######## twos_word_loader ########
Figure 1. Metal layers overlaid (twos_word_loader).
Scale: 6 px per um. Two of the layers only.
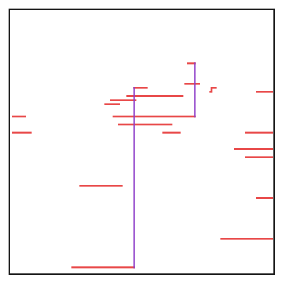

[src/rtl/twos_pkg.sv]
// Shared types and widths for the two's-complement loader slice.
package twos_pkg;

   typedef enum logic [1:0] {
      IDLE  = 2'd0,
      SHIFT = 2'd1,
      HOLD  = 2'd2
   } loader_state_t;

   localparam int TWOS_WIDTH = 4;

endpackage

[src/rtl/twos_word_loader.sv]
// Serial LSB-first word assembler with valid/ready hold and a most-negative flag.
module twos_word_loader
   import twos_pkg::*;
#(
   parameter int unsigned WIDTH = TWOS_WIDTH
) (
   input  logic             clk,
   input  logic             rst_n,
   input  logic             s_start,
   input  logic             s_bit,
   input  logic             s_bit_vld,
   output logic [WIDTH-1:0] m_word,
   output logic             m_valid,
   input  logic             m_ready,
   output logic             m_min_neg
);

   localparam int unsigned CNT_W = (WIDTH > 1) ? $clog2(WIDTH) : 1;
   localparam logic [CNT_W-1:0] LAST_IDX = CNT_W'(WIDTH - 1);
   localparam logic [WIDTH-1:0] MIN_NEG  = {1'b1, {(WIDTH-1){1'b0}}};

   loader_state_t    state_q, state_d;
   logic [CNT_W-1:0] cnt_q, cnt_d;
   logic [WIDTH-1:0] word_q, word_d;
   logic             valid_q, valid_d;
   logic             min_neg_q, min_neg_d;

   // State and output registers.
   always_ff @(posedge clk or negedge rst_n) begin
      if (!rst_n) begin
         state_q   <= IDLE;
         cnt_q     <= '0;
         word_q    <= '0;
         valid_q   <= 1'b0;
         min_neg_q <= 1'b0;
      end else begin
         state_q   <= state_d;
         cnt_q     <= cnt_d;
         word_q    <= word_d;
         valid_q   <= valid_d;
         min_neg_q <= min_neg_d;
      end
   end

   // Next-state logic; a start always wins over a bit arriving in the same cycle.
   always_comb begin
      state_d   = state_q;
      cnt_d     = cnt_q;
      word_d    = word_q;
      valid_d   = valid_q;
      min_neg_d = min_neg_q;
      unique case (state_q)
         IDLE: begin
            if (s_start) begin
               state_d = SHIFT;
               cnt_d   = '0;
               word_d  = '0;
            end
         end
         SHIFT: begin
            if (s_start) begin
               cnt_d  = '0;
               word_d = '0;
            end else if (s_bit_vld) begin
               word_d[cnt_q] = s_bit;
               if (cnt_q == LAST_IDX) begin
                  state_d   = HOLD;
                  valid_d   = 1'b1;
                  min_neg_d = (word_d == MIN_NEG);
               end else begin
                  cnt_d = cnt_q + CNT_W'(1);
               end
            end
         end
         HOLD: begin
            if (m_ready) begin
               valid_d   = 1'b0;
               min_neg_d = 1'b0;
               if (s_start) begin
                  state_d = SHIFT;
                  cnt_d   = '0;
                  word_d  = '0;
               end else begin
                  state_d = IDLE;
               end
            end
         end
         default: begin
            state_d = IDLE;
         end
      endcase
   end

   assign m_word    = word_q;
   assign m_valid   = valid_q;
   assign m_min_neg = min_neg_q;

endmodule

[config.mk]
export PLATFORM = sky130hd
export DESIGN_NAME = twos_word_loader
export DESIGN_NICKNAME = d
export VERILOG_FILES = /design/src/rtl/twos_pkg.sv /design/src/rtl/twos_word_loader.sv
export SDC_FILE = /design/constraint.sdc
export NUM_CORES = 1
export LEC_CHECK = 0
export ABC_AREA = 1
export CORE_MARGIN = 2
export CORE_UTILIZATION = 45
export DETAILED_ROUTE_END_ITERATION = 12
export PLACE_DENSITY = 0.72
export SYNTH_ARGS = -nofsm -noshare
export SYNTH_HDL_FRONTEND = slang
export SYNTH_SLANG_ARGS = --single-unit
[constraint.sdc]
create_clock -name clk -period 1.15 [get_ports clk]
set_input_delay 0.1725 -clock clk [delete_from_list [all_inputs] [get_ports clk]]
set_output_delay 0.1725 -clock clk [all_outputs]
set_load 0.005 [all_outputs]
######## module_hamming_decoder_flat ########
## src/rtl/module_hamming_decoder_pkg.sv

```systemverilog
// Shared Hamming(7,4) types, bit positions and syndrome helper.
// Word layout bit6..0 = {i3,i2,i1,c2,i0,c1,c0}.
package hamming_pkg;
  typedef logic [6:0] codeword_t;
  typedef logic [3:0] data_t;
  typedef logic [2:0] syndrome_t;

  localparam int STAGES = 2;
  localparam int POS_C0 = 0;
  localparam int POS_C1 = 1;
  localparam int POS_I0 = 2;
  localparam int POS_C2 = 3;
  localparam int POS_I1 = 4;
  localparam int POS_I2 = 5;
  localparam int POS_I3 = 6;

  typedef struct packed {
    data_t     data;
    syndrome_t syndrome;
    logic      err_corrected;
    logic [2:0] err_pos;
  } dec_rsp_t;

  // Nonzero result is the 1-based position of the flipped bit.
  function automatic syndrome_t calc_syndrome(codeword_t w);
    syndrome_t s;
    s[0] = w[POS_I3] ^ w[POS_I1] ^ w[POS_I0] ^ w[POS_C0];
    s[1] = w[POS_I3] ^ w[POS_I2] ^ w[POS_I0] ^ w[POS_C1];
    s[2] = w[POS_I3] ^ w[POS_I2] ^ w[POS_I1] ^ w[POS_C2];
    return s;
  endfunction

  function automatic data_t extract_data(codeword_t w);
    return {w[POS_I3], w[POS_I2], w[POS_I1], w[POS_I0]};
  endfunction
endpackage

```

## src/rtl/module_hamming_decoder_if.sv

```systemverilog
// Decoder stream interface: codeword in, corrected bundle out, valid/ready on both sides.
interface module_hamming_decoder_if;
  import hamming_pkg::*;

  logic       in_valid;
  logic       in_ready;
  codeword_t  code_in;
  logic       out_valid;
  logic       out_ready;
  data_t      data_out;
  syndrome_t  syndrome;
  logic       err_corrected;
  logic [2:0] err_pos;

  modport slave (
    input  in_valid, code_in, out_ready,
    output in_ready, out_valid, data_out, syndrome, err_corrected, err_pos
  );

  modport master (
    output in_valid, code_in, out_ready,
    input  in_ready, out_valid, data_out, syndrome, err_corrected, err_pos
  );
endinterface

```

## src/rtl/module_hamming_decoder_correct.sv

```systemverilog
// Combinational single-bit corrector: flips the bit named by the syndrome, extracts data.
module hamming_correct
  import hamming_pkg::*;
(
  input  codeword_t  code,
  input  syndrome_t  syn,
  output data_t      data,
  output logic [2:0] err_pos
);
  codeword_t fixed;

  always_comb begin
    err_pos = '0;
    fixed   = code;
    if (syn != '0) begin
      err_pos = syn - 3'd1;
      fixed   = code ^ (codeword_t'(1) << err_pos);
    end
    data = extract_data(fixed);
  end
endmodule

```

## src/rtl/module_hamming_decoder.sv

```systemverilog
// Hamming(7,4) receive decoder: S1 registers word+syndrome, S2 registers the corrected
// bundle; elastic valid/ready with a saturating corrected-word counter.
module module_hamming_decoder
  import hamming_pkg::*;
#(
  parameter int CNT_W = 8
) (
  input  logic                  clk,
  input  logic                  rst,
  module_hamming_decoder_if.slave bus,
  input  logic                  clr_count,
  output logic [CNT_W-1:0]      err_count
);
  // vld_pipe[1] = S1 occupied, vld_pipe[2] = S2 occupied
  logic [STAGES:1] vld_pipe;
  codeword_t       s1_code;
  syndrome_t       s1_syn;
  dec_rsp_t        s2_q;
  dec_rsp_t        s2_d;
  data_t           corr_data;
  logic [2:0]      corr_pos;
  logic            in_fire;
  logic            s2_load;
  logic            out_fire;

  assign s2_load      = vld_pipe[1] && (!vld_pipe[2] || bus.out_ready);
  assign bus.in_ready = !vld_pipe[1] || s2_load;
  assign in_fire      = bus.in_valid && bus.in_ready;
  assign out_fire     = vld_pipe[2] && bus.out_ready;

  hamming_correct u_correct (
    .code    (s1_code),
    .syn     (s1_syn),
    .data    (corr_data),
    .err_pos (corr_pos)
  );

  assign s2_d = '{data: corr_data, syndrome: s1_syn,
                  err_corrected: (s1_syn != '0), err_pos: corr_pos};

  always_ff @(posedge clk) begin
    if (rst) begin
      vld_pipe <= '0;
      s1_code  <= '0;
      s1_syn   <= '0;
      s2_q     <= '0;
    end else begin
      if (in_fire) begin
        s1_code <= bus.code_in;
        s1_syn  <= calc_syndrome(bus.code_in);
      end
      if (s2_load) s2_q <= s2_d;
      vld_pipe[1] <= in_fire || (vld_pipe[1] && !s2_load);
      vld_pipe[2] <= s2_load || (vld_pipe[2] && !bus.out_ready);
    end
  end

  // Clear wins over a same-cycle increment; counter sticks at all-ones.
  always_ff @(posedge clk) begin
    if (rst || clr_count)
      err_count <= '0;
    else if (out_fire && s2_q.err_corrected && (err_count != '1))
      err_count <= err_count + CNT_W'(1);
  end

  assign bus.out_valid     = vld_pipe[2];
  assign bus.data_out      = s2_q.data;
  assign bus.syndrome      = s2_q.syndrome;
  assign bus.err_corrected = s2_q.err_corrected;
  assign bus.err_pos       = s2_q.err_pos;
endmodule

```

## src/flat_wrapper.sv

```systemverilog
// flat-port wrapper written by rule: the top's interface ports become plain ports
module module_hamming_decoder_flat import hamming_pkg::*;
#(
  parameter int CNT_W = 8
)
  (clk, rst, clr_count, err_count, bus_in_valid, bus_code_in, bus_out_ready, bus_in_ready, bus_out_valid, bus_data_out, bus_syndrome, bus_err_corrected, bus_err_pos);
  module_hamming_decoder_if bus_i ();
  input  logic clk;
  input  logic rst;
  input  logic clr_count;
  output logic [CNT_W-1:0] err_count;
  input wire logic [$bits(bus_i.in_valid)-1:0] bus_in_valid;
  input wire logic [$bits(bus_i.code_in)-1:0] bus_code_in;
  input wire logic [$bits(bus_i.out_ready)-1:0] bus_out_ready;
  output wire logic [$bits(bus_i.in_ready)-1:0] bus_in_ready;
  output wire logic [$bits(bus_i.out_valid)-1:0] bus_out_valid;
  output wire logic [$bits(bus_i.data_out)-1:0] bus_data_out;
  output wire logic [$bits(bus_i.syndrome)-1:0] bus_syndrome;
  output wire logic [$bits(bus_i.err_corrected)-1:0] bus_err_corrected;
  output wire logic [$bits(bus_i.err_pos)-1:0] bus_err_pos;
  assign bus_i.in_valid = bus_in_valid;
  assign bus_i.code_in = bus_code_in;
  assign bus_i.out_ready = bus_out_ready;
  assign bus_in_ready = bus_i.in_ready;
  assign bus_out_valid = bus_i.out_valid;
  assign bus_data_out = bus_i.data_out;
  assign bus_syndrome = bus_i.syndrome;
  assign bus_err_corrected = bus_i.err_corrected;
  assign bus_err_pos = bus_i.err_pos;
  module_hamming_decoder #(.CNT_W(CNT_W)) u_core (.clk(clk), .rst(rst), .bus(bus_i), .clr_count(clr_count), .err_count(err_count));
endmodule
```

## config.mk

```make
export PLATFORM = sky130hd
export DESIGN_NAME = module_hamming_decoder_flat
export DESIGN_NICKNAME = d
export VERILOG_FILES = /design/src/rtl/module_hamming_decoder_pkg.sv /design/src/rtl/module_hamming_decoder_if.sv /design/src/rtl/module_hamming_decoder_correct.sv /design/src/rtl/module_hamming_decoder.sv /design/src/flat_wrapper.sv
export SDC_FILE = /design/constraint.sdc
export NUM_CORES = 1
export LEC_CHECK = 0
export CAP_MARGIN = 20
export CORE_ASPECT_RATIO = 1.1
export CORE_MARGIN = 2
export CORE_UTILIZATION = 42
export CTS_BUF_LIST = sky130_fd_sc_hd__clkbuf_4 sky130_fd_sc_hd__clkbuf_8 sky130_fd_sc_hd__clkbuf_16
export CTS_CLUSTER_SIZE = 28
export DETAILED_ROUTE_END_ITERATION = 10
export PLACE_DENSITY = 0.79
export SYNTH_ARGS = -nofsm -noshare
export SYNTH_HDL_FRONTEND = slang
export SYNTH_SLANG_ARGS = --single-unit
export TNS_END_PERCENT = 10
```

## constraint.sdc

```tcl
create_clock -name clk -period 1.36 [get_ports clk]
set_input_delay 0.204 -clock clk [delete_from_list [all_inputs] [get_ports clk]]
set_output_delay 0.204 -clock clk [all_outputs]
set_load 0.03 [all_outputs]
```

######## sensor_scan_mux ########
$ cat src/rtl/sensor_scan_mux.sv
// Sensor channel multiplexer with a manual select mode and an automatic
// round-robin scan mode that dwells a fixed number of cycles per channel.
module sensor_scan_mux #(
    parameter  int CH    = 4,
    parameter  int W     = 8,
    parameter  int DWELL = 4,
    localparam int SW    = (CH > 1) ? $clog2(CH) : 1
) (
    input  logic            clk,
    input  logic            rst_n,
    input  logic            en,
    input  logic            mode,
    input  logic [SW-1:0]   sel,
    input  logic            hold,
    input  logic [CH*W-1:0] din,
    output logic [W-1:0]    dout,
    output logic [SW-1:0]   ch_out,
    output logic            valid,
    output logic            frame_done,
    output logic            sel_err
);

    localparam int CW = (DWELL > 1) ? $clog2(DWELL) : 1;
    localparam logic [CW-1:0] LAST_CNT = CW'(DWELL - 1);
    localparam logic [SW-1:0] LAST_CH  = SW'(CH - 1);

    typedef enum logic [1:0] {
        IDLE   = 2'd0,
        MANUAL = 2'd1,
        SCAN   = 2'd2
    } state_t;

    state_t        state_q, state_d;
    logic [SW-1:0] ptr_q, ptr_d;
    logic [CW-1:0] cnt_q, cnt_d;
    logic [W-1:0]  dout_q, dout_d;
    logic [SW-1:0] ch_out_q, ch_out_d;
    logic          valid_q, valid_d;
    logic          frame_done_q, frame_done_d;
    logic          sel_err_q, sel_err_d;

    logic [SW-1:0] scan_ptr;
    logic [CW-1:0] scan_cnt;
    logic [W-1:0]  sel_data;
    logic [W-1:0]  ptr_data;
    logic          sel_ok;

    // The state chosen for this edge is the one whose action is taken on it,
    // so a mode or enable change is visible on the very next edge.
    always_comb begin
        if (!en) begin
            state_d = IDLE;
        end else if (!mode) begin
            state_d = MANUAL;
        end else begin
            state_d = SCAN;
        end
    end

    // Entering SCAN from another state always restarts at channel 0, count 0.
    always_comb begin
        if (state_q == SCAN) begin
            scan_ptr = ptr_q;
            scan_cnt = cnt_q;
        end else begin
            scan_ptr = '0;
            scan_cnt = '0;
        end
    end

    assign sel_ok = (int'(sel) < CH);

    // Only channels 0..CH-1 are decoded; unused selector codes read as zero.
    always_comb begin
        sel_data = '0;
        ptr_data = '0;
        for (int k = 0; k < CH; k++) begin
            if (sel == SW'(k)) begin
                sel_data = din[k*W +: W];
            end
            if (scan_ptr == SW'(k)) begin
                ptr_data = din[k*W +: W];
            end
        end
    end

    always_comb begin
        ptr_d        = ptr_q;
        cnt_d        = cnt_q;
        dout_d       = dout_q;
        ch_out_d     = ch_out_q;
        valid_d      = 1'b0;
        frame_done_d = 1'b0;
        sel_err_d    = 1'b0;

        case (state_d)
            IDLE: begin
                ptr_d = '0;
                cnt_d = '0;
            end

            MANUAL: begin
                ptr_d    = '0;
                cnt_d    = '0;
                ch_out_d = sel;
                if (sel_ok) begin
                    dout_d  = sel_data;
                    valid_d = 1'b1;
                end else begin
                    dout_d    = '0;
                    sel_err_d = 1'b1;
                end
            end

            SCAN: begin
                ptr_d = scan_ptr;
                cnt_d = scan_cnt;
                if (!hold) begin
                    if (scan_cnt == LAST_CNT) begin
                        dout_d       = ptr_data;
                        ch_out_d     = scan_ptr;
                        valid_d      = 1'b1;
                        frame_done_d = (scan_ptr == LAST_CH);
                        cnt_d        = '0;
                        ptr_d        = (scan_ptr == LAST_CH) ? '0 : scan_ptr + SW'(1);
                    end else begin
                        cnt_d = scan_cnt + CW'(1);
                    end
                end
            end

            default: begin
                ptr_d = '0;
                cnt_d = '0;
            end
        endcase
    end

    always_ff @(posedge clk or negedge rst_n) begin
        if (!rst_n) begin
            state_q      <= IDLE;
            ptr_q        <= '0;
            cnt_q        <= '0;
            dout_q       <= '0;
            ch_out_q     <= '0;
            valid_q      <= 1'b0;
            frame_done_q <= 1'b0;
            sel_err_q    <= 1'b0;
        end else begin
            state_q      <= state_d;
            ptr_q        <= ptr_d;
            cnt_q        <= cnt_d;
            dout_q       <= dout_d;
            ch_out_q     <= ch_out_d;
            valid_q      <= valid_d;
            frame_done_q <= frame_done_d;
            sel_err_q    <= sel_err_d;
        end
    end

    // valid is a single-cycle strobe with no back-pressure: a consumer must
    // capture dout/ch_out in the cycle valid is high.
    assign dout       = dout_q;
    assign ch_out     = ch_out_q;
    assign valid      = valid_q;
    assign frame_done = frame_done_q;
    assign sel_err    = sel_err_q;

    a_valid_err_excl : assert property (@(posedge clk) disable iff (!rst_n)
        !(valid_q && sel_err_q));

    a_frame_needs_valid : assert property (@(posedge clk) disable iff (!rst_n)
        frame_done_q |-> valid_q);

    a_valid_ch_range : assert property (@(posedge clk) disable iff (!rst_n)
        valid_q |-> (int'(ch_out_q) < CH));

endmodule

$ cat config.mk
export PLATFORM = sky130hd
export DESIGN_NAME = sensor_scan_mux
export DESIGN_NICKNAME = d
export VERILOG_FILES = /design/src/rtl/sensor_scan_mux.sv
export SDC_FILE = /design/constraint.sdc
export NUM_CORES = 1
export LEC_CHECK = 0
export ABC_AREA = 1
export ABC_CLOCK_PERIOD_IN_PS = 2500
export CORE_MARGIN = 2
export CORE_UTILIZATION = 45
export DETAILED_ROUTE_END_ITERATION = 16
export PLACE_DENSITY_LB_ADDON = 0.2
export REMOVE_ABC_BUFFERS = 1
export SYNTH_ARGS = -nofsm -noshare
export SYNTH_HDL_FRONTEND = slang
export SYNTH_SLANG_ARGS = --single-unit
$ cat constraint.sdc
create_clock -name clk -period 2.5 [get_ports clk]
set_clock_uncertainty 0.2 [all_clocks]
set_input_delay 0.375 -clock clk [delete_from_list [all_inputs] [get_ports clk]]
set_output_delay 0.375 -clock clk [all_outputs]
set_load 0.05 [all_outputs]
######## store_buffer ########
==> config.mk <==
export PLATFORM = sky130hd
export DESIGN_NAME = store_buffer
export DESIGN_NICKNAME = d
export VERILOG_FILES = /design/src/rtl/store_buffer.sv
export SDC_FILE = /design/constraint.sdc
export NUM_CORES = 1
export LEC_CHECK = 0
export ABC_AREA = 1
export CORE_AREA = 5 5 199 201
export DETAILED_ROUTE_END_ITERATION = 8
export DIE_AREA = 0 0 204 206
export GPL_ROUTABILITY_DRIVEN = 0
export PLACE_DENSITY = 0.62
export SYNTH_ARGS = -nofsm -noshare
export SYNTH_HDL_FRONTEND = slang
export SYNTH_SLANG_ARGS = --single-unit
==> constraint.sdc <==
create_clock -name clk -period 9 [get_ports clk]
set_input_delay 1.8 -clock clk [delete_from_list [all_inputs] [get_ports clk]]
set_output_delay 1.8 -clock clk [all_outputs]
set_load 0.01 [all_outputs]
==> src/rtl/store_buffer.sv <==
// Posted-store FIFO between MEM stage and data memory. Loads own the single memory port;
// buffered stores drain one per idle cycle, and loads to a pending word stall until it drains.
module store_buffer #(
  parameter int unsigned DATA_WIDTH = 32,
  parameter int unsigned ADDR_WIDTH = 32,
  parameter int unsigned DEPTH      = 4
) (
  input  logic                     clk,
  input  logic                     reset,
  input  logic                     st_valid,
  input  logic [2:0]               st_funct3,
  input  logic [ADDR_WIDTH-1:0]    st_addr,
  input  logic [DATA_WIDTH-1:0]    st_data,
  output logic                     st_ready,
  output logic                     st_err,
  input  logic                     ld_valid,
  input  logic [2:0]               ld_funct3,
  input  logic [ADDR_WIDTH-1:0]    ld_addr,
  output logic                     ld_stall,
  input  logic                     fence_req,
  output logic                     fence_busy,
  output logic                     mem_wr_en,
  output logic [2:0]               mem_funct3,
  output logic [ADDR_WIDTH-1:0]    mem_addr,
  output logic [DATA_WIDTH-1:0]    mem_wr_data,
  output logic                     empty,
  output logic [$clog2(DEPTH):0]   count
);

  localparam int unsigned PW = $clog2(DEPTH) + 1;
  localparam int unsigned IW = PW - 1;
  localparam logic [PW-1:0] PtrOne = 1;

  logic [2:0]            f3_q   [DEPTH];
  logic [ADDR_WIDTH-1:0] addr_q [DEPTH];
  logic [DATA_WIDTH-1:0] data_q [DEPTH];
  logic [DEPTH-1:0]      valid_q;
  logic [PW-1:0]         wr_ptr_q, rd_ptr_q;
  logic                  st_err_q;

  logic [IW-1:0] wr_idx, rd_idx;
  logic          full, legal, push, pop, load_go, hit;

  assign wr_idx = wr_ptr_q[IW-1:0];
  assign rd_idx = rd_ptr_q[IW-1:0];

  // Full when the pointers differ only in the wrap bit.
  assign empty    = (wr_ptr_q == rd_ptr_q);
  assign full     = (wr_ptr_q[PW-1] != rd_ptr_q[PW-1]) && (wr_idx == rd_idx);
  assign count    = wr_ptr_q - rd_ptr_q;
  assign st_ready = !full;
  assign st_err   = st_err_q;

  assign legal = (st_funct3 == 3'b000) || (st_funct3 == 3'b001) || (st_funct3 == 3'b010);
  assign push  = st_valid && st_ready && legal;

  // A same-cycle accepted store counts as older than the load.
  always_comb begin
    hit = push && (st_addr[ADDR_WIDTH-1:2] == ld_addr[ADDR_WIDTH-1:2]);
    for (int unsigned i = 0; i < DEPTH; i++) begin
      if (valid_q[i] && (addr_q[i][ADDR_WIDTH-1:2] == ld_addr[ADDR_WIDTH-1:2])) begin
        hit = 1'b1;
      end
    end
  end

  assign ld_stall   = ld_valid && hit;
  assign load_go    = ld_valid && !ld_stall;
  assign pop        = !load_go && !empty;
  assign fence_busy = fence_req && !empty;

  always_comb begin
    mem_wr_en   = 1'b0;
    mem_funct3  = 3'b000;
    mem_addr    = '0;
    mem_wr_data = '0;
    if (load_go) begin
      mem_funct3 = ld_funct3;
      mem_addr   = ld_addr;
    end else if (!empty) begin
      mem_wr_en   = 1'b1;
      mem_funct3  = f3_q[rd_idx];
      mem_addr    = addr_q[rd_idx];
      mem_wr_data = data_q[rd_idx];
    end
  end

  always_ff @(posedge clk or posedge reset) begin
    if (reset) begin
      wr_ptr_q <= '0;
      rd_ptr_q <= '0;
      valid_q  <= '0;
      st_err_q <= 1'b0;
    end else begin
      st_err_q <= st_valid && !legal;
      if (push) begin
        valid_q[wr_idx] <= 1'b1;
        wr_ptr_q        <= wr_ptr_q + PtrOne;
      end
      if (pop) begin
        valid_q[rd_idx] <= 1'b0;
        rd_ptr_q        <= rd_ptr_q + PtrOne;
      end
    end
  end

  // Payload needs no reset; the valid bits and pointers qualify it.
  always_ff @(posedge clk) begin
    if (push) begin
      f3_q[wr_idx]   <= st_funct3;
      addr_q[wr_idx] <= st_addr;
      data_q[wr_idx] <= st_data;
    end
  end

endmodule

Figure 2. Clock nets (sensor_scan_mux).
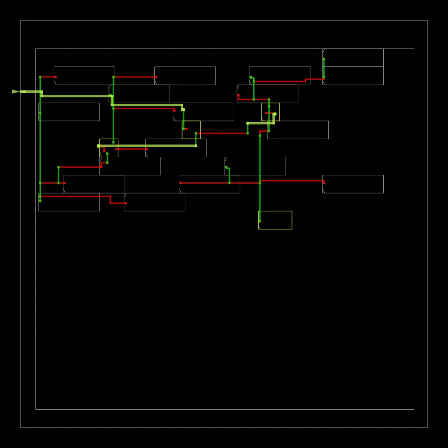
CLK BUF: 4
# clock sinks: 18

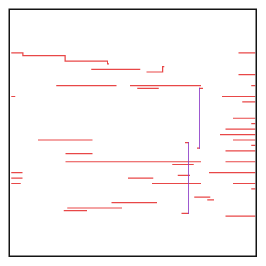
Figure 3: sensor_scan_mux, metal layers overlaid.
Scale: 4 px per um. Two of the layers only.
legend:
  purple:
    layer: M4
    wire_length: 32.6 um
  red:
    layer: M3
    wire_length: 293 um

==> impl_metrics.env, sensor_scan_mux <==
# physical design summary
export IMPL_fillers=312
export IMPL_cp_end_kind="register"
export IMPL_ant_nets=0
export IMPL_nets=332
export IMPL_most_common_cell="nand2_1"
export IMPL_relSlewSlack_pct=57.2
export IMPL_layout_nonclk_buf_share_pct=26.4
export IMPL_finalHoldViolCount=0
export IMPL_finalInstanceArea_sq_um=2010
export IMPL_async_flop_share_pct=100
export IMPL_clk_power_mw=0.178
export IMPL_edf_count=0
export IMPL_vdd_drop_max_v=0.000328
export IMPL_via_per_inst=5.12
export IMPL_dpl_cell_area_sq_um=1980
export IMPL_use_met3_pct=4.41
export IMPL_grt_setup_unrepaired="no"
export IMPL_gp_congestion=0.914
export IMPL_timing_rr_start="state_q[0]"
export IMPL_clkPwrFrac_pct=21.0
export IMPL_cts_buffers=3
export IMPL_grt_first_pass_wirelength_mm=6.55
export IMPL_buffers_excl_clock=54
export IMPL_tap_cells=44
export IMPL_status="completed"
export IMPL_cts_setup_buffers=0
export IMPL_setup_viol=0
export IMPL_wl_met2_mm=2.02
export IMPL_yosys_warnings=0
export IMPL_max_stage_delay_ns=0.44
export IMPL_tightestPinTransition_ns=0.641
export IMPL_drv_slew=0
export IMPL_sh_comb_area_pct=41.1
export IMPL_netlist_area_leader_share_pct=30.4
export IMPL_p_comb_share_pct=39.7
export IMPL_powerDensity_nw_per_um2=421
export IMPL_dr_pass1_iters=5
export IMPL_routed_wl_mm=4.01
export IMPL_design_seq_count=18
==> sensor_scan_mux: metrics by stage <==
step / utilization [%] / setup slack, ns
floorplan: - / 0.699
global placement: 63.7 / 0.381
detailed placement: 63.7 / 0.357
CTS: 64.9 / 0.336
global route: 64.9 / 0.0774
finish: 64.9 / 0.348
==> sensor_scan_mux: cell usage in the layout (no fill, tap or decap) <==
cell,synthesis,routed
inv_2,2,2
nor3_1,1,1
o21ai_1,1,1
inv_1,28,28
a21oi_1,26,26
nor2_2,1,1
clkbuf_8,0,1
nor2_1,8,8
clkdlybuf4s50_1,0,50
a22oi_1,1,1
nand3_1,16,16
or2_4,1,1
buf_4,2,4
nand2_1,103,103
o21ai_0,12,12
ha_1,5,5
dfrtp_1,18,18
nor2_4,2,2
o21a_1,1,1
clkbuf_4,0,3
conb_1,1,1
nand2_2,2,2
==> sensor_scan_mux: flip-flops by register name, indices dropped and copies added (netlist names) <==
register / cells
dout: 8
ch_out: 2
cnt_q: 2
ptr_q: 2
state_q: 2
frame_done: 1
valid: 1
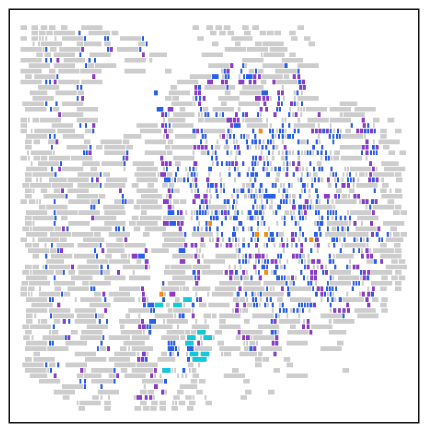
Figure 4: store_buffer, gate families picked out.
Scale: 2 px per um.
legend:
  orange:
    family: and/or cells
    cells: 7
    most_used: or2_1
    where: middle
  purple:
    family: aoi and oai cells
    cells: 264
    most_used: o21ai_0
  cyan:
    family: fa/ha/maj cells
    cells: 11
    most_used: ha_1
    where: bottom middle
  blue:
    family: nand cells
    cells: 548
    most_used: nand2_1

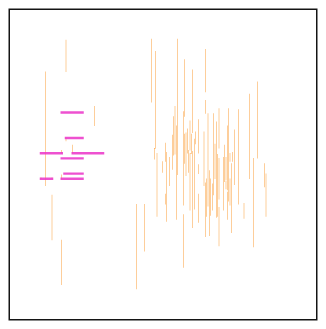
Figure 5: store_buffer, metal layers overlaid.
Scale: 1.5 px per um. Two of the layers only.
legend:
  magenta:
    layer: M5
    wire_length: 106 um
  orange:
    layer: M4
    wire_length: 2380 um

==> impl_metrics.env, store_buffer <==
# physical design summary
export IMPL_flop_area_sq_um=8330
export IMPL_ant_nets=0
export IMPL_dpl_cell_area_sq_um=17100
export IMPL_dpl_hpwl_mm=35.3
export IMPL_clkSinkCount=279
export IMPL_async_flop_share_pct=3.94
export IMPL_warning_count=33
export IMPL_postSynthSeqShare_pct=55.9
export IMPL_dominant_cells="sequential cells"
export IMPL_antenna_found_initial=9
export IMPL_most_common_cell="nand2_1"
export IMPL_edf_count=268
export IMPL_maxCapViolations=0
export IMPL_final_layout_top_logic_cell="nand2_1"
export IMPL_h_tree_depth=1
export IMPL_top_usage_layer="met2"
export IMPL_max_freq_ghz=0.135
export IMPL_finalHoldViolCount=0
export IMPL_min_delay_start="wr_ptr_q[2]"
export IMPL_coreArea_sq_um=37400
export IMPL_cts_repair_resized=0
export IMPL_status="completed"
export IMPL_path_class="input port to output port"
export IMPL_layout_nonclk_buf_share_pct=10.6
export IMPL_met2_usage_pct=36.2
export IMPL_fp_nets=1793
export IMPL_finalInstanceArea_sq_um=18100
export IMPL_dr_pass1_iters=8
export IMPL_grt_max_degree=92
export IMPL_common_cells="nand2_1, edfxtp_1, nor2_1"
export IMPL_drv_slew=0
export IMPL_fin_crit_ns=7.43
export IMPL_cts_tree="done"
export IMPL_netlist_area_leader_share_pct=54.0
export IMPL_fillers=3640
export IMPL_setup_worst_path_start="ld_addr[27]"
==> store_buffer: cells by family after synthesis <==
family	after synthesis	share of synthesized area [%]
AND-OR/OR-AND	297	11.6
adder cells (fa/ha/maj)	11	0.974
AND/OR/NAND/NOR	782	21.7
buffers and inverters	258	7.03
XOR/XNOR	48	2.82
flip-flops	279	55.9
==> store_buffer: final timing paths <==
kind	to	slack, ns	cells past startpoint
setup reg to reg	rd_ptr_q[0]	5.46	12
hold / removal	wr_ptr_q[2]	0.49	1
hold reg to reg	wr_ptr_q[2]	0.49	1
max in group asynchronous	rd_ptr_q[0]	7.13	2
setup / recovery	mem_wr_data[29]	1.57	16
min in group asynchronous	st_err	1.51	2
==> store_buffer: registers in the layout, indices dropped and copies added, names as in the netlist <==
signal,cells
addr_q,128
data_q,128
f3_q,12
valid_q,4
rd_ptr_q,3
wr_ptr_q,3
st_err,1
==> store_buffer: per-layer routing <==
layer | vias to the layer above | part of all wire (%)
li1 | 5914 | -
met1 | 5938 | 39
met2 | 670 | 45
met3 | 173 | 11
met4 | 16 | 4.8
met5 | - | 0.21
==> store_buffer: where the power goes <==
group          switching, mW  internal [mW]
Clock                  0.508          0.691
Combinational           1.12          0.724
Sequential            0.0819           1.56
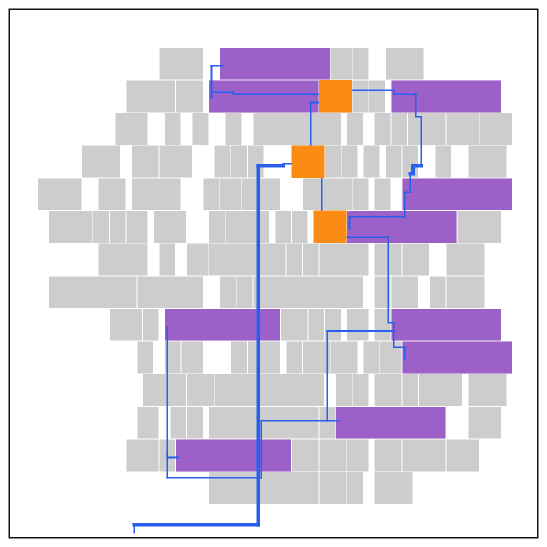
Figure 6: twos_word_loader, clock wires, drivers and flops.
Scale: 12 px per um.
legend:
  purple:
    item: flip-flops
    count: 10
  blue:
    item: clock wires
    length: 158 um
  orange:
    item: clock-net drivers
    count: 3
routed clock nets: 4

Notes on Figure 1 above:
legend:
  red:
    layer: M3
    wire_length: 98.7 um
  purple:
    layer: M4
    wire_length: 38.8 um

==> impl_metrics.env, twos_word_loader <==
# physical design summary
export IMPL_powerDensity_nw_per_um2=1980
export IMPL_ant_nets=0
export IMPL_sh_comb_area_pct=46.9
export IMPL_clock_latency_ns=0.26
export IMPL_root_buffer="clkbuf_4"
export IMPL_fin_skew_ns=0.00942
export IMPL_timing_rr_start="cnt_q[0]"
export IMPL_syn_cell_area_sq_um=717
export IMPL_coreArea_sq_um=1510
export IMPL_path_class="register to register"
export IMPL_maxCapViolations=0
export IMPL_layout_top_cells="nand2_1, nand2_2, buf_4"
export IMPL_comb_cells=75
export IMPL_drt_iter0_drc=25
export IMPL_cp_required_ns=1.34
export IMPL_status="complete, but fails checks"
export IMPL_max_stage_delay_ns=0.48
export IMPL_dp_slack_ns=-0.247
export IMPL_setup_viol=8
export IMPL_nonClockInverterCount=18
export IMPL_ys_ff=10
export IMPL_ys_cells=102
export IMPL_setup_ws_ns=-0.0996
export IMPL_r2r_slack_ns=-0.1
export IMPL_violations="negative setup slack"
export IMPL_dieArea_sq_um=1930
[twos_word_loader: power by group]
| part | internal (mW) | switching [mW] | total (mW) |
|---|---|---|---|
| clock network | 0.120 | 0.118 | 0.238 |
| logic | 0.591 | 0.696 | 1.29 |
| registers | 0.475 | 0.145 | 0.619 |
| total | 1.19 | 0.959 | 2.15 |
[twos_word_loader: worst max-delay path by stage]
stage,start,end,cells after the start
floorplan,cnt_q[0],m_min_neg,8
global placement,s_start,cnt_q[0],8
detailed placement,s_start,cnt_q[0],8
CTS,cnt_q[1],m_min_neg,9
global route,cnt_q[1],m_min_neg,8
finish,cnt_q[0],m_min_neg,8
[twos_word_loader: logic make-up (layout without fill, tap and decap cells)]
logic type	after synthesis	count (layout)	synth area share [%]
and+or+nand+nor	60	61	40.5
buffers and inverters	18	44	9.42
DFF	10	10	34.9
AOI/OAI and AO/OA	9	9	6.46
adders and majority gates	5	5	8.73
[twos_word_loader: routing by layer]
metal | vias to the layer above | GRT usage (%) | wire, um
li1 | 364 | - | -
met1 | 362 | 24.0 | 809
met2 | 28 | 29.7 | 918
met3 | 4 | 2.50 | 98
met4 | 0 | 12.7 | 38
met5 | - | 0 | 0
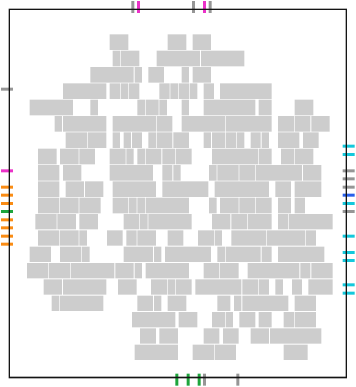
Figure 7: module_hamming_decoder_flat, ports around the boundary.
Scale: 6 px per um. Pins as bars across the die edge, other pins in gray.
legend:
  cyan:
    port: err_count
    pins: 8
    direction: output
    edge: right
  magenta:
    port: bus_err_pos
    pins: 3
    direction: output
    edge: 2 top, 1 left
  orange:
    port: bus_code_in
    pins: 7
    direction: input
    edge: left
  blue:
    port: bus_out_ready
    pins: 1
    direction: input
    edge: right
  green:
    port: bus_data_out
    pins: 4
    direction: output
    edge: 3 bottom, 1 left
all pins by edge: 13 right, 10 left, 5 bottom, 5 top

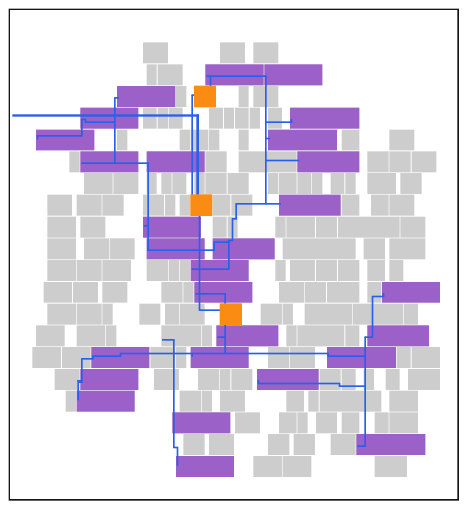
Figure 8: module_hamming_decoder_flat, clock wires, drivers and flops.
Scale: 8 px per um.
legend:
  orange:
    item: clock-net drivers
    count: 3
  blue:
    item: clock wires
    length: 280 um
  purple:
    item: flip-flops
    count: 28
routed clock nets: 4

==> impl_metrics.env, module_hamming_decoder_flat <==
# physical design summary
export IMPL_status="completed"
export IMPL_reg2reg_depth=5
export IMPL_clkbuf_count=4
export IMPL_nonClockInverterCount=2
export IMPL_critPathLaunchType="register"
export IMPL_core_util_floorplan_pct=44.5
export IMPL_setup_viol=0
export IMPL_yosys_cell_types_count=29
export IMPL_path_max_fanout=4
export IMPL_p_sw_share_pct=26.2
export IMPL_ant_nets=0
export IMPL_power_switching_mw=0.407
export IMPL_static_leakage_power_nw=0.735
export IMPL_dp_slack_ns=-0.310
export IMPL_synthTopLogicFamily="simple AND/OR/NAND/NOR gates"
export IMPL_cts_tree="done"
export IMPL_dpl_hpwl_mm=2.10
export IMPL_flop_cell="dfxtp_1"
export IMPL_antenna_found_initial=0
export IMPL_postCtsHoldBufs=0
export IMPL_design_seq_count=28
export IMPL_path_class="register to register"
export IMPL_fillers=241
export IMPL_relSlewSlack_pct=78.5
export IMPL_fp_nets=155
export IMPL_xor_share_pct=10.5
export IMPL_highest_layer="met4"
export IMPL_max_freq_ghz=0.736
export IMPL_fin_skew_ns=0.00448
export IMPL_nets=197
export IMPL_use_met3_pct=2.73
export IMPL_routed_wl_met3_um=143
export IMPL_grtUsageMet1_pct=16.7
export IMPL_largest_reg_flops=8
export IMPL_grt_pass1_vias=1059
export IMPL_hold_slack_ns=0.252
export IMPL_wl_per_cell_um=12.5
export IMPL_finalHoldViolCount=0
-- module_hamming_decoder_flat: power groups by stage --
stage | Clock (mW) | Sequential, mW | Combinational (mW)
final | 0.391 | 0.893 | 0.271
after global routing | 0.426 | 0.900 | 0.295
after detailed placement | 0 | 0.917 | 0.287
after CTS | 0.405 | 0.899 | 0.274
after global placement | 0 | 0.914 | 0.278
after floorplan | 0 | 0.933 | 0.146
-- module_hamming_decoder_flat: cells in the final DEF (no fill, tap or decap), types with 2 or more instances in the layout --
cell / netlist / final
o211ai_1: 2 / 2
dfxtp_2: 0 / 6
buf_4: 0 / 12
clkdlybuf4s15_1: 0 / 3
nand2_1: 14 / 14
inv_1: 2 / 2
nand3b_1: 3 / 3
a211oi_1: 8 / 8
nand3_1: 4 / 3
and2_1: 3 / 3
dfxtp_1: 28 / 18
a21oi_1: 10 / 10
xor2_1: 7 / 7
dlygate4sd2_1: 0 / 14
xnor2_1: 8 / 8
mux2i_1: 5 / 5
dfxtp_4: 0 / 4
clkbuf_2: 0 / 2
nor2_1: 21 / 21
o21ai_0: 2 / 2
clkdlybuf4s50_1: 0 / 10
clkbuf_4: 0 / 3
or3_1: 4 / 3

######## cdb_arbiter ########
Figure 9. Gate families picked out (cdb_arbiter).
Scale: 1.5 px per um.
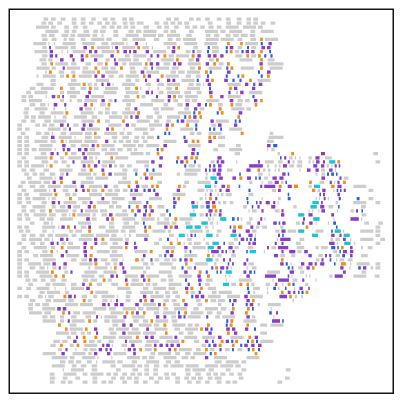

**src/rtl/rv32i_types.sv**
```systemverilog
// rv32i_types: shared widths and the common data bus packet carried from functional units to the CDB
package rv32i_types;
  localparam int NUM_CDB_REQ = 5;
  localparam int ROB_IDX_W = 5;
  localparam int PREG_W = 6;
  localparam int ARCH_REG_W = 5;
  localparam int XLEN = 32;
  typedef struct packed {
    logic [ROB_IDX_W-1:0] rob_idx;
    logic [PREG_W-1:0] pd;
    logic [ARCH_REG_W-1:0] rd;
    logic [XLEN-1:0] data;
  } cdb_pkt_t;
endpackage

```
**src/rtl/cdb_arbiter_rr_arbiter.sv**
```systemverilog
// rr_arbiter: combinational round-robin pick; req/ptr in, one-hot gnt, encoded idx and any out
module rr_arbiter #(
  parameter int N = 5,
  parameter int IW = 3
) (
  input  logic [N-1:0]  req,
  input  logic [IW-1:0] ptr,
  output logic [N-1:0]  gnt,
  output logic [IW-1:0] idx,
  output logic          any
);
  int j;
  always_comb begin
    gnt = '0;
    idx = '0;
    any = 1'b0;
    j = 0;
    for (int k = N - 1; k >= 0; k--) begin
      j = (int'(ptr) + k) % N;
      if (req[j]) begin
        gnt = '0;
        gnt[j] = 1'b1;
        idx = IW'(j);
        any = 1'b1;
      end
    end
  end
endmodule

```
**src/rtl/cdb_arbiter.sv**
```systemverilog
// cdb_arbiter: per-unit result buffers round-robin arbitrated onto one registered CDB; clk/rst, req_valid/req_ready/req_pkt in, flush, cdb_valid/cdb_pkt/cdb_src out
module cdb_arbiter
  import rv32i_types::*;
#(
  parameter int NUM_REQ = NUM_CDB_REQ,
  parameter int ROB_IDX_W = rv32i_types::ROB_IDX_W,
  parameter int PREG_W = rv32i_types::PREG_W
) (
  input  logic               clk,
  input  logic               rst,
  input  logic [NUM_REQ-1:0] req_valid,
  output logic [NUM_REQ-1:0] req_ready,
  input  cdb_pkt_t           req_pkt [NUM_REQ],
  input  logic               flush,
  output logic               cdb_valid,
  output cdb_pkt_t           cdb_pkt,
  output logic [NUM_REQ-1:0] cdb_src
);
  localparam int IW = NUM_REQ > 1 ? $clog2(NUM_REQ) : 1;
  if (ROB_IDX_W + PREG_W + ARCH_REG_W + XLEN != $bits(cdb_pkt_t)) begin : g_bad_width
    $error("cdb_arbiter widths disagree with cdb_pkt_t");
  end
  logic [NUM_REQ-1:0] buf_valid, gnt_raw, grant, load;
  cdb_pkt_t buf_pkt [NUM_REQ];
  logic [IW-1:0] rr_ptr, gnt_idx;
  logic gnt_any, win;
  rr_arbiter #(.N(NUM_REQ), .IW(IW)) u_rr (
    .req(buf_valid),
    .ptr(rr_ptr),
    .gnt(gnt_raw),
    .idx(gnt_idx),
    .any(gnt_any)
  );
  always_comb begin
    win = gnt_any & ~flush;
    grant = win ? gnt_raw : '0;
    req_ready = ~buf_valid | grant;
    load = req_valid & req_ready & {NUM_REQ{~flush}};
  end
  always_ff @(posedge clk or posedge rst) begin
    if (rst) begin
      buf_valid <= '0;
      rr_ptr <= '0;
      cdb_valid <= 1'b0;
      cdb_pkt <= '0;
      cdb_src <= '0;
      for (int i = 0; i < NUM_REQ; i++) buf_pkt[i] <= '0;
    end else begin
      buf_valid <= flush ? '0 : (buf_valid & ~grant) | load;
      for (int i = 0; i < NUM_REQ; i++) if (load[i]) buf_pkt[i] <= req_pkt[i];
      cdb_valid <= win;
      cdb_src <= grant;
      if (win) begin
        cdb_pkt <= buf_pkt[gnt_idx];
        rr_ptr <= (gnt_idx == IW'(NUM_REQ - 1)) ? '0 : gnt_idx + 1'b1;
      end
    end
  end
endmodule

```
**config.mk**
```make
export PLATFORM = sky130hd
export DESIGN_NAME = cdb_arbiter
export DESIGN_NICKNAME = d
export VERILOG_FILES = /design/src/rtl/rv32i_types.sv /design/src/rtl/cdb_arbiter_rr_arbiter.sv /design/src/rtl/cdb_arbiter.sv
export SDC_FILE = /design/constraint.sdc
export NUM_CORES = 1
export LEC_CHECK = 0
export CAP_MARGIN = 0
export CELL_PAD_IN_SITES_DETAIL_PLACEMENT = 1
export CELL_PAD_IN_SITES_GLOBAL_PLACEMENT = 2
export CORE_MARGIN = 4
export CORE_UTILIZATION = 30
export CTS_BUF_LIST = sky130_fd_sc_hd__clkbuf_4 sky130_fd_sc_hd__clkbuf_8
export DETAILED_ROUTE_END_ITERATION = 12
export GPL_TIMING_DRIVEN = 1
export PLACE_DENSITY = 0.82
export SYNTH_ARGS = -nofsm -noshare
export SYNTH_HDL_FRONTEND = slang
export SYNTH_SLANG_ARGS = --single-unit
export TNS_END_PERCENT = 10
```
**constraint.sdc**
```tcl
create_clock -name clk -period 19.6 [get_ports clk]
set_input_delay 2.94 -clock clk [delete_from_list [all_inputs] [get_ports clk]]
set_output_delay 2.94 -clock clk [all_outputs]
set_load 0.03 [all_outputs]
```
######## push_button_scheduler ########
[src/rtl/push_button_pkg.sv]
// Shared types and defaults for the push-button scheduler.
package push_button_pkg;

  typedef enum logic [2:0] {
    IDLE          = 3'd0,
    REQ_PRESS     = 3'd1,
    PRESS_DELAY   = 3'd2,
    PENDING       = 3'd3,
    WAIT_RELEASE  = 3'd4,
    REQ_RELEASE   = 3'd5,
    RELEASE_DELAY = 3'd6
  } button_state_t;

  // ~20 ms at 50 MHz
  localparam int unsigned DEBOUNCE_DEFAULT      = 32'h000F_FFFF;
  localparam int unsigned NUM_BUTTONS_DEFAULT   = 4;
  localparam int unsigned COUNTER_WIDTH_DEFAULT = 32;

  // A button wants the shared timer in either request state.
  function automatic logic is_timer_request(button_state_t s);
    return (s == REQ_PRESS) || (s == REQ_RELEASE);
  endfunction

endpackage

[src/rtl/rr_arbiter.sv]
// Round-robin arbiter: search starts at the slot after the last grantee.
// The pointer only moves when the caller strobes advance with a live grant.
module rr_arbiter #(
  parameter int N = 4
) (
  input  logic                 clock,
  input  logic                 reset,
  input  logic [N-1:0]         req,
  input  logic                 advance,
  output logic [N-1:0]         grant,
  output logic [$clog2(N)-1:0] grant_idx,
  output logic                 grant_valid
);

  localparam int IDX_W = $clog2(N);
  localparam logic [IDX_W-1:0] LAST_IDX = IDX_W'(N - 1);
  localparam logic [IDX_W:0]   N_WIDE   = (IDX_W + 1)'(N);

  logic [IDX_W-1:0] ptr_q, ptr_d;
  logic [IDX_W:0]   sum;
  logic [IDX_W-1:0] cand;

  // First requester at or after the pointer, wrapping modulo N
  always_comb begin
    grant       = '0;
    grant_idx   = '0;
    grant_valid = 1'b0;
    sum         = '0;
    cand        = '0;
    for (int k = 0; k < N; k++) begin
      sum = {1'b0, ptr_q} + (IDX_W + 1)'(k);
      if (sum >= N_WIDE) begin
        sum = sum - N_WIDE;
      end
      cand = sum[IDX_W-1:0];
      if (!grant_valid && req[cand]) begin
        grant_valid = 1'b1;
        grant[cand] = 1'b1;
        grant_idx   = cand;
      end
    end
  end

  // Pointer moves past the grantee once the grant is actually taken
  always_comb begin
    ptr_d = ptr_q;
    if (advance && grant_valid) begin
      ptr_d = (grant_idx == LAST_IDX) ? '0 : grant_idx + 1'b1;
    end
  end

  // Pointer register
  always_ff @(posedge clock) begin
    if (reset) begin
      ptr_q <= '0;
    end else begin
      ptr_q <= ptr_d;
    end
  end

endmodule

[src/rtl/push_button_scheduler.sv]
// Push-button scheduler: one shared debounce timer for all buttons and a
// single registered event port with accept handshake.
//
// Per-button FSM states:
//   state         | meaning
//   IDLE          | released, waiting for a press level
//   REQ_PRESS     | press seen, waiting for the shared timer
//   PRESS_DELAY   | timer owned, press level sampled at expiry
//   PENDING       | debounced press, waiting for the consumer to accept
//   WAIT_RELEASE  | accepted, waiting for the pin to be released
//   REQ_RELEASE   | release seen, waiting for the shared timer
//   RELEASE_DELAY | timer owned, release level sampled at expiry
module push_button_scheduler
  import push_button_pkg::*;
#(
  parameter int          NUM_BUTTONS    = NUM_BUTTONS_DEFAULT,
  parameter int unsigned DEBOUNCE_DELAY = DEBOUNCE_DEFAULT,
  parameter int          COUNTER_WIDTH  = COUNTER_WIDTH_DEFAULT
) (
  input  logic                           clock,
  input  logic                           reset,
  input  logic [NUM_BUTTONS-1:0]         raw_buttons_n,
  output logic                           event_valid,
  output logic [$clog2(NUM_BUTTONS)-1:0] event_id,
  input  logic                           event_accepted,
  output logic [NUM_BUTTONS-1:0]         pending,
  output logic                           timer_busy
);

  localparam int IDX_W = $clog2(NUM_BUTTONS);
  localparam logic [COUNTER_WIDTH-1:0] LAST_COUNT = COUNTER_WIDTH'(DEBOUNCE_DELAY - 1);

  // ---------------------------------------------------------------- sync
  logic [NUM_BUTTONS-1:0] sync1_q, sync1_d;
  logic [NUM_BUTTONS-1:0] sync2_q, sync2_d;
  logic [NUM_BUTTONS-1:0] btn;

  // Two-stage shift toward the FSMs
  always_comb begin
    sync1_d = raw_buttons_n;
    sync2_d = sync1_q;
  end

  // Synchroniser flops come out of reset as "released" so no phantom press
  always_ff @(posedge clock) begin
    if (reset) begin
      sync1_q <= '1;
      sync2_q <= '1;
    end else begin
      sync1_q <= sync1_d;
      sync2_q <= sync2_d;
    end
  end

  assign btn = ~sync2_q;

  // ---------------------------------------------------------------- timer
  logic [NUM_BUTTONS-1:0]   timer_req;
  logic [NUM_BUTTONS-1:0]   timer_grant;
  logic [IDX_W-1:0]         timer_grant_idx;
  logic                     timer_grant_valid;
  logic                     timer_take;
  logic                     timer_expire;
  logic                     timer_busy_q, timer_busy_d;
  logic [COUNTER_WIDTH-1:0] count_q, count_d;
  logic [IDX_W-1:0]         owner_q, owner_d;

  assign timer_take   = ~timer_busy_q & timer_grant_valid;
  assign timer_expire = timer_busy_q & (count_q == LAST_COUNT);

  rr_arbiter #(.N(NUM_BUTTONS)) u_timer_arb (
    .clock       (clock),
    .reset       (reset),
    .req         (timer_req),
    .advance     (timer_take),
    .grant       (timer_grant),
    .grant_idx   (timer_grant_idx),
    .grant_valid (timer_grant_valid)
  );

  // Counter runs only while owned and parks at the last count, so it never wraps
  always_comb begin
    timer_busy_d = timer_busy_q;
    count_d      = count_q;
    owner_d      = owner_q;
    if (timer_busy_q) begin
      if (count_q == LAST_COUNT) begin
        timer_busy_d = 1'b0;
      end else begin
        count_d = count_q + 1'b1;
      end
    end else if (timer_grant_valid) begin
      timer_busy_d = 1'b1;
      count_d      = '0;
      owner_d      = timer_grant_idx;
    end
  end

  // Timer registers
  always_ff @(posedge clock) begin
    if (reset) begin
      timer_busy_q <= 1'b0;
      count_q      <= '0;
      owner_q      <= '0;
    end else begin
      timer_busy_q <= timer_busy_d;
      count_q      <= count_d;
      owner_q      <= owner_d;
    end
  end

  assign timer_busy = timer_busy_q;

  // ---------------------------------------------------------------- event port
  logic                   event_valid_q, event_valid_d;
  logic [IDX_W-1:0]       event_id_q, event_id_d;
  logic [NUM_BUTTONS-1:0] event_sel_q, event_sel_d;
  logic [NUM_BUTTONS-1:0] evt_grant;
  logic [IDX_W-1:0]       evt_grant_idx;
  logic                   evt_grant_valid;
  logic                   evt_take;

  assign evt_take = ~event_valid_q & evt_grant_valid;

  rr_arbiter #(.N(NUM_BUTTONS)) u_event_arb (
    .clock       (clock),
    .reset       (reset),
    .req         (pending),
    .advance     (evt_take),
    .grant       (evt_grant),
    .grant_idx   (evt_grant_idx),
    .grant_valid (evt_grant_valid)
  );

  // Offer is frozen until taken; after a transfer the port idles one cycle
  // before choosing again, which also lets the accepted button leave PENDING.
  always_comb begin
    event_valid_d = event_valid_q;
    event_id_d    = event_id_q;
    event_sel_d   = event_sel_q;
    if (event_valid_q) begin
      if (event_accepted) begin
        event_valid_d = 1'b0;
        event_sel_d   = '0;
      end
    end else if (evt_grant_valid) begin
      event_valid_d = 1'b1;
      event_id_d    = evt_grant_idx;
      event_sel_d   = evt_grant;
    end
  end

  // Event registers
  always_ff @(posedge clock) begin
    if (reset) begin
      event_valid_q <= 1'b0;
      event_id_q    <= '0;
      event_sel_q   <= '0;
    end else begin
      event_valid_q <= event_valid_d;
      event_id_q    <= event_id_d;
      event_sel_q   <= event_sel_d;
    end
  end

  assign event_valid = event_valid_q;
  assign event_id    = event_id_q;

  // ---------------------------------------------------------------- buttons
  for (genvar i = 0; i < NUM_BUTTONS; i++) begin : g_button
    button_state_t state_q, state_d;
    logic          gnt;
    logic          expire;
    logic          accept;
    logic          req_i;
    logic          pend_i;

    assign gnt    = timer_take & timer_grant[i];
    assign expire = timer_expire & (owner_q == IDX_W'(i));
    assign accept = event_valid_q & event_accepted & event_sel_q[i];

    // State register
    always_ff @(posedge clock) begin
      if (reset) begin
        state_q <= IDLE;
      end else begin
        state_q <= state_d;
      end
    end

    // Next state; only the level at expiry matters, glitches in between are ignored
    always_comb begin
      state_d = state_q;
      case (state_q)
        IDLE:          if (btn[i])  state_d = REQ_PRESS;
        REQ_PRESS:     if (gnt)     state_d = PRESS_DELAY;
        PRESS_DELAY:   if (expire)  state_d = btn[i] ? PENDING : IDLE;
        PENDING:       if (accept)  state_d = WAIT_RELEASE;
        WAIT_RELEASE:  if (!btn[i]) state_d = REQ_RELEASE;
        REQ_RELEASE:   if (gnt)     state_d = RELEASE_DELAY;
        RELEASE_DELAY: if (expire)  state_d = btn[i] ? WAIT_RELEASE : IDLE;
        default:                    state_d = IDLE;
      endcase
    end

    // Outputs toward the timer arbiter and the event port
    always_comb begin
      req_i  = is_timer_request(state_q);
      pend_i = (state_q == PENDING);
    end

    assign timer_req[i] = req_i;
    assign pending[i]   = pend_i;
  end

endmodule

[config.mk]
export PLATFORM = sky130hd
export DESIGN_NAME = push_button_scheduler
export DESIGN_NICKNAME = d
export VERILOG_FILES = /design/src/rtl/push_button_pkg.sv /design/src/rtl/rr_arbiter.sv /design/src/rtl/push_button_scheduler.sv
export SDC_FILE = /design/constraint.sdc
export NUM_CORES = 1
export LEC_CHECK = 0
export CAP_MARGIN = 10
export CELL_PAD_IN_SITES_DETAIL_PLACEMENT = 2
export CELL_PAD_IN_SITES_GLOBAL_PLACEMENT = 2
export CORE_MARGIN = 10
export CORE_UTILIZATION = 33
export CTS_CLUSTER_SIZE = 30
export DETAILED_ROUTE_END_ITERATION = 6
export PLACE_DENSITY = 0.73
export SETUP_SLACK_MARGIN = 0.3
export SYNTH_ARGS = -nofsm -noshare
export SYNTH_HDL_FRONTEND = slang
export SYNTH_SLANG_ARGS = --single-unit
[constraint.sdc]
create_clock -name clock -period 2.95 [get_ports clock]
set_input_delay 0.295 -clock clock [delete_from_list [all_inputs] [get_ports clock]]
set_output_delay 0.295 -clock clock [all_outputs]
set_load 0.02 [all_outputs]
######## program_loader ########
File: src/rtl/program_loader.sv
// Boot loader: writes a framed byte stream into program memory, then releases the core when the checksum matches.
// Define LOADER_TIMEOUT_EN to abort a frame after TIMEOUT_CYCLES idle cycles between bytes.
module program_loader #(
   parameter int         ADDR_W         = 8,
   parameter logic [7:0] SYNC_BYTE      = 8'hA5,
   parameter int         TIMEOUT_CYCLES = 1024
) (
   input  logic              clk,
   input  logic              sync_reset,
   input  logic [7:0]        rx_data,
   input  logic              rx_valid,
   output logic              rx_ready,
   output logic [ADDR_W-1:0] pm_wr_address,
   output logic [7:0]        pm_wr_data,
   output logic              pm_wren,
   output logic              cpu_reset,
   output logic              load_done,
   output logic              load_error
);
   localparam int               CNT_W   = ADDR_W + 1;
   localparam logic [CNT_W-1:0] LEN_MAX = {1'b1, {ADDR_W{1'b0}}};

   typedef enum logic [2:0] {IDLE, LEN, DATA, CSUM, DONE} state_t;

   state_t            state;
   logic [CNT_W-1:0]  len_cnt;
   logic [ADDR_W-1:0] wr_ptr;
   logic [7:0]        csum;
   logic              accept;

`ifdef LOADER_TIMEOUT_EN
   localparam int TO_W = $clog2(TIMEOUT_CYCLES + 1);
   logic [TO_W-1:0] to_cnt;
`else
   logic unused_timeout;
   assign unused_timeout = (TIMEOUT_CYCLES != 0);
`endif

   assign rx_ready = (state != DONE);
   assign accept   = rx_valid & rx_ready;

   always_ff @(posedge clk) begin
      if (sync_reset) begin
         state         <= IDLE;
         cpu_reset     <= 1'b1;
         pm_wren       <= 1'b0;
         pm_wr_address <= '0;
         pm_wr_data    <= '0;
         load_done     <= 1'b0;
         load_error    <= 1'b0;
         len_cnt       <= '0;
         csum          <= '0;
         wr_ptr        <= '0;
`ifdef LOADER_TIMEOUT_EN
         to_cnt        <= '0;
`endif
      end else begin
         pm_wren <= 1'b0;
         case (state)
            IDLE: if (accept && rx_data == SYNC_BYTE) begin
               load_error <= 1'b0;
               csum       <= '0;
               wr_ptr     <= '0;
               state      <= LEN;
            end
            LEN: if (accept) begin
               // a zero length field encodes the full memory size
               len_cnt <= (rx_data == 8'd0) ? LEN_MAX : CNT_W'(rx_data);
               state   <= DATA;
            end
            DATA: if (accept) begin
               csum          <= csum + rx_data;
               pm_wren       <= 1'b1;
               pm_wr_data    <= rx_data;
               pm_wr_address <= wr_ptr;
               wr_ptr        <= wr_ptr + 1'b1;
               len_cnt       <= len_cnt - 1'b1;
               if (len_cnt == CNT_W'(1)) state <= CSUM;
            end
            CSUM: if (accept) begin
               if (rx_data == csum) begin
                  state     <= DONE;
                  load_done <= 1'b1;
                  cpu_reset <= 1'b0;
               end else begin
                  state      <= IDLE;
                  load_error <= 1'b1;
               end
            end
            default: ;
         endcase
`ifdef LOADER_TIMEOUT_EN
         // placed after the case so an expiry overrides any state update above
         if (state inside {LEN, DATA, CSUM}) begin
            if (accept) begin
               to_cnt <= '0;
            end else if (to_cnt == TO_W'(TIMEOUT_CYCLES - 1)) begin
               to_cnt     <= '0;
               state      <= IDLE;
               load_error <= 1'b1;
            end else begin
               to_cnt <= to_cnt + 1'b1;
            end
         end else begin
            to_cnt <= '0;
         end
`endif
      end
   end
endmodule

File: config.mk
export PLATFORM = sky130hd
export DESIGN_NAME = program_loader
export DESIGN_NICKNAME = d
export VERILOG_FILES = /design/src/rtl/program_loader.sv
export SDC_FILE = /design/constraint.sdc
export NUM_CORES = 1
export LEC_CHECK = 0
export CAP_MARGIN = 20
export CORE_AREA = 10 10 129 96
export DETAILED_ROUTE_END_ITERATION = 8
export DIE_AREA = 0 0 139 106
export PLACE_DENSITY = 0.43
export REMOVE_ABC_BUFFERS = 1
export SLEW_MARGIN = 20
export SYNTH_ARGS = -nofsm -noshare
export SYNTH_HDL_FRONTEND = slang
export SYNTH_SLANG_ARGS = --single-unit
export TNS_END_PERCENT = 50
File: constraint.sdc
create_clock -name clk -period 1.75 [get_ports clk]
set_input_delay 0.175 -clock clk [delete_from_list [all_inputs] [get_ports clk]]
set_output_delay 0.175 -clock clk [all_outputs]
set_load 0.005 [all_outputs]
######## node_link_scheduler ########
**src/rtl/node_link_scheduler_pkg.sv**
```systemverilog
// rtl/node_link_scheduler_pkg.sv - shared types and constants for the node link scheduler
package node_link_scheduler_pkg;

    typedef enum logic [2:0] {
        OFFER,
        WAIT,
        RECV,
        XWAIT,
        XMIT
    } sched_state_t;

    localparam int PKT_BYTES = 4;

    typedef logic [1:0] byte_idx_t;

endpackage

```
**src/rtl/node_link_scheduler_link_serializer.sv**
```systemverilog
// rtl/node_link_scheduler_link_serializer.sv - packet buffer and downstream byte replay
module link_serializer
    import node_link_scheduler_pkg::*;
(
    input  logic       clock,
    input  logic       reset_n,
    input  logic       wr_en,
    input  logic [1:0] wr_idx,
    input  logic [7:0] wr_data,
    input  logic       clear,
    input  logic       start,
    output logic       put_out,
    output logic [7:0] payload_out,
    output logic       done
);

    localparam byte_idx_t LAST_IDX = byte_idx_t'(PKT_BYTES - 1);

    logic [PKT_BYTES-1:0][7:0] buf_q;
    byte_idx_t                 tx_idx;
    byte_idx_t                 tx_next;

    assign tx_next = tx_idx + 2'd1;
    // High during the cycle that presents the final byte.
    assign done    = put_out && (tx_idx == LAST_IDX);

    always_ff @(posedge clock or negedge reset_n) begin
        if (!reset_n) begin
            buf_q       <= '0;
            put_out     <= 1'b0;
            payload_out <= 8'h00;
            tx_idx      <= '0;
        end else begin
            if (clear) begin
                buf_q <= '0;
            end else if (wr_en) begin
                buf_q[wr_idx] <= wr_data;
            end

            if (start) begin
                put_out     <= 1'b1;
                payload_out <= buf_q[0];
                tx_idx      <= '0;
            end else if (put_out) begin
                if (tx_idx == LAST_IDX) begin
                    put_out     <= 1'b0;
                    payload_out <= 8'h00;
                    tx_idx      <= '0;
                end else begin
                    payload_out <= buf_q[tx_next];
                    tx_idx      <= tx_next;
                end
            end
        end
    end

endmodule

```
**src/rtl/node_link_scheduler.sv**
```systemverilog
// rtl/node_link_scheduler.sv - round-robin poller sharing one downstream link among node links
module node_link_scheduler
    import node_link_scheduler_pkg::*;
#(
    parameter int NUM_NODES = 4,
    parameter int PKT_BYTES = 4
) (
    input  logic                         clock,
    input  logic                         reset_n,
    output logic [NUM_NODES-1:0]         free_in,
    input  logic [NUM_NODES-1:0]         put_in,
    input  logic [NUM_NODES*8-1:0]       payload_in,
    input  logic                         free_out,
    output logic                         put_out,
    output logic [7:0]                   payload_out,
    output logic [$clog2(NUM_NODES)-1:0] src_id,
    output logic                         err_short,
    output logic                         err_stray
);

    localparam int                PTR_W     = $clog2(NUM_NODES);
    localparam logic [PTR_W-1:0]  LAST_NODE = PTR_W'(NUM_NODES - 1);
    localparam byte_idx_t         LAST_BYTE = byte_idx_t'(PKT_BYTES - 1);

    sched_state_t     state_q, state_d;
    logic [PTR_W-1:0] ptr_q, ptr_d, ptr_next, src_d;
    byte_idx_t        cnt_q, cnt_d, wr_idx;
    logic             live_q;
    logic             wr_en, clear, start, tx_done;
    logic             short_d, stray_d;
    logic             cur_put;
    logic [7:0]       cur_byte;

    function automatic logic [NUM_NODES-1:0] grant_of(input logic [PTR_W-1:0] p);
        logic [NUM_NODES-1:0] g;
        g    = '0;
        g[p] = 1'b1;
        return g;
    endfunction

    assign cur_put  = put_in[ptr_q];
    assign cur_byte = payload_in[ptr_q*8 +: 8];
    assign ptr_next = (ptr_q == LAST_NODE) ? '0 : ptr_q + 1'b1;
    assign wr_idx   = (state_q == WAIT) ? '0 : cnt_q;

    always_comb begin
        state_d = state_q;
        ptr_d   = ptr_q;
        cnt_d   = cnt_q;
        src_d   = src_id;
        wr_en   = 1'b0;
        clear   = 1'b0;
        start   = 1'b0;
        short_d = 1'b0;
        // The first cycle after reset only primes the registered free_in strobe.
        if (live_q) begin
            case (state_q)
                OFFER: state_d = WAIT;
                WAIT: begin
                    if (cur_put) begin
                        wr_en   = 1'b1;
                        cnt_d   = byte_idx_t'(1);
                        state_d = RECV;
                    end else begin
                        ptr_d   = ptr_next;
                        state_d = OFFER;
                    end
                end
                RECV: begin
                    if (cur_put) begin
                        wr_en = 1'b1;
                        cnt_d = cnt_q + 2'd1;
                        if (cnt_q == LAST_BYTE) begin
                            src_d   = ptr_q;
                            ptr_d   = ptr_next;
                            cnt_d   = '0;
                            state_d = XWAIT;
                        end
                    end else begin
                        short_d = 1'b1;
                        clear   = 1'b1;
                        cnt_d   = '0;
                        ptr_d   = ptr_next;
                        state_d = OFFER;
                    end
                end
                XWAIT: begin
                    if (free_out) begin
                        start   = 1'b1;
                        state_d = XMIT;
                    end
                end
                XMIT: begin
                    if (tx_done) state_d = OFFER;
                end
                default: state_d = OFFER;
            endcase
        end
    end

    assign stray_d = (|(put_in & ~grant_of(ptr_q))) ||
                     (cur_put && (state_q != WAIT) && (state_q != RECV));

    always_ff @(posedge clock or negedge reset_n) begin
        if (!reset_n) begin
            state_q   <= OFFER;
            ptr_q     <= '0;
            cnt_q     <= '0;
            src_id    <= '0;
            live_q    <= 1'b0;
            free_in   <= '0;
            err_short <= 1'b0;
            err_stray <= 1'b0;
        end else begin
            state_q   <= state_d;
            ptr_q     <= ptr_d;
            cnt_q     <= cnt_d;
            src_id    <= src_d;
            live_q    <= 1'b1;
            free_in   <= (state_d == OFFER) ? grant_of(ptr_d) : '0;
            err_short <= short_d;
            err_stray <= stray_d;
        end
    end

    link_serializer u_link_serializer (
        .clock       (clock),
        .reset_n     (reset_n),
        .wr_en       (wr_en),
        .wr_idx      (wr_idx),
        .wr_data     (cur_byte),
        .clear       (clear),
        .start       (start),
        .put_out     (put_out),
        .payload_out (payload_out),
        .done        (tx_done)
    );

endmodule

```
**config.mk**
```make
export PLATFORM = sky130hd
export DESIGN_NAME = node_link_scheduler
export DESIGN_NICKNAME = d
export VERILOG_FILES = /design/src/rtl/node_link_scheduler_pkg.sv /design/src/rtl/node_link_scheduler_link_serializer.sv /design/src/rtl/node_link_scheduler.sv
export SDC_FILE = /design/constraint.sdc
export NUM_CORES = 1
export LEC_CHECK = 0
export CAP_MARGIN = 5
export CELL_PAD_IN_SITES_DETAIL_PLACEMENT = 1
export CELL_PAD_IN_SITES_GLOBAL_PLACEMENT = 1
export CORE_UTILIZATION = 45
export DETAILED_ROUTE_END_ITERATION = 10
export PLACE_DENSITY = 0.82
export SLEW_MARGIN = 20
export SYNTH_ARGS = -nofsm -noshare
export SYNTH_HDL_FRONTEND = slang
export SYNTH_SLANG_ARGS = --single-unit
```
**constraint.sdc**
```tcl
create_clock -name clock -period 6.4 [get_ports clock]
set_clock_uncertainty 0.05 [all_clocks]
set_input_delay 1.28 -clock clock [delete_from_list [all_inputs] [get_ports clock]]
set_output_delay 1.28 -clock clock [all_outputs]
set_load 0.02 [all_outputs]
```
Figure 10. Ports around the boundary (cdb_arbiter).
Scale: 1.5 px per um. Pins as bars across the die edge, other pins in gray.
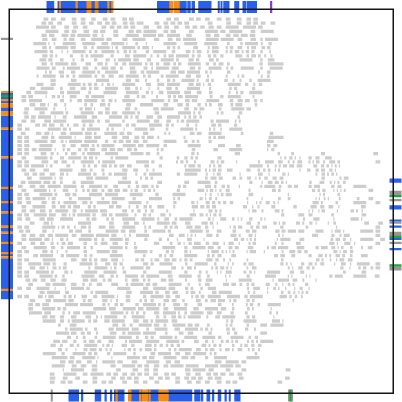
legend:
  purple:
    port: cdb_valid
    pins: 1
    direction: output
    edge: top
  blue:
    port: req_pkt
    pins: 240
    direction: input
    edge: 84 left, 81 top, 67 bottom, 8 right
  green:
    port: req_ready
    pins: 5
    direction: output
    edge: 3 right, 1 left, 1 bottom
  orange:
    port: cdb_pkt
    pins: 48
    direction: output
    edge: 17 left, 16 bottom, 15 top
all pins by edge: 103 left, 97 top, 87 bottom, 20 right

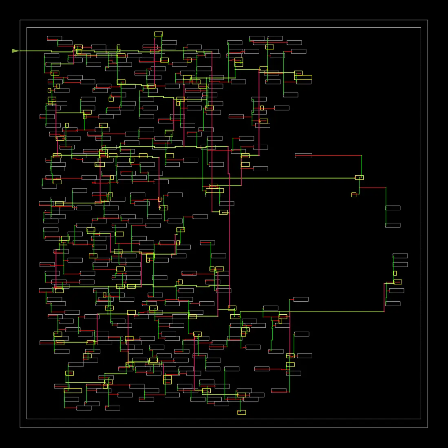
Figure 11: cdb_arbiter, clock nets.
CTS buffer count: 57
skew final: 0.0337 ns
Seq cells: 302
CLK BUF: 85

About Figure 9:
legend:
  orange:
    family: and/or cells
    cells: 221
    most_used: and3_1
  purple:
    family: aoi and oai cells
    cells: 440
    most_used: a211oi_1
    where: widely spread
  cyan:
    family: fa/ha/maj cells
    cells: 28
    most_used: ha_1
  blue:
    family: nand cells
    cells: 167
    most_used: nand3_1

==> impl_metrics.env, cdb_arbiter <==
# physical design summary
export IMPL_status="completed"
export IMPL_highest_layer="met5"
export IMPL_grt_first_pass_wirelength_mm=105
export IMPL_syn_cell_area_sq_um=18300
export IMPL_seqAreaFraction_pct=32.5
export IMPL_finalHoldViolCount=0
export IMPL_yosys_cell_types_count=88
export IMPL_layout_nonclk_buf_share_pct=14.1
export IMPL_mux_share_pct=15.4
export IMPL_max_stage_delay_ns=0.85
export IMPL_h_tree_depth=2
export IMPL_most_common_cell="dfrtp_1"
export IMPL_final_layout_top_logic_cell="clkdlybuf4s50_1"
export IMPL_dr_total_vias=16403
export IMPL_drt_iter0_drc=1102
export IMPL_clkCellAreaFrac_pct=5.65
export IMPL_xor_share_pct=0.513
export IMPL_drive_gt1_share_pct=14.7
-- cdb_arbiter: final timing paths --
| check | from | endpoint | slack (ns) | cells after the start |
|---|---|---|---|---|
| max | rr_ptr[0] | req_ready[4] | 8.56 | 19 |
| min in group asynchronous | rst | buf_pkt[135] | 2.79 | 2 |
| max in group asynchronous | rst | buf_valid[1] | 13.49 | 5 |
| min reg2reg | buf_pkt[195] | buf_pkt[195] | 0.49 | 1 |
| max reg2reg | rr_ptr[0] | buf_pkt[143] | 11.86 | 19 |
| min | buf_pkt[195] | buf_pkt[195] | 0.49 | 1 |
-- cdb_arbiter: sequential cells by signal, summed over array words and instances, names as in the netlist --
signal     flops
cdb_src        5
buf_pkt      240
buf_valid      5
cdb_valid      1
cdb_pkt       48
rr_ptr         3
-- cdb_arbiter: per-stage QoR --
stage          util, %  std cells  cell area, sq um
2_1_floorplan        -       1834             18300
3_3_place_gp      36.3       2788             21900
3_5_place_dp      36.3       2788             21900
4_1_cts           38.5       2893             23200
5_1_grt           38.5       2897             23200
6_report          38.5       2900             23200
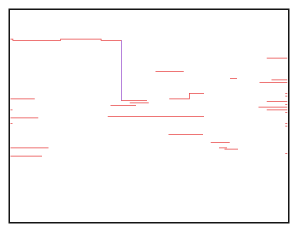
Figure 12: program_loader, metal layers overlaid.
Scale: 2 px per um. Two of the layers only.
legend:
  purple:
    layer: M4
    wire_length: 29.9 um
  red:
    layer: M3
    wire_length: 343 um

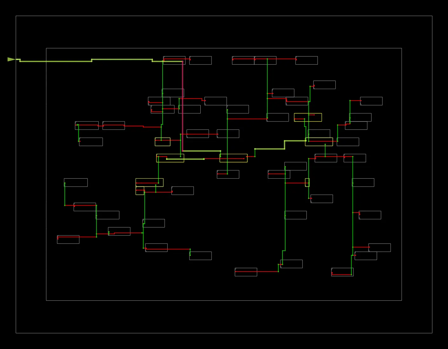
Figure 13: program_loader, clock nets.
Clock Latency Late Sink: 0.29 ns
CTS buffer count: 5
Seq cells: 48
# clock sinks: 48

==> impl_metrics.env, program_loader <==
# physical design summary
export IMPL_status="complete, but fails checks"
export IMPL_violations="negative setup slack"
export IMPL_cp_depth=6
export IMPL_layout_top_cells="buf_4, nand2_1, dfxtp_1"
export IMPL_setup_viol=2
export IMPL_h_tree_depth=2
export IMPL_top_usage_layer="met1"
export IMPL_clkbuf_count=7
export IMPL_dpl_hpwl_mm=5.70
export IMPL_ys_cells=301
export IMPL_hold_path_class="register to register"
export IMPL_comb_cells=233
export IMPL_drv_slew=0
export IMPL_syn_cell_area_sq_um=2430
export IMPL_r2r_slack_ns=-0.04
export IMPL_max_stage_delay_ns=0.39
export IMPL_drc=0
export IMPL_setup_ws_ns=-0.0406
export IMPL_dr_total_vias=2368
export IMPL_clk_pin_slew_ns=0.06
export IMPL_maxCapViolations=0
export IMPL_final_layout_top_logic_cell="buf_4"
export IMPL_tightestPinTransition_ns=0.383
export IMPL_ys_chip_area_sq_um=2430
export IMPL_routed_wl_mm=7.58
export IMPL_dominant_cells="combinational gates"
export IMPL_syn_area_per_cell_sq_um=8.09
export IMPL_ant_nets=0
export IMPL_wl_met2_mm=2.95
export IMPL_critPathBufInv=0
export IMPL_min_period_over_period_pct=102
export IMPL_grt_max_degree=31
export IMPL_grt_pass1_vias=2444
export IMPL_path_max_fanout=2
export IMPL_seqAreaFraction_pct=27.2
program_loader: kinds of logic after synthesis:
group,count (synthesis),share of synthesized area (%)
XOR/XNOR,13,4.68
AND-OR/OR-AND,78,19.4
adder cells (fa/ha/maj),11,5.96
flip-flops,48,39.5
AND/OR/NAND/NOR,131,26.5
buffers and inverters,20,4.01
program_loader: cells in the mapped netlist, drive strengths merged:
library cell	instances
a211o	1
a211oi	6
a21o	3
a21oi	39
a22o	1
a22oi	2
a2bb2oi	1
a311o	1
a31oi	1
a41oi	2
and2	1
and3	1
and4	2
buf	8
clkbuf	7
dfxtp	48
fa	1
ha	10
inv	5
nand2	52
nand2b	1
nand3	10
nand4	10
nor2	30
nor2b	2
nor3	6
nor3b	2
nor4	8
nor4b	2
o211a	1
o211ai	2
o21a	2
o21ai	14
o21bai	1
o31ai	1
or2	1
or3	1
or3b	1
or4b	1
xnor2	9
xor2	4
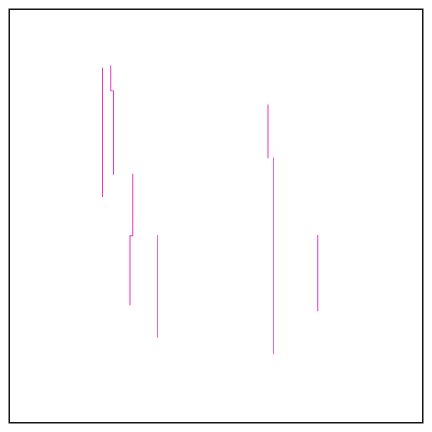
Figure 14: push_button_scheduler, signal wires on met4.
Scale: 3 px per um.
wire length on this layer: 266 um
share of all routed wire: 1.6%
longest straight run: 65.3 um
nets with wire on the layer: 4
main direction: vertical

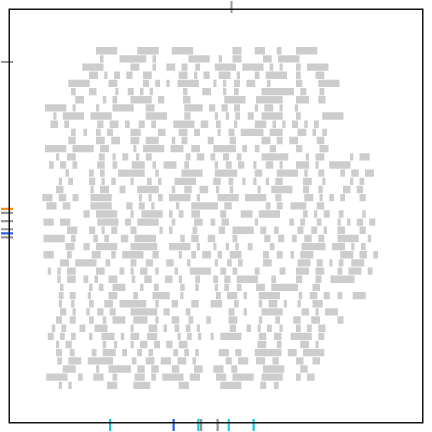
Figure 15: push_button_scheduler, ports around the boundary.
Scale: 3 px per um. Pins as bars across the die edge, other pins in gray.
legend:
  orange:
    port: reset
    pins: 1
    direction: input
    edge: left
  cyan:
    port: pending
    pins: 4
    direction: output
    edge: bottom
  blue:
    port: event_id
    pins: 2
    direction: output
    edge: 1 left, 1 bottom
all pins by edge: 7 left, 7 bottom, 1 top

==> impl_metrics.env, push_button_scheduler <==
# physical design summary
export IMPL_path_class="register to output port"
export IMPL_flop_cell="dfxtp_1"
export IMPL_hold_path_class="register to register"
export IMPL_layout_top_cells="nand2_1, dfxtp_1, nor2_1"
export IMPL_ys_chip_area_sq_um=4540
export IMPL_postSynthSeqShare_pct=29.1
export IMPL_fin_crit_ns=2.57
export IMPL_max_freq_ghz=0.389
export IMPL_cts_repair_resized=1
export IMPL_fin_skew_ns=0.0122
export IMPL_tightestPinTransition_ns=0.708
export IMPL_final_setup_tns_ns=0
export IMPL_dr_pass1_iters=4
export IMPL_fin_cells=785
export IMPL_syn_area_per_cell_sq_um=7.59
export IMPL_setup_viol=0
export IMPL_status="completed"
export IMPL_gp_congestion=0.878
export IMPL_setup_ws_ns=0.379
export IMPL_dieArea_sq_um=18900
export IMPL_nets=630
export IMPL_grt_usage_pct=17.7
export IMPL_path_cells="nand3b_1 > inv_1 > clkdlybuf4s50_1"
export IMPL_via_per_inst=5.92
export IMPL_min_period_over_period_pct=87.2
export IMPL_edf_count=0
export IMPL_drive_gt1_share_pct=12.2
export IMPL_drc=0
export IMPL_port_buffers=14
export IMPL_final_layout_top_logic_cell="nand2_1"
export IMPL_min_delay_start="sync1_q[1]"
export IMPL_clock_latency_ns=0.35
export IMPL_dpl_hpwl_mm=11.5
export IMPL_reg2reg_to="u_event_arb.ptr_q[0]"
export IMPL_core_util_floorplan_pct=34.0
==> push_button_scheduler: through the flow <==
step	area [sq um]	hold WS (ns)	util (%)
final	5240	0.410	39.3
after global routing	5240	0.450	39.3
after CTS	5160	0.415	38.7
after detailed placement	4860	0.402	36.4
after global placement	4860	0.391	36.4
after floorplan	4550	0.389	-
==> push_button_scheduler: cells by family after synthesis <==
| group | synth area share (%) |
|---|---|
| AND-OR/OR-AND | 20.4 |
| XOR/XNOR | 3.85 |
| adder cells (fa/ha/maj) | 5.23 |
| buffers and inverters | 5.59 |
| flip-flops | 29.1 |
| multiplexers | 1.68 |
| AND/OR/NAND/NOR | 34.2 |
==> push_button_scheduler: area by class of cell <==
type	count	area (sq um)	area share, %
clock buffers	9	225	4.30
clock inverters	7	77.6	1.48
inverters	15	57.6	1.10
multi-input cells	475	3020	57.6
flip-flops and latches	66	1330	25.3
well taps	176	220	4.20
repair buffers	37	313	5.97
==> push_button_scheduler: per-layer routing <==
metal	vias up	global-route usage [%]	share of wire (%)
li1	2222	-	-
met1	2362	23.1	48
met2	42	29.2	49
met3	18	2.29	1.7
met4	0	6.21	1.6
met5	-	0	0
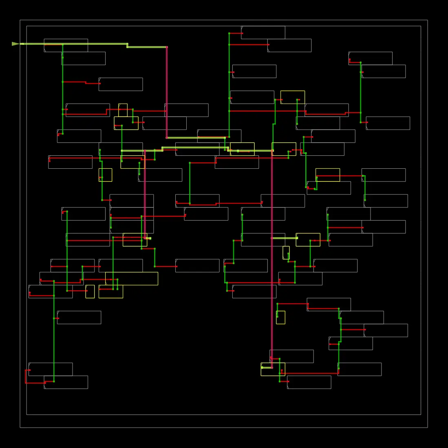
Figure 16: node_link_scheduler, clock nets.
Seq cells: 59
# clock sinks: 59
CTS buffer count: 9
Clock Latency Late Sink: 0.33 ns

==> impl_metrics.env, node_link_scheduler <==
# physical design summary
export IMPL_maxCapViolations=0
export IMPL_grt_first_pass_wirelength_mm=13.7
export IMPL_finalInstanceArea_sq_um=3930
export IMPL_status="completed"
export IMPL_whs_path_depth=2
export IMPL_most_common_cell="dfrtp_1"
export IMPL_setup_viol=0
export IMPL_flop_area_sq_um=1480
export IMPL_grtUsageMet1_pct=32.8
export IMPL_drc=0
export IMPL_cts_setup_buffers=0
export IMPL_path_max_fanout=10
export IMPL_ys_sh_adder_pct=2.39
export IMPL_common_cells="dfrtp_1, nor2_1, mux2i_1"
export IMPL_diodes=0
export IMPL_timing_rr_start="ptr_q[0]"
export IMPL_dieArea_sq_um=7330
export IMPL_dpl_hpwl_mm=5.71
export IMPL_reg2reg_depth=7
export IMPL_critPathBufInv=1
export IMPL_grt_usage_pct=24.7
export IMPL_r2r_slack_ns=3.61
export IMPL_fp_nets=321
export IMPL_hold_slack_ns=0.449
export IMPL_min_period_over_period_pct=48.4
export IMPL_ys_cells=276
export IMPL_layout_nonclk_buf_share_pct=14.5
export IMPL_crit_slowest_cell="mux4_2"
export IMPL_highest_layer="met4"
export IMPL_warning_count=29
export IMPL_syn_area_per_cell_sq_um=11.4
export IMPL_root_buffer="clkbuf_8"
export IMPL_yosys_warnings=0
export IMPL_dpl_cell_area_sq_um=3730
export IMPL_clkCellAreaFrac_pct=4.94
export IMPL_use_met3_pct=3.95
export IMPL_crit_family="multiplexers"
[node_link_scheduler: worst min-delay path: stages (launching register included)]
cell and delay (ns):
dfrtp_1 0.35, nand2_1 0.05, o21ai_0 0.06
[node_link_scheduler: how the worst max path moves through the flow]
stage	from	end	slack [ns]	cells after the start
floorplan	put_in[3]	free_in[3]	3.60	5
global placement	put_in[0]	free_in[3]	3.05	6
detailed placement	put_in[1]	free_in[3]	2.97	6
CTS	put_in[1]	free_in[2]	3.31	6
global route	free_out	free_in[3]	3.20	5
finish	put_in[1]	free_in[3]	3.30	6
[node_link_scheduler: state kept, by name, summed over array words and instances (netlist names), 2 cells and up]
| register | count |
|---|---|
| free_in | 4 |
| u_link_serializer.tx_idx | 2 |
| ptr_q | 2 |
| state_q | 3 |
| u_link_serializer.payload_out | 8 |
| src_id | 2 |
| u_link_serializer.buf_q | 32 |
| cnt_q | 2 |

## Gallery

Gate families picked out.
picture 1
Scale: 3 px per um.
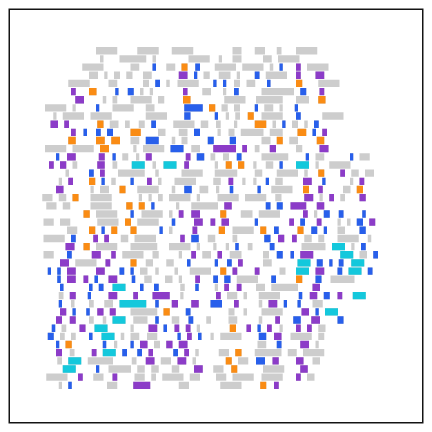
picture 2
Scale: 3 px per um.
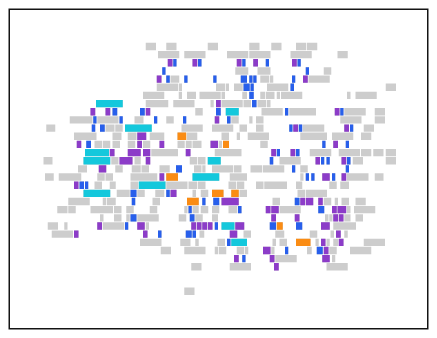
picture 3
Scale: 4 px per um.
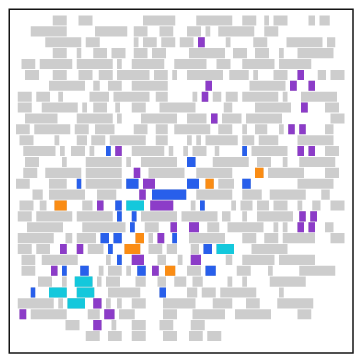
| picture | from |
|---|---|
| picture 3 | node_link_scheduler |
| picture 2 | program_loader |
| picture 1 | push_button_scheduler |
Of these, largest die: picture 1
Of these, fewest cells: picture 3


######## scalar_rf_write_sequencer ########
Figure 17. Metal layers overlaid (scalar_rf_write_sequencer).
Scale: 3 px per um. Two of the layers only.
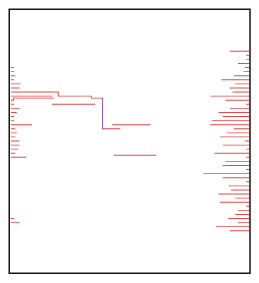

## config.mk

```make
export PLATFORM = sky130hd
export DESIGN_NAME = scalar_rf_write_sequencer
export DESIGN_NICKNAME = d
export VERILOG_FILES = /design/src/rtl/scalar_rf_write_sequencer.sv
export SDC_FILE = /design/constraint.sdc
export NUM_CORES = 1
export LEC_CHECK = 0
export CORE_ASPECT_RATIO = 1.1
export CORE_UTILIZATION = 42
export CTS_CLUSTER_SIZE = 30
export DETAILED_ROUTE_END_ITERATION = 7
export HOLD_SLACK_MARGIN = 0.05
export PLACE_DENSITY = 0.81
export SLEW_MARGIN = 0
export SYNTH_ARGS = -nofsm -noshare
export SYNTH_HDL_FRONTEND = slang
export SYNTH_SLANG_ARGS = --single-unit
export TNS_END_PERCENT = 20
```

## constraint.sdc

```tcl
create_clock -name clk -period 1.6 [get_ports clk]
set_input_delay 0.32 -clock clk [delete_from_list [all_inputs] [get_ports clk]]
set_output_delay 0.32 -clock clk [all_outputs]
set_load 0.03 [all_outputs]
```

## src/rtl/scalar_rf_write_sequencer.sv

```systemverilog
// Write-port sequencer for the scalar register file: zero-fills every register
// after reset or on request, then arbitrates pipeline writeback against host writes.
module scalar_rf_write_sequencer #(
    parameter int          NUM_REGS      = 128,
    parameter int          REG_IDX_WIDTH = 7,
    parameter logic [31:0] CLEAR_VALUE   = 32'h0
) (
    input  logic                     clk,
    input  logic                     reset,
    input  logic                     clear_req,
    input  logic                     wb_enable_scalar_writeback,
    input  logic [REG_IDX_WIDTH-1:0] wb_writeback_reg,
    input  logic [31:0]              wb_writeback_value,
    input  logic                     host_wr_valid,
    input  logic [REG_IDX_WIDTH-1:0] host_wr_reg,
    input  logic [31:0]              host_wr_value,
    output logic                     host_wr_ready,
    output logic                     rf_enable_scalar_writeback,
    output logic [REG_IDX_WIDTH-1:0] rf_writeback_reg,
    output logic [31:0]              rf_writeback_value,
    output logic                     init_busy,
    output logic                     wb_drop_err
);

    typedef enum logic {ST_CLEAR, ST_IDLE} state_t;

    localparam logic [REG_IDX_WIDTH-1:0] LAST_IDX = REG_IDX_WIDTH'(NUM_REGS - 1);

    state_t                   state_q, state_d;
    logic [REG_IDX_WIDTH-1:0] clr_idx_q, clr_idx_d;
    logic [REG_IDX_WIDTH-1:0] issue_idx;
    logic                     rf_en_q, rf_en_d;
    logic [REG_IDX_WIDTH-1:0] rf_reg_q, rf_reg_d;
    logic [31:0]              rf_val_q, rf_val_d;
    logic                     busy_q, busy_d;
    logic                     drop_q, drop_d;

    always_comb begin
        state_d       = state_q;
        clr_idx_d     = clr_idx_q;
        rf_en_d       = 1'b0;
        rf_reg_d      = rf_reg_q;
        rf_val_d      = rf_val_q;
        busy_d        = busy_q;
        drop_d        = drop_q;
        host_wr_ready = (state_q == ST_IDLE) && !wb_enable_scalar_writeback && !clear_req;
        // A restart request writes index 0 on the same edge, so the counter moves on to 1.
        issue_idx     = clear_req ? '0 : clr_idx_q;

        unique case (state_q)
            ST_CLEAR: begin
                rf_en_d  = 1'b1;
                rf_reg_d = issue_idx;
                rf_val_d = CLEAR_VALUE;
                if (wb_enable_scalar_writeback) drop_d = 1'b1;
                if (issue_idx == LAST_IDX) begin
                    state_d = ST_IDLE;
                    busy_d  = 1'b0;
                end else begin
                    clr_idx_d = issue_idx + 1'b1;
                end
            end
            ST_IDLE: begin
                if (wb_enable_scalar_writeback) begin
                    rf_en_d  = 1'b1;
                    rf_reg_d = wb_writeback_reg;
                    rf_val_d = wb_writeback_value;
                end else if (host_wr_valid && host_wr_ready) begin
                    rf_en_d  = 1'b1;
                    rf_reg_d = host_wr_reg;
                    rf_val_d = host_wr_value;
                end
                if (clear_req) begin
                    state_d   = ST_CLEAR;
                    clr_idx_d = '0;
                    busy_d    = 1'b1;
                end
            end
            default: state_d = ST_CLEAR;
        endcase
    end

    always_ff @(posedge clk or negedge reset) begin
        if (!reset) begin
            state_q   <= ST_CLEAR;
            clr_idx_q <= '0;
            rf_en_q   <= 1'b0;
            rf_reg_q  <= '0;
            rf_val_q  <= '0;
            busy_q    <= 1'b1;
            drop_q    <= 1'b0;
        end else begin
            state_q   <= state_d;
            clr_idx_q <= clr_idx_d;
            rf_en_q   <= rf_en_d;
            rf_reg_q  <= rf_reg_d;
            rf_val_q  <= rf_val_d;
            busy_q    <= busy_d;
            drop_q    <= drop_d;
        end
    end

    assign rf_enable_scalar_writeback = rf_en_q;
    assign rf_writeback_reg           = rf_reg_q;
    assign rf_writeback_value         = rf_val_q;
    assign init_busy                  = busy_q;
    assign wb_drop_err                = drop_q;

endmodule
```

######## ps2_lynx_matrix ########
## config.mk

```make
export PLATFORM = sky130hd
export DESIGN_NAME = ps2_lynx_matrix
export DESIGN_NICKNAME = d
export VERILOG_FILES = /design/src/rtl/lynx_kbd_pkg.sv /design/src/rtl/lynx_keymap.sv /design/src/rtl/ps2_lynx_matrix.sv
export SDC_FILE = /design/constraint.sdc
export NUM_CORES = 1
export LEC_CHECK = 0
export ABC_AREA = 1
export CORE_ASPECT_RATIO = 1.2
export CORE_UTILIZATION = 30
export DETAILED_ROUTE_END_ITERATION = 10
export GPL_ROUTABILITY_DRIVEN = 0
export PLACE_DENSITY = 0.48
export SETUP_SLACK_MARGIN = 0.05
export SLEW_MARGIN = 20
export SYNTH_ARGS = -nofsm -noshare
export SYNTH_HDL_FRONTEND = slang
export SYNTH_SLANG_ARGS = --single-unit
```

## constraint.sdc

```tcl
create_clock -name clock -period 5.83 [get_ports clock]
set_input_delay 1.749 -clock clock [delete_from_list [all_inputs] [get_ports clock]]
set_output_delay 1.749 -clock clock [all_outputs]
set_load 0.01 [all_outputs]
```

## src/rtl/lynx_kbd_pkg.sv

```systemverilog
// Shared definitions for the PS/2 to Lynx keyboard matrix bridge:
// scancode constants, prefix state, keymap entry type and the keymap table.
package lynx_kbd_pkg;

  localparam logic [7:0] E0 = 8'hE0;
  localparam logic [7:0] F0 = 8'hF0;
  localparam logic [7:0] AA = 8'hAA;
  localparam logic [7:0] FC = 8'hFC;

  typedef enum logic [1:0] {IDLE, EXT, BRK, EXTBRK} pfx_state_t;

  typedef struct packed {
    logic       valid;
    logic [3:0] row;
    logic [2:0] col;
  } keymap_entry_t;

  function automatic keymap_entry_t km(input logic [3:0] r, input logic [2:0] c);
    keymap_entry_t e;
    e.valid = 1'b1;
    e.row   = r;
    e.col   = c;
    return e;
  endfunction

  // Self-test pass, keyboard error and overrun bytes all mean the keyboard
  // state is unknown, so the whole matrix is dropped.
  function automatic logic is_clear_code(input logic [7:0] c);
    return (c == AA) || (c == FC) || (c == 8'h00) || (c == 8'hFF);
  endfunction

  function automatic keymap_entry_t keymap_lookup(input logic ext, input logic [7:0] c);
    keymap_entry_t e;
    e = '0;
    if (!ext) begin
      case (c)
        8'h12, 8'h59: e = km(4'd0, 3'd0);
        8'h15: e = km(4'd1, 3'd0);
        8'h1D: e = km(4'd1, 3'd1);
        8'h24: e = km(4'd1, 3'd2);
        8'h2D: e = km(4'd1, 3'd3);
        8'h2C: e = km(4'd1, 3'd4);
        8'h35: e = km(4'd1, 3'd5);
        8'h3C: e = km(4'd1, 3'd6);
        8'h43: e = km(4'd1, 3'd7);
        8'h44: e = km(4'd2, 3'd0);
        8'h4D: e = km(4'd2, 3'd1);
        8'h16: e = km(4'd2, 3'd2);
        8'h1E: e = km(4'd2, 3'd3);
        8'h26: e = km(4'd2, 3'd4);
        8'h25: e = km(4'd2, 3'd5);
        8'h2E: e = km(4'd2, 3'd6);
        8'h36: e = km(4'd2, 3'd7);
        8'h1B: e = km(4'd3, 3'd0);
        8'h23: e = km(4'd3, 3'd1);
        8'h2B: e = km(4'd3, 3'd2);
        8'h34: e = km(4'd3, 3'd3);
        8'h1C: e = km(4'd3, 3'd4);
        8'h33: e = km(4'd3, 3'd5);
        8'h3B: e = km(4'd3, 3'd6);
        8'h42: e = km(4'd3, 3'd7);
        8'h4B: e = km(4'd4, 3'd0);
        8'h1A: e = km(4'd4, 3'd1);
        8'h22: e = km(4'd4, 3'd2);
        8'h21: e = km(4'd4, 3'd3);
        8'h2A: e = km(4'd4, 3'd4);
        8'h32: e = km(4'd4, 3'd5);
        8'h31: e = km(4'd4, 3'd6);
        8'h3A: e = km(4'd4, 3'd7);
        8'h3D: e = km(4'd5, 3'd0);
        8'h3E: e = km(4'd5, 3'd1);
        8'h46: e = km(4'd5, 3'd2);
        8'h45: e = km(4'd5, 3'd3);
        8'h4E: e = km(4'd5, 3'd4);
        8'h55: e = km(4'd5, 3'd5);
        8'h41: e = km(4'd5, 3'd6);
        8'h49: e = km(4'd5, 3'd7);
        8'h4A: e = km(4'd6, 3'd0);
        8'h4C: e = km(4'd6, 3'd1);
        8'h52: e = km(4'd6, 3'd2);
        8'h54: e = km(4'd6, 3'd3);
        8'h5B: e = km(4'd6, 3'd4);
        8'h5D: e = km(4'd6, 3'd5);
        8'h0E: e = km(4'd6, 3'd6);
        8'h29: e = km(4'd6, 3'd7);
        8'h14: e = km(4'd7, 3'd0);
        8'h76: e = km(4'd7, 3'd1);
        8'h0D: e = km(4'd7, 3'd2);
        8'h66: e = km(4'd7, 3'd3);
        8'h58: e = km(4'd7, 3'd4);
        8'h11: e = km(4'd7, 3'd5);
        8'h05: e = km(4'd8, 3'd0);
        8'h06: e = km(4'd8, 3'd1);
        8'h04: e = km(4'd8, 3'd2);
        8'h5A: e = km(4'd8, 3'd3);
        default: e = '0;
      endcase
    end else begin
      case (c)
        8'h72: e = km(4'd9, 3'd0);
        8'h75: e = km(4'd9, 3'd1);
        8'h6B: e = km(4'd9, 3'd2);
        8'h74: e = km(4'd9, 3'd3);
        8'h71: e = km(4'd9, 3'd4);
        8'h6C: e = km(4'd9, 3'd5);
        default: e = '0;
      endcase
    end
    return e;
  endfunction

endpackage

```

## src/rtl/lynx_keymap.sv

```systemverilog
// Combinational keymap ROM: {ext, scancode} -> Lynx matrix position.
module lynx_keymap
  import lynx_kbd_pkg::*;
(
  input  logic          ext,
  input  logic [7:0]    code,
  output keymap_entry_t entry
);

  assign entry = keymap_lookup(ext, code);

endmodule

```

## src/rtl/ps2_lynx_matrix.sv

```systemverilog
// PS/2 scancode stream to Lynx 10x8 keyboard matrix, with CPU row read port
// and an F12 reset-request pulse.
module ps2_lynx_matrix
  import lynx_kbd_pkg::*;
#(
  parameter int ROWS   = 10,
  parameter int TOUT_W = 20
) (
  input  logic       clock,
  input  logic       reset,
  input  logic       strb,
  input  logic [7:0] code,
  input  logic [3:0] row,
  output logic [7:0] cols,
  output logic       f12
);

  function automatic logic [TOUT_W-1:0] sat_inc(input logic [TOUT_W-1:0] v);
    return (&v) ? v : v + 1'b1;
  endfunction

  pfx_state_t        state;
  logic [TOUT_W-1:0] tout;
  logic              clr;
  logic              emit;
  logic              ext_now;
  logic              brk_now;

  logic              vld_p0;
  logic              ext_p0;
  logic              brk_p0;
  logic [7:0]        code_p0;
  keymap_entry_t     ent_p0;

  logic [7:0]        matrix [ROWS];
  logic [7:0]        rd_cols;

  assign clr     = strb && is_clear_code(code);
  assign emit    = strb && !is_clear_code(code) && (code != E0) && (code != F0);
  assign ext_now = (state == EXT) || (state == EXTBRK);
  assign brk_now = (state == BRK) || (state == EXTBRK);

  // Prefix tracking; a fresh byte always takes priority over the timeout.
  always_ff @(posedge clock or posedge reset) begin
    if (reset) begin
      state <= IDLE;
      tout  <= '0;
    end else begin
      if (strb || state == IDLE) tout <= '0;
      else                       tout <= sat_inc(tout);

      if (strb) begin
        if (clr)              state <= IDLE;
        else if (code == E0)  state <= brk_now ? EXTBRK : EXT;
        else if (code == F0)  state <= ext_now ? EXTBRK : BRK;
        else                  state <= IDLE;
      end else if (state != IDLE && (&tout)) begin
        state <= IDLE;
      end
    end
  end

  // ---- stage p0: event registered for keymap lookup ----
  always_ff @(posedge clock or posedge reset) begin
    if (reset) vld_p0 <= 1'b0;
    else       vld_p0 <= emit;
  end

  always_ff @(posedge clock) begin
    if (emit) begin
      ext_p0  <= ext_now;
      brk_p0  <= brk_now;
      code_p0 <= code;
    end
  end

  lynx_keymap u_keymap (
    .ext   (ext_p0),
    .code  (code_p0),
    .entry (ent_p0)
  );

  // ---- stage p1: matrix update and F12 pulse; a clear beats a pending write ----
  always_ff @(posedge clock or posedge reset) begin
    if (reset) begin
      for (int r = 0; r < ROWS; r++) matrix[r] <= '0;
      f12 <= 1'b0;
    end else begin
      f12 <= vld_p0 && !ext_p0 && !brk_p0 && (code_p0 == 8'h07);
      if (clr) begin
        for (int r = 0; r < ROWS; r++) matrix[r] <= '0;
      end else if (vld_p0 && ent_p0.valid) begin
        for (int r = 0; r < ROWS; r++)
          if (ent_p0.row == r[3:0]) matrix[r][ent_p0.col] <= ~brk_p0;
      end
    end
  end

  always_comb begin
    rd_cols = 8'hFF;
    for (int r = 0; r < ROWS; r++)
      if (row == r[3:0]) rd_cols = ~matrix[r];
  end

  always_ff @(posedge clock or posedge reset) begin
    if (reset) cols <= 8'hFF;
    else       cols <= rd_cols;
  end

endmodule

```

######## shift_sequencer ########
[src/rtl/shift_sequencer.sv]
// rtl/shift_sequencer.sv - multi-cycle single-bit shift sequencer with shift-register control word
//
// Purpose:
//   Accepts one LSL/LSR (optionally ASR) request, loads the operand and shifts
//   it one bit per clock until the clamped shift amount is used up. Every cycle
//   it also drives the control word for an external N-bit shift register, so
//   that register tracks the internal result register in lockstep.
//
// Ports:
//   clk, reset        rising-edge clock, synchronous active-high reset
//   start             request strobe, only looked at while busy = 0
//   op                00 LSL, 01 LSR, 10 ASR (optional), 11 reserved
//   shamt, operand    shift amount and data, captured with an accepted start
//   busy              high from acceptance until the operation retires
//   done              one-cycle completion pulse, result valid in that cycle
//   result            internal register, changes only on a load or a shift
//   sr_enable         external shift register enable
//   sr_mode           00 load, 01 shift right, 10 shift left, 11 clear
//   sr_loadin         load data for the external register
//   sr_left_in        MSB fill for a right shift
//   sr_right_in       LSB fill for a left shift
//
// Configuration:
//   SHIFT_SEQ_ASR_EN  when defined, op 10 is an arithmetic right shift; when
//                     undefined, op 10 is ignored like op 11 and no sign-fill
//                     logic exists.

module shift_sequencer #(
   parameter int N  = 64,
   parameter int SW = 7
) (
   input  logic          clk,
   input  logic          reset,
   input  logic          start,
   input  logic [1:0]    op,
   input  logic [SW-1:0] shamt,
   input  logic [N-1:0]  operand,
   output logic          busy,
   output logic          done,
   output logic [N-1:0]  result,
   output logic          sr_enable,
   output logic [1:0]    sr_mode,
   output logic [N-1:0]  sr_loadin,
   output logic          sr_left_in,
   output logic          sr_right_in
);

   localparam logic [1:0] OP_LSL    = 2'b00;
   localparam logic [1:0] OP_LSR    = 2'b01;
`ifdef SHIFT_SEQ_ASR_EN
   localparam logic [1:0] OP_ASR    = 2'b10;
`endif

   localparam logic [1:0] MODE_LOAD = 2'b00;
   localparam logic [1:0] MODE_SHR  = 2'b01;
   localparam logic [1:0] MODE_SHL  = 2'b10;
   localparam logic [1:0] MODE_CLR  = 2'b11;

   localparam logic [SW-1:0] N_SW   = SW'(N);

   typedef enum logic {
      S_IDLE,
      S_SHIFT
   } state_t;

   state_t        state;
   logic [1:0]    op_q;
   logic [SW-1:0] count;
   // Set by reset so the first cycle out of reset clears the downstream register.
   logic          clr_pend;

   logic          op_legal;
   logic          accept;
   logic          step;
   logic [SW-1:0] shamt_clamped;
   logic          fill_msb;
   logic [N-1:0]  shifted;

   // Request decode
   always_comb begin
      op_legal = (op == OP_LSL) || (op == OP_LSR);
`ifdef SHIFT_SEQ_ASR_EN
      op_legal = op_legal || (op == OP_ASR);
`endif
   end

   assign accept        = (state == S_IDLE) && start && op_legal;
   assign step          = (state == S_SHIFT) && (count != '0);
   // Amounts of N or more all produce exactly N single-bit steps.
   assign shamt_clamped = (shamt >= N_SW) ? N_SW : shamt;

   // Fill bit entering at the MSB on a right shift
`ifdef SHIFT_SEQ_ASR_EN
   assign fill_msb = (op_q == OP_ASR) ? result[N-1] : 1'b0;
`else
   assign fill_msb = 1'b0;
`endif

   // Next value of the internal register for one step
   always_comb begin
      if (op_q == OP_LSL) begin
         shifted = {result[N-2:0], 1'b0};
      end else begin
         shifted = {fill_msb, result[N-1:1]};
      end
   end

   // External shift-register control word. The load is driven in the accepting
   // cycle itself so the external register captures the operand on the same
   // edge as the internal one. A start in the post-reset cycle wins over the
   // clear, since the load overwrites the register anyway.
   always_comb begin
      sr_enable   = 1'b0;
      sr_mode     = MODE_LOAD;
      sr_loadin   = '0;
      sr_left_in  = 1'b0;
      sr_right_in = 1'b0;
      if (accept) begin
         sr_enable = 1'b1;
         sr_mode   = MODE_LOAD;
         sr_loadin = operand;
      end else if (step) begin
         sr_enable  = 1'b1;
         sr_mode    = (op_q == OP_LSL) ? MODE_SHL : MODE_SHR;
         sr_left_in = fill_msb;
      end else if (clr_pend) begin
         sr_enable = 1'b1;
         sr_mode   = MODE_CLR;
      end
   end

   // Sequencer
   always_ff @(posedge clk) begin
      if (reset) begin
         state    <= S_IDLE;
         busy     <= 1'b0;
         done     <= 1'b0;
         result   <= '0;
         count    <= '0;
         op_q     <= OP_LSL;
         clr_pend <= 1'b1;
      end else begin
         done     <= 1'b0;
         clr_pend <= 1'b0;
         case (state)
            S_IDLE: begin
               if (accept) begin
                  result <= operand;
                  count  <= shamt_clamped;
                  op_q   <= op;
                  busy   <= 1'b1;
                  state  <= S_SHIFT;
               end
            end
            S_SHIFT: begin
               if (count != '0) begin
                  result <= shifted;
                  count  <= count - SW'(1);
               end else begin
                  // Retire: the following cycle is an IDLE cycle carrying done.
                  busy  <= 1'b0;
                  done  <= 1'b1;
                  state <= S_IDLE;
               end
            end
            default: begin
               state <= S_IDLE;
            end
         endcase
      end
   end

endmodule

[config.mk]
export PLATFORM = sky130hd
export DESIGN_NAME = shift_sequencer
export DESIGN_NICKNAME = d
export VERILOG_FILES = /design/src/rtl/shift_sequencer.sv
export SDC_FILE = /design/constraint.sdc
export NUM_CORES = 1
export LEC_CHECK = 0
export CORE_MARGIN = 1
export CORE_UTILIZATION = 60
export DETAILED_ROUTE_END_ITERATION = 8
export DONT_BUFFER_PORTS = 1
export PLACE_DENSITY_LB_ADDON = 0.1
export RECOVER_POWER = 50
export SLEW_MARGIN = 20
export SYNTH_ARGS = -nofsm -noshare
export SYNTH_HDL_FRONTEND = slang
export SYNTH_SLANG_ARGS = --single-unit
export TNS_END_PERCENT = 1
[constraint.sdc]
create_clock -name clk -period 5.57 [get_ports clk]
set_input_delay 1.3925 -clock clk [delete_from_list [all_inputs] [get_ports clk]]
set_output_delay 1.3925 -clock clk [all_outputs]
set_load 0.02 [all_outputs]
######## reg_delay_set ########
## src/rtl/reg_delay_set.sv

```systemverilog
// rtl/reg_delay_set.sv - single delay, N-stage delay line and clearable enabled register
// Three independent register paths sharing one clock and one reset.
module reg_delay_set #(
  parameter int unsigned     W  = 1,
  parameter int unsigned     N  = 4,
  parameter logic [W-1:0]    RV = '0
) (
  input  logic         c,
  input  logic         rst,
  input  logic [W-1:0] d1_d,
  output logic [W-1:0] d1_q,
  input  logic [W-1:0] dn_d,
  output logic [W-1:0] dn_q,
  input  logic         r_clr,
  input  logic         r_en,
  input  logic [W-1:0] r_d,
  output logic [W-1:0] r_q
);

  logic [W-1:0] stage [N];

  always_ff @(posedge c or posedge rst) begin
    if (rst) begin
      d1_q <= '0;
    end else begin
      d1_q <= d1_d;
    end
  end

  // A reset flushes every stage so no pre-reset data leaks out afterwards.
  always_ff @(posedge c or posedge rst) begin
    if (rst) begin
      for (int k = 0; k < int'(N); k++) begin
        stage[k] <= '0;
      end
    end else begin
      stage[0] <= dn_d;
      for (int k = 1; k < int'(N); k++) begin
        stage[k] <= stage[k-1];
      end
    end
  end

  assign dn_q = stage[N-1];

  always_ff @(posedge c or posedge rst) begin
    if (rst) begin
      r_q <= RV;
    end else if (r_clr) begin
      r_q <= RV;
    end else if (r_en) begin
      r_q <= r_d;
    end
  end

endmodule

```

## config.mk

```make
export PLATFORM = sky130hd
export DESIGN_NAME = reg_delay_set
export DESIGN_NICKNAME = d
export VERILOG_FILES = /design/src/rtl/reg_delay_set.sv
export SDC_FILE = /design/constraint.sdc
export NUM_CORES = 1
export LEC_CHECK = 0
export ABC_AREA = 1
export CORE_AREA = 2 2 39 41
export DETAILED_ROUTE_END_ITERATION = 8
export DIE_AREA = 0 0 41 43
export GPL_ROUTABILITY_DRIVEN = 0
export SYNTH_ARGS = -nofsm -noshare
export SYNTH_HDL_FRONTEND = slang
export SYNTH_SLANG_ARGS = --single-unit
export TNS_END_PERCENT = 30
```

## constraint.sdc

```tcl
create_clock -name c -period 0.8 [get_ports c]
set_clock_uncertainty 0.2 [all_clocks]
set_input_delay 0.24 -clock c [delete_from_list [all_inputs] [get_ports c]]
set_output_delay 0.24 -clock c [all_outputs]
set_load 0.05 [all_outputs]
```


## Gallery

Gate families picked out.
panel A
Scale: 2 px per um.
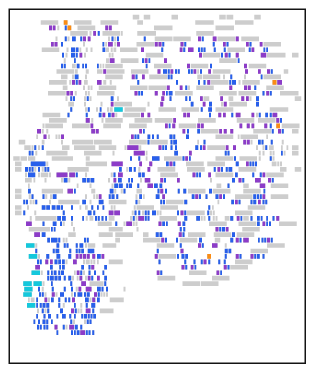
panel B
Scale: 4 px per um.
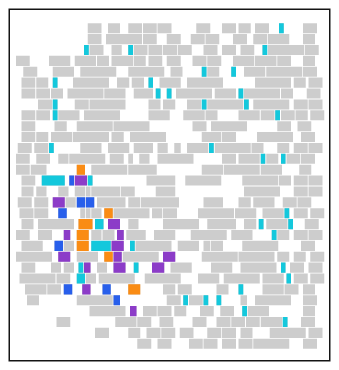
panel C
Scale: 4 px per um.
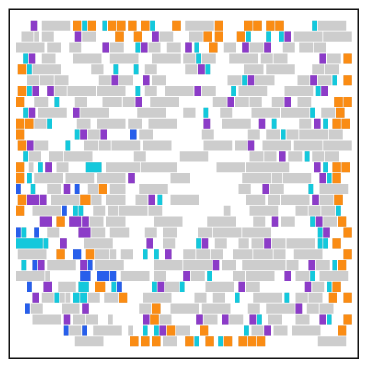
| picture | from |
|---|---|
| panel A | ps2_lynx_matrix |
| panel B | scalar_rf_write_sequencer |
| panel C | shift_sequencer |
- fewest cells: panel B
- largest die: panel A

Key to panel A:
legend:
  purple:
    family: aoi and oai cells
    cells: 204
    most_used: o21ai_0
    where: widely spread
  orange:
    family: and/or cells
    cells: 5
    most_used: or2_2
  blue:
    family: nand cells
    cells: 455
    most_used: nand2_1
    where: widely spread
  cyan:
    family: fa/ha/maj cells
    cells: 9
    most_used: ha_1
    where: bottom left

Figure 18. Ports around the boundary (scalar_rf_write_sequencer).
Scale: 4 px per um. Pins as bars across the die edge, other pins in gray.
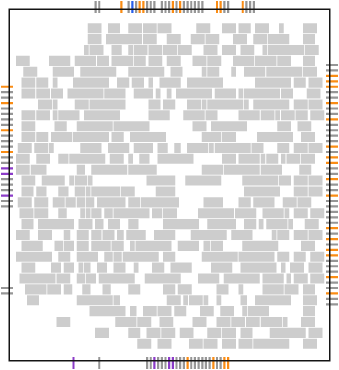
legend:
  orange:
    port: rf_writeback_value
    pins: 32
    direction: output
    edge: 16 right, 8 top, 4 left, 4 bottom
  blue:
    port: wb_drop_err
    pins: 1
    direction: output
    edge: top
  purple:
    port: wb_writeback_reg
    pins: 7
    direction: input
    edge: 4 bottom, 3 left

## Picture notes: Figure 17
legend:
  red:
    layer: M3
    wire_length: 419 um
  purple:
    layer: M4
    wire_length: 10.2 um

==> impl_metrics.env, scalar_rf_write_sequencer <==
# physical design summary
export IMPL_largest_reg_flops=32
export IMPL_min_delay_start="wb_drop_err"
export IMPL_timing_rr_start="clr_idx_q[0]"
export IMPL_final_setup_tns_ns=0
export IMPL_status="completed"
export IMPL_critPathCapture="init_busy"
export IMPL_fp_nets=310
export IMPL_vdd_drop_max_v=0.000371
export IMPL_edf_count=0
export IMPL_antenna_found_initial=0
export IMPL_cts_buffers=5
export IMPL_cts_setup_buffers=0
export IMPL_gp_congestion=0.835
export IMPL_finalHoldViolCount=0
export IMPL_total_power_mw=2.47
export IMPL_min_period_over_period_pct=96.3
export IMPL_grt_max_degree=39
export IMPL_port_buffers=125
export IMPL_holdPathEnd="wb_drop_err"
export IMPL_clk_pin_slew_ns=0.09
export IMPL_ant_nets=0
export IMPL_critPathBufInv=1
export IMPL_num_rows=30
export IMPL_fin_util_pct=68.9
export IMPL_coreArea_sq_um=6310
export IMPL_ys_chip_area_sq_um=2790
export IMPL_tightestPinTransition_ns=0.358
export IMPL_setup_worst_path_start="init_busy"
export IMPL_common_cells="dfrtp_1, mux2i_1, mux2_4"
export IMPL_hold_path_class="register to register"
export IMPL_dpl_hpwl_mm=5.24
export IMPL_diodes=0
export IMPL_ys_top_cells_by_area="dfrtp_1, mux2_4, mux2i_1, nor2_1, buf_6"
export IMPL_ys_cells=226
export IMPL_crit_slowest_cell="dfstp_2"
export IMPL_relSlewSlack_pct=76.1
[scalar_rf_write_sequencer: logic make-up (layout without fill, tap and decap cells)]
logic type / Yosys count / after routing / share of synthesized area, %
adders and majority gates: 1 / 1 / 0.448
xor gates and xnor gates: 1 / 1 / 0.314
AOI/OAI and AO/OA: 17 / 17 / 4.57
buffers and inverters: 20 / 159 / 4.12
muxes: 82 / 82 / 36.4
DFF: 50 / 50 / 44.8
and+or+nand+nor: 55 / 55 / 9.32
[scalar_rf_write_sequencer: final cells by class]
type / instances / area (sq um) / area share, %
sequential: 50 / 1250 / 28.8
tap: 80 / 100 / 2.30
clock buffer: 6 / 82.6 / 1.90
multi-input combinational: 156 / 1450 / 33.3
inverter: 4 / 15.0 / 0.345
timing repair buffer: 147 / 1440 / 33.1
clock inverter: 2 / 12.5 / 0.288
[scalar_rf_write_sequencer: routing by layer]
layer,up-vias,track usage (%)
met5,-,0
met4,0,3.57
met3,2,4.29
met2,76,37.5
met1,1090,24.6
li1,1073,-
[scalar_rf_write_sequencer: report_power, final]
group	leakage [nW]	total (mW)	internal, mW	switching, mW
clock network	0.0472	0.751	0.348	0.403
logic	1.58	0.432	0.281	0.151
registers	0.676	1.29	1.28	0.0119
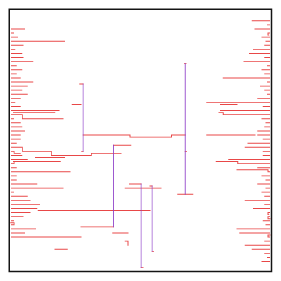
Figure 19: shift_sequencer, metal layers overlaid.
Scale: 3 px per um. Two of the layers only.
legend:
  purple:
    layer: M4
    wire_length: 143 um
  red:
    layer: M3
    wire_length: 795 um

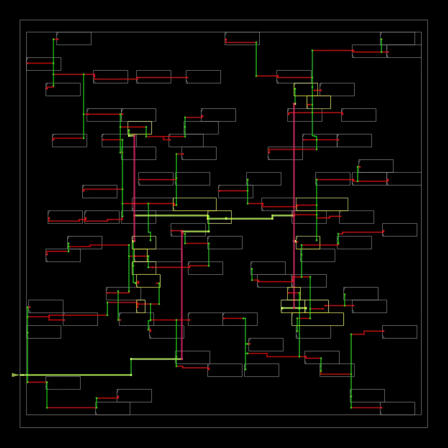
Figure 20: shift_sequencer, clock nets.
# clock sinks: 77
Clock Latency Late Sink: 0.34 ns
CTS buffer count: 9
skew final: 0.0115 ns

==> impl_metrics.env, shift_sequencer <==
# physical design summary
export IMPL_status="complete, but fails checks"
export IMPL_violations="max-capacitance violations, max-slew violations"
export IMPL_postSynthSeqShare_pct=35.6
export IMPL_drv_slew=37
export IMPL_flop_area_sq_um=1550
export IMPL_min_period_over_period_pct=81.3
export IMPL_static_leakage_power_nw=2.14
export IMPL_dr_pass1_iters=4
export IMPL_setup_ws_ns=1.04
export IMPL_crit_family="AND-OR/OR-AND gates"
export IMPL_largest_register="result"
export IMPL_power_switching_mw=0.475
export IMPL_power_leader="registers"
export IMPL_clkCellAreaFrac_pct=5.39
export IMPL_diodes=0
export IMPL_xor_share_pct=0.405
export IMPL_vdd_drop_max_v=0.000195
export IMPL_comb_area_sq_um=2540
export IMPL_yosys_warnings=0
export IMPL_met2_usage_pct=43.9
export IMPL_warning_count=29
export IMPL_maxCapViolations=1
export IMPL_root_buffer="clkbuf_8"
export IMPL_reg2reg_depth=7
export IMPL_powerSeq_mw=0.711
export IMPL_critPathBufInv=1
## shift_sequencer: layer usage
metal / up-vias / wire length [um]
met1: 1712 / 4290
met5: - / 0
met4: 0 / 142
met2: 158 / 4930
met3: 13 / 795
li1: 1741 / -
## shift_sequencer: synthesized netlist by cell type, drive strengths merged
cell | count | share of area [%]
o21ai | 6 | 0.78
nand4b | 1 | 0.20
conb | 1 | 0.087
a21oi | 66 | 7.6
dfxtp | 77 | 36
or4 | 1 | 0.26
a22o | 69 | 14
or2 | 3 | 0.43
xnor2 | 2 | 0.41
buf | 27 | 3.9
a311oi | 1 | 0.20
o22ai | 1 | 0.14
a32o | 2 | 0.46
and2 | 65 | 9.4
ha | 2 | 0.58
nor2 | 71 | 6.2
nand3 | 2 | 0.23
nand2 | 12 | 1.0
nand2b | 1 | 0.14
nor3b | 2 | 0.46
mux2i | 63 | 15
o2bb2ai | 2 | 0.41
clkbuf | 19 | 1.6
nor3 | 2 | 0.23
or3 | 1 | 0.14
inv | 5 | 0.43
nand3b | 1 | 0.17
o32a | 1 | 0.23
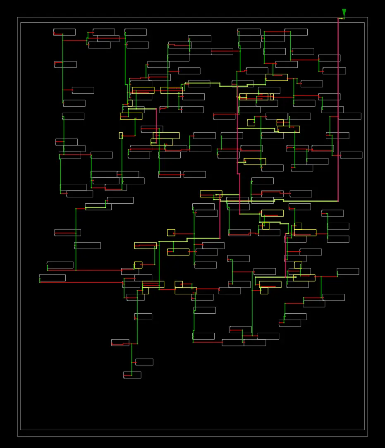
Figure 21: ps2_lynx_matrix, clock nets.
CLK BUF: 19
CTS buffer count: 17
skew final: 0.0131 ns
# clock sinks: 130

==> impl_metrics.env, ps2_lynx_matrix <==
# physical design summary
export IMPL_nonClockInverterCount=110
export IMPL_min_period_over_period_pct=73.1
export IMPL_routed_wl_mm=20.6
export IMPL_h_tree_depth=4
export IMPL_drive_gt1_share_pct=9.84
export IMPL_syn2layout_area_growth_pct=14.5
export IMPL_path_max_fanout=28
export IMPL_flop_area_sq_um=3270
export IMPL_drv_slew=0
export IMPL_min_delay_start="matrix[3]"
export IMPL_static_leakage_power_nw=3.86
export IMPL_max_stage_delay_ns=0.62
export IMPL_mux_share_pct=0
export IMPL_setup_viol=0
export IMPL_reg2reg_to="matrix[31]"
export IMPL_dr_pass1_iters=5
export IMPL_timing_rr_start="ext_p0"
export IMPL_crit_slowest_cell="o21ai_2"
export IMPL_cp_end_kind="register"
export IMPL_ys_chip_area_sq_um=7590
export IMPL_fp_nets=1061
export IMPL_yosys_cell_types_count=48
export IMPL_design_seq_count=130
export IMPL_drt_iter0_drc=454
export IMPL_grt_pass1_vias=6769
export IMPL_tightestPinTransition_ns=0.764
export IMPL_buffers_excl_clock=28
export IMPL_status="completed"
export IMPL_max_freq_ghz=0.235
export IMPL_via_per_inst=4.90
-- ps2_lynx_matrix: cells in the final DEF (no fill, tap or decap), types with 4 or more instances in the layout --
cell type | synthesis | final
nor2_1 | 80 | 80
dfstp_2 | 8 | 8
nor3_1 | 8 | 8
nand3_1 | 87 | 87
inv_1 | 94 | 93
a221oi_1 | 4 | 4
clkdlybuf4s50_1 | 0 | 23
inv_6 | 0 | 6
nor2_4 | 5 | 5
nor4_1 | 4 | 4
a21oi_1 | 31 | 31
nand2_1 | 318 | 318
buf_4 | 2 | 5
edfxtp_1 | 10 | 10
ha_1 | 9 | 9
clkbuf_16 | 0 | 17
nand2_2 | 15 | 15
a31oi_1 | 4 | 4
dfrtp_1 | 104 | 104
clkinvlp_4 | 0 | 4
o21ai_1 | 36 | 36
o21ai_2 | 9 | 9
inv_2 | 15 | 15
nand4_1 | 28 | 28
o21ai_0 | 99 | 99
dfxtp_1 | 8 | 8
-- ps2_lynx_matrix: flip-flops by register name, indices dropped and copies added, names as in the netlist, named ones only --
| register | flops |
|---|---|
| brk_p0 | 1 |
| code_p0 | 8 |
| f12 | 1 |
| ext_p0 | 1 |
| state | 2 |
| cols | 8 |
| vld_p0 | 1 |
| matrix | 80 |
| tout | 20 |
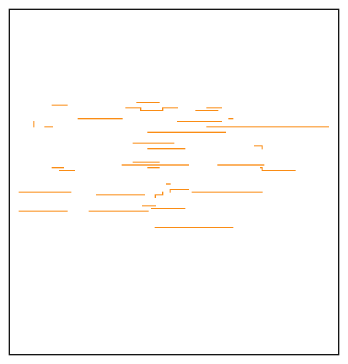
Figure 22: reg_delay_set, signal wires on met1.
Scale: 8 px per um.
nets with wire on the layer: 23
main direction: horizontal
share of all routed wire: 51%

==> impl_metrics.env, reg_delay_set <==
# physical design summary
export IMPL_ys_ff=6
export IMPL_clock_latency_ns=0.25
export IMPL_num_rows=14
export IMPL_clk_pin_slew_ns=0.05
export IMPL_dieArea_sq_um=1760
export IMPL_min_period_over_period_pct=157
export IMPL_syn2layout_area_growth_pct=96.4
export IMPL_grt_max_degree=7
export IMPL_grt_usage_pct=4.96
export IMPL_reg2reg_depth=2
export IMPL_hold_path_class="input port to asynchronous set/reset pin"
export IMPL_cp_required_ns=0.36
export IMPL_violations="negative setup slack"
export IMPL_grt_first_pass_wirelength_um=483
export IMPL_final_layout_top_logic_cell="clkdlybuf4s50_1"
export IMPL_root_buffer="clkbuf_4"
export IMPL_nets=33
export IMPL_cp_depth=1
export IMPL_hold_slack_ns=0.00248
export IMPL_routed_wl_met3_um=64
export IMPL_netlist_area_leader_share_pct=86.3
export IMPL_status="complete, but fails checks"
export IMPL_total_power_mw=0.727
export IMPL_aoi_share_pct=0
export IMPL_crit_slowest_cell="dfrtp_2"
export IMPL_ys_sh_simple_pct=9.35
export IMPL_antenna_found_initial=0
export IMPL_die_h_um=43
export IMPL_fin_crit_ns=1.26
export IMPL_setup_ws_ns=-0.455
export IMPL_port_buffers=9
export IMPL_drive_gt1_share_pct=36.0
export IMPL_grt_setup_unrepaired="yes"
export IMPL_ys_cells=12
export IMPL_dr_total_vias=120
export IMPL_ctsLongestPathBuffers=2
export IMPL_grt_pass1_vias=125
export IMPL_via_per_inst=2.93
export IMPL_setup_viol=4
export IMPL_ys_chip_area_sq_um=174
[reg_delay_set: layout make-up]
class                           instances  area, sq um
Tap cell                               16         20.0
Fill cell                             144         1040
Clock buffer                            4         26.3
Inverter                                2         7.51
Multi-Input combinational cell          4         16.3
Timing Repair Buffer                    9          118
Sequential cell                         6          154
[reg_delay_set: metrics by stage]
| step | TNS (ns) | cells | utilization, % | setup WS (ns) |
|---|---|---|---|---|
| after floorplan | -0.519 | 12 | - | -0.138 |
| after global placement | -1.69 | 37 | 23.0 | -0.383 |
| after detailed placement | -1.72 | 37 | 23.0 | -0.395 |
| after CTS | -1.40 | 41 | 24.7 | -0.470 |
| after global routing | -1.49 | 41 | 24.7 | -0.489 |
| final | -1.37 | 41 | 24.7 | -0.455 |
[reg_delay_set: Yosys cell counts]
| master | n |
|---|---|
| nor2_1 | 1 |
| nand2_1 | 2 |
| inv_1 | 2 |
| dfrtp_1 | 6 |
| nand3_1 | 1 |
[reg_delay_set: report_power, final]
group / internal (mW) / switching [mW]
logic: 0.0548 / 0.0444
registers: 0.322 / 0.00885
clock network: 0.189 / 0.108
total: 0.565 / 0.161


==> screenshots <==
Gate families picked out.
shot_01.png
Scale: 8 px per um.
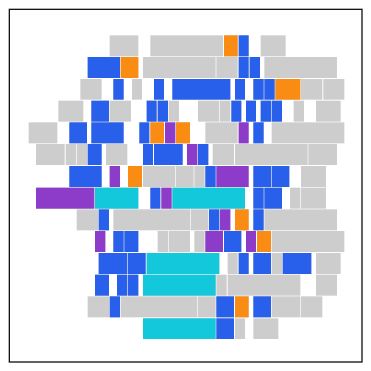
shot_02.png
Scale: 6 px per um.
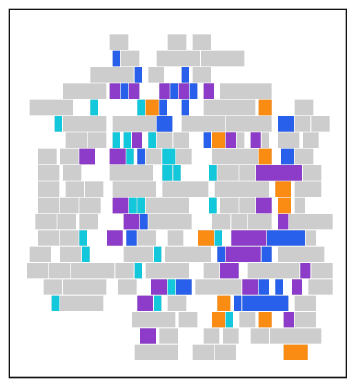
shot_03.png
Scale: 6 px per um.
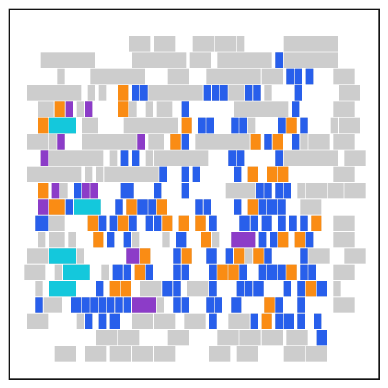
- smallest die: shot_01.png
- most cells: shot_03.png
shot_03.png is sensor_scan_mux.
shot_02.png is module_hamming_decoder_flat.
shot_01.png is twos_word_loader.


==> layout pictures side by side <==
Metal layers overlaid.
Plate I
Scale: 6 px per um. Two of the layers only.
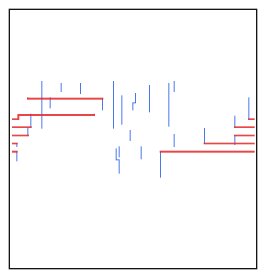
Plate II
Scale: 1 px per um. Two of the layers only.
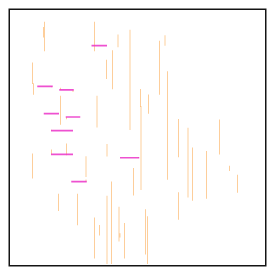
Plate III
Scale: 1.5 px per um. Two of the layers only.
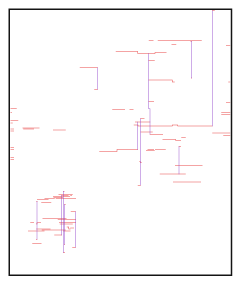
Plate IV
Scale: 3 px per um. Two of the layers only.
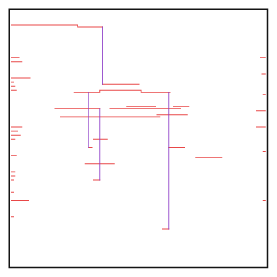
Plate V
Scale: 4 px per um. Two of the layers only.
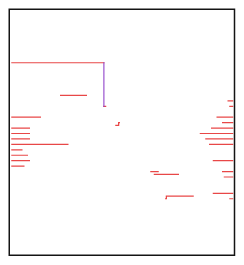
Plate VI
Scale: 2 px per um. Two of the layers only.
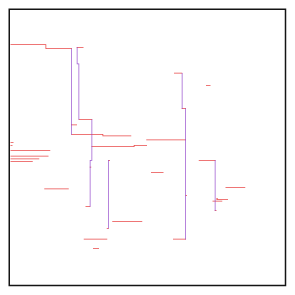
- Plate I = reg_delay_set
- Plate III = ps2_lynx_matrix
- Plate IV = node_link_scheduler
- Plate II = cdb_arbiter
- Plate V = module_hamming_decoder_flat
- Plate VI = push_button_scheduler
Of these, largest die: Plate II
Of these, least wire: Plate I

No activity file was given, so power comes from the tool's default toggle rates.
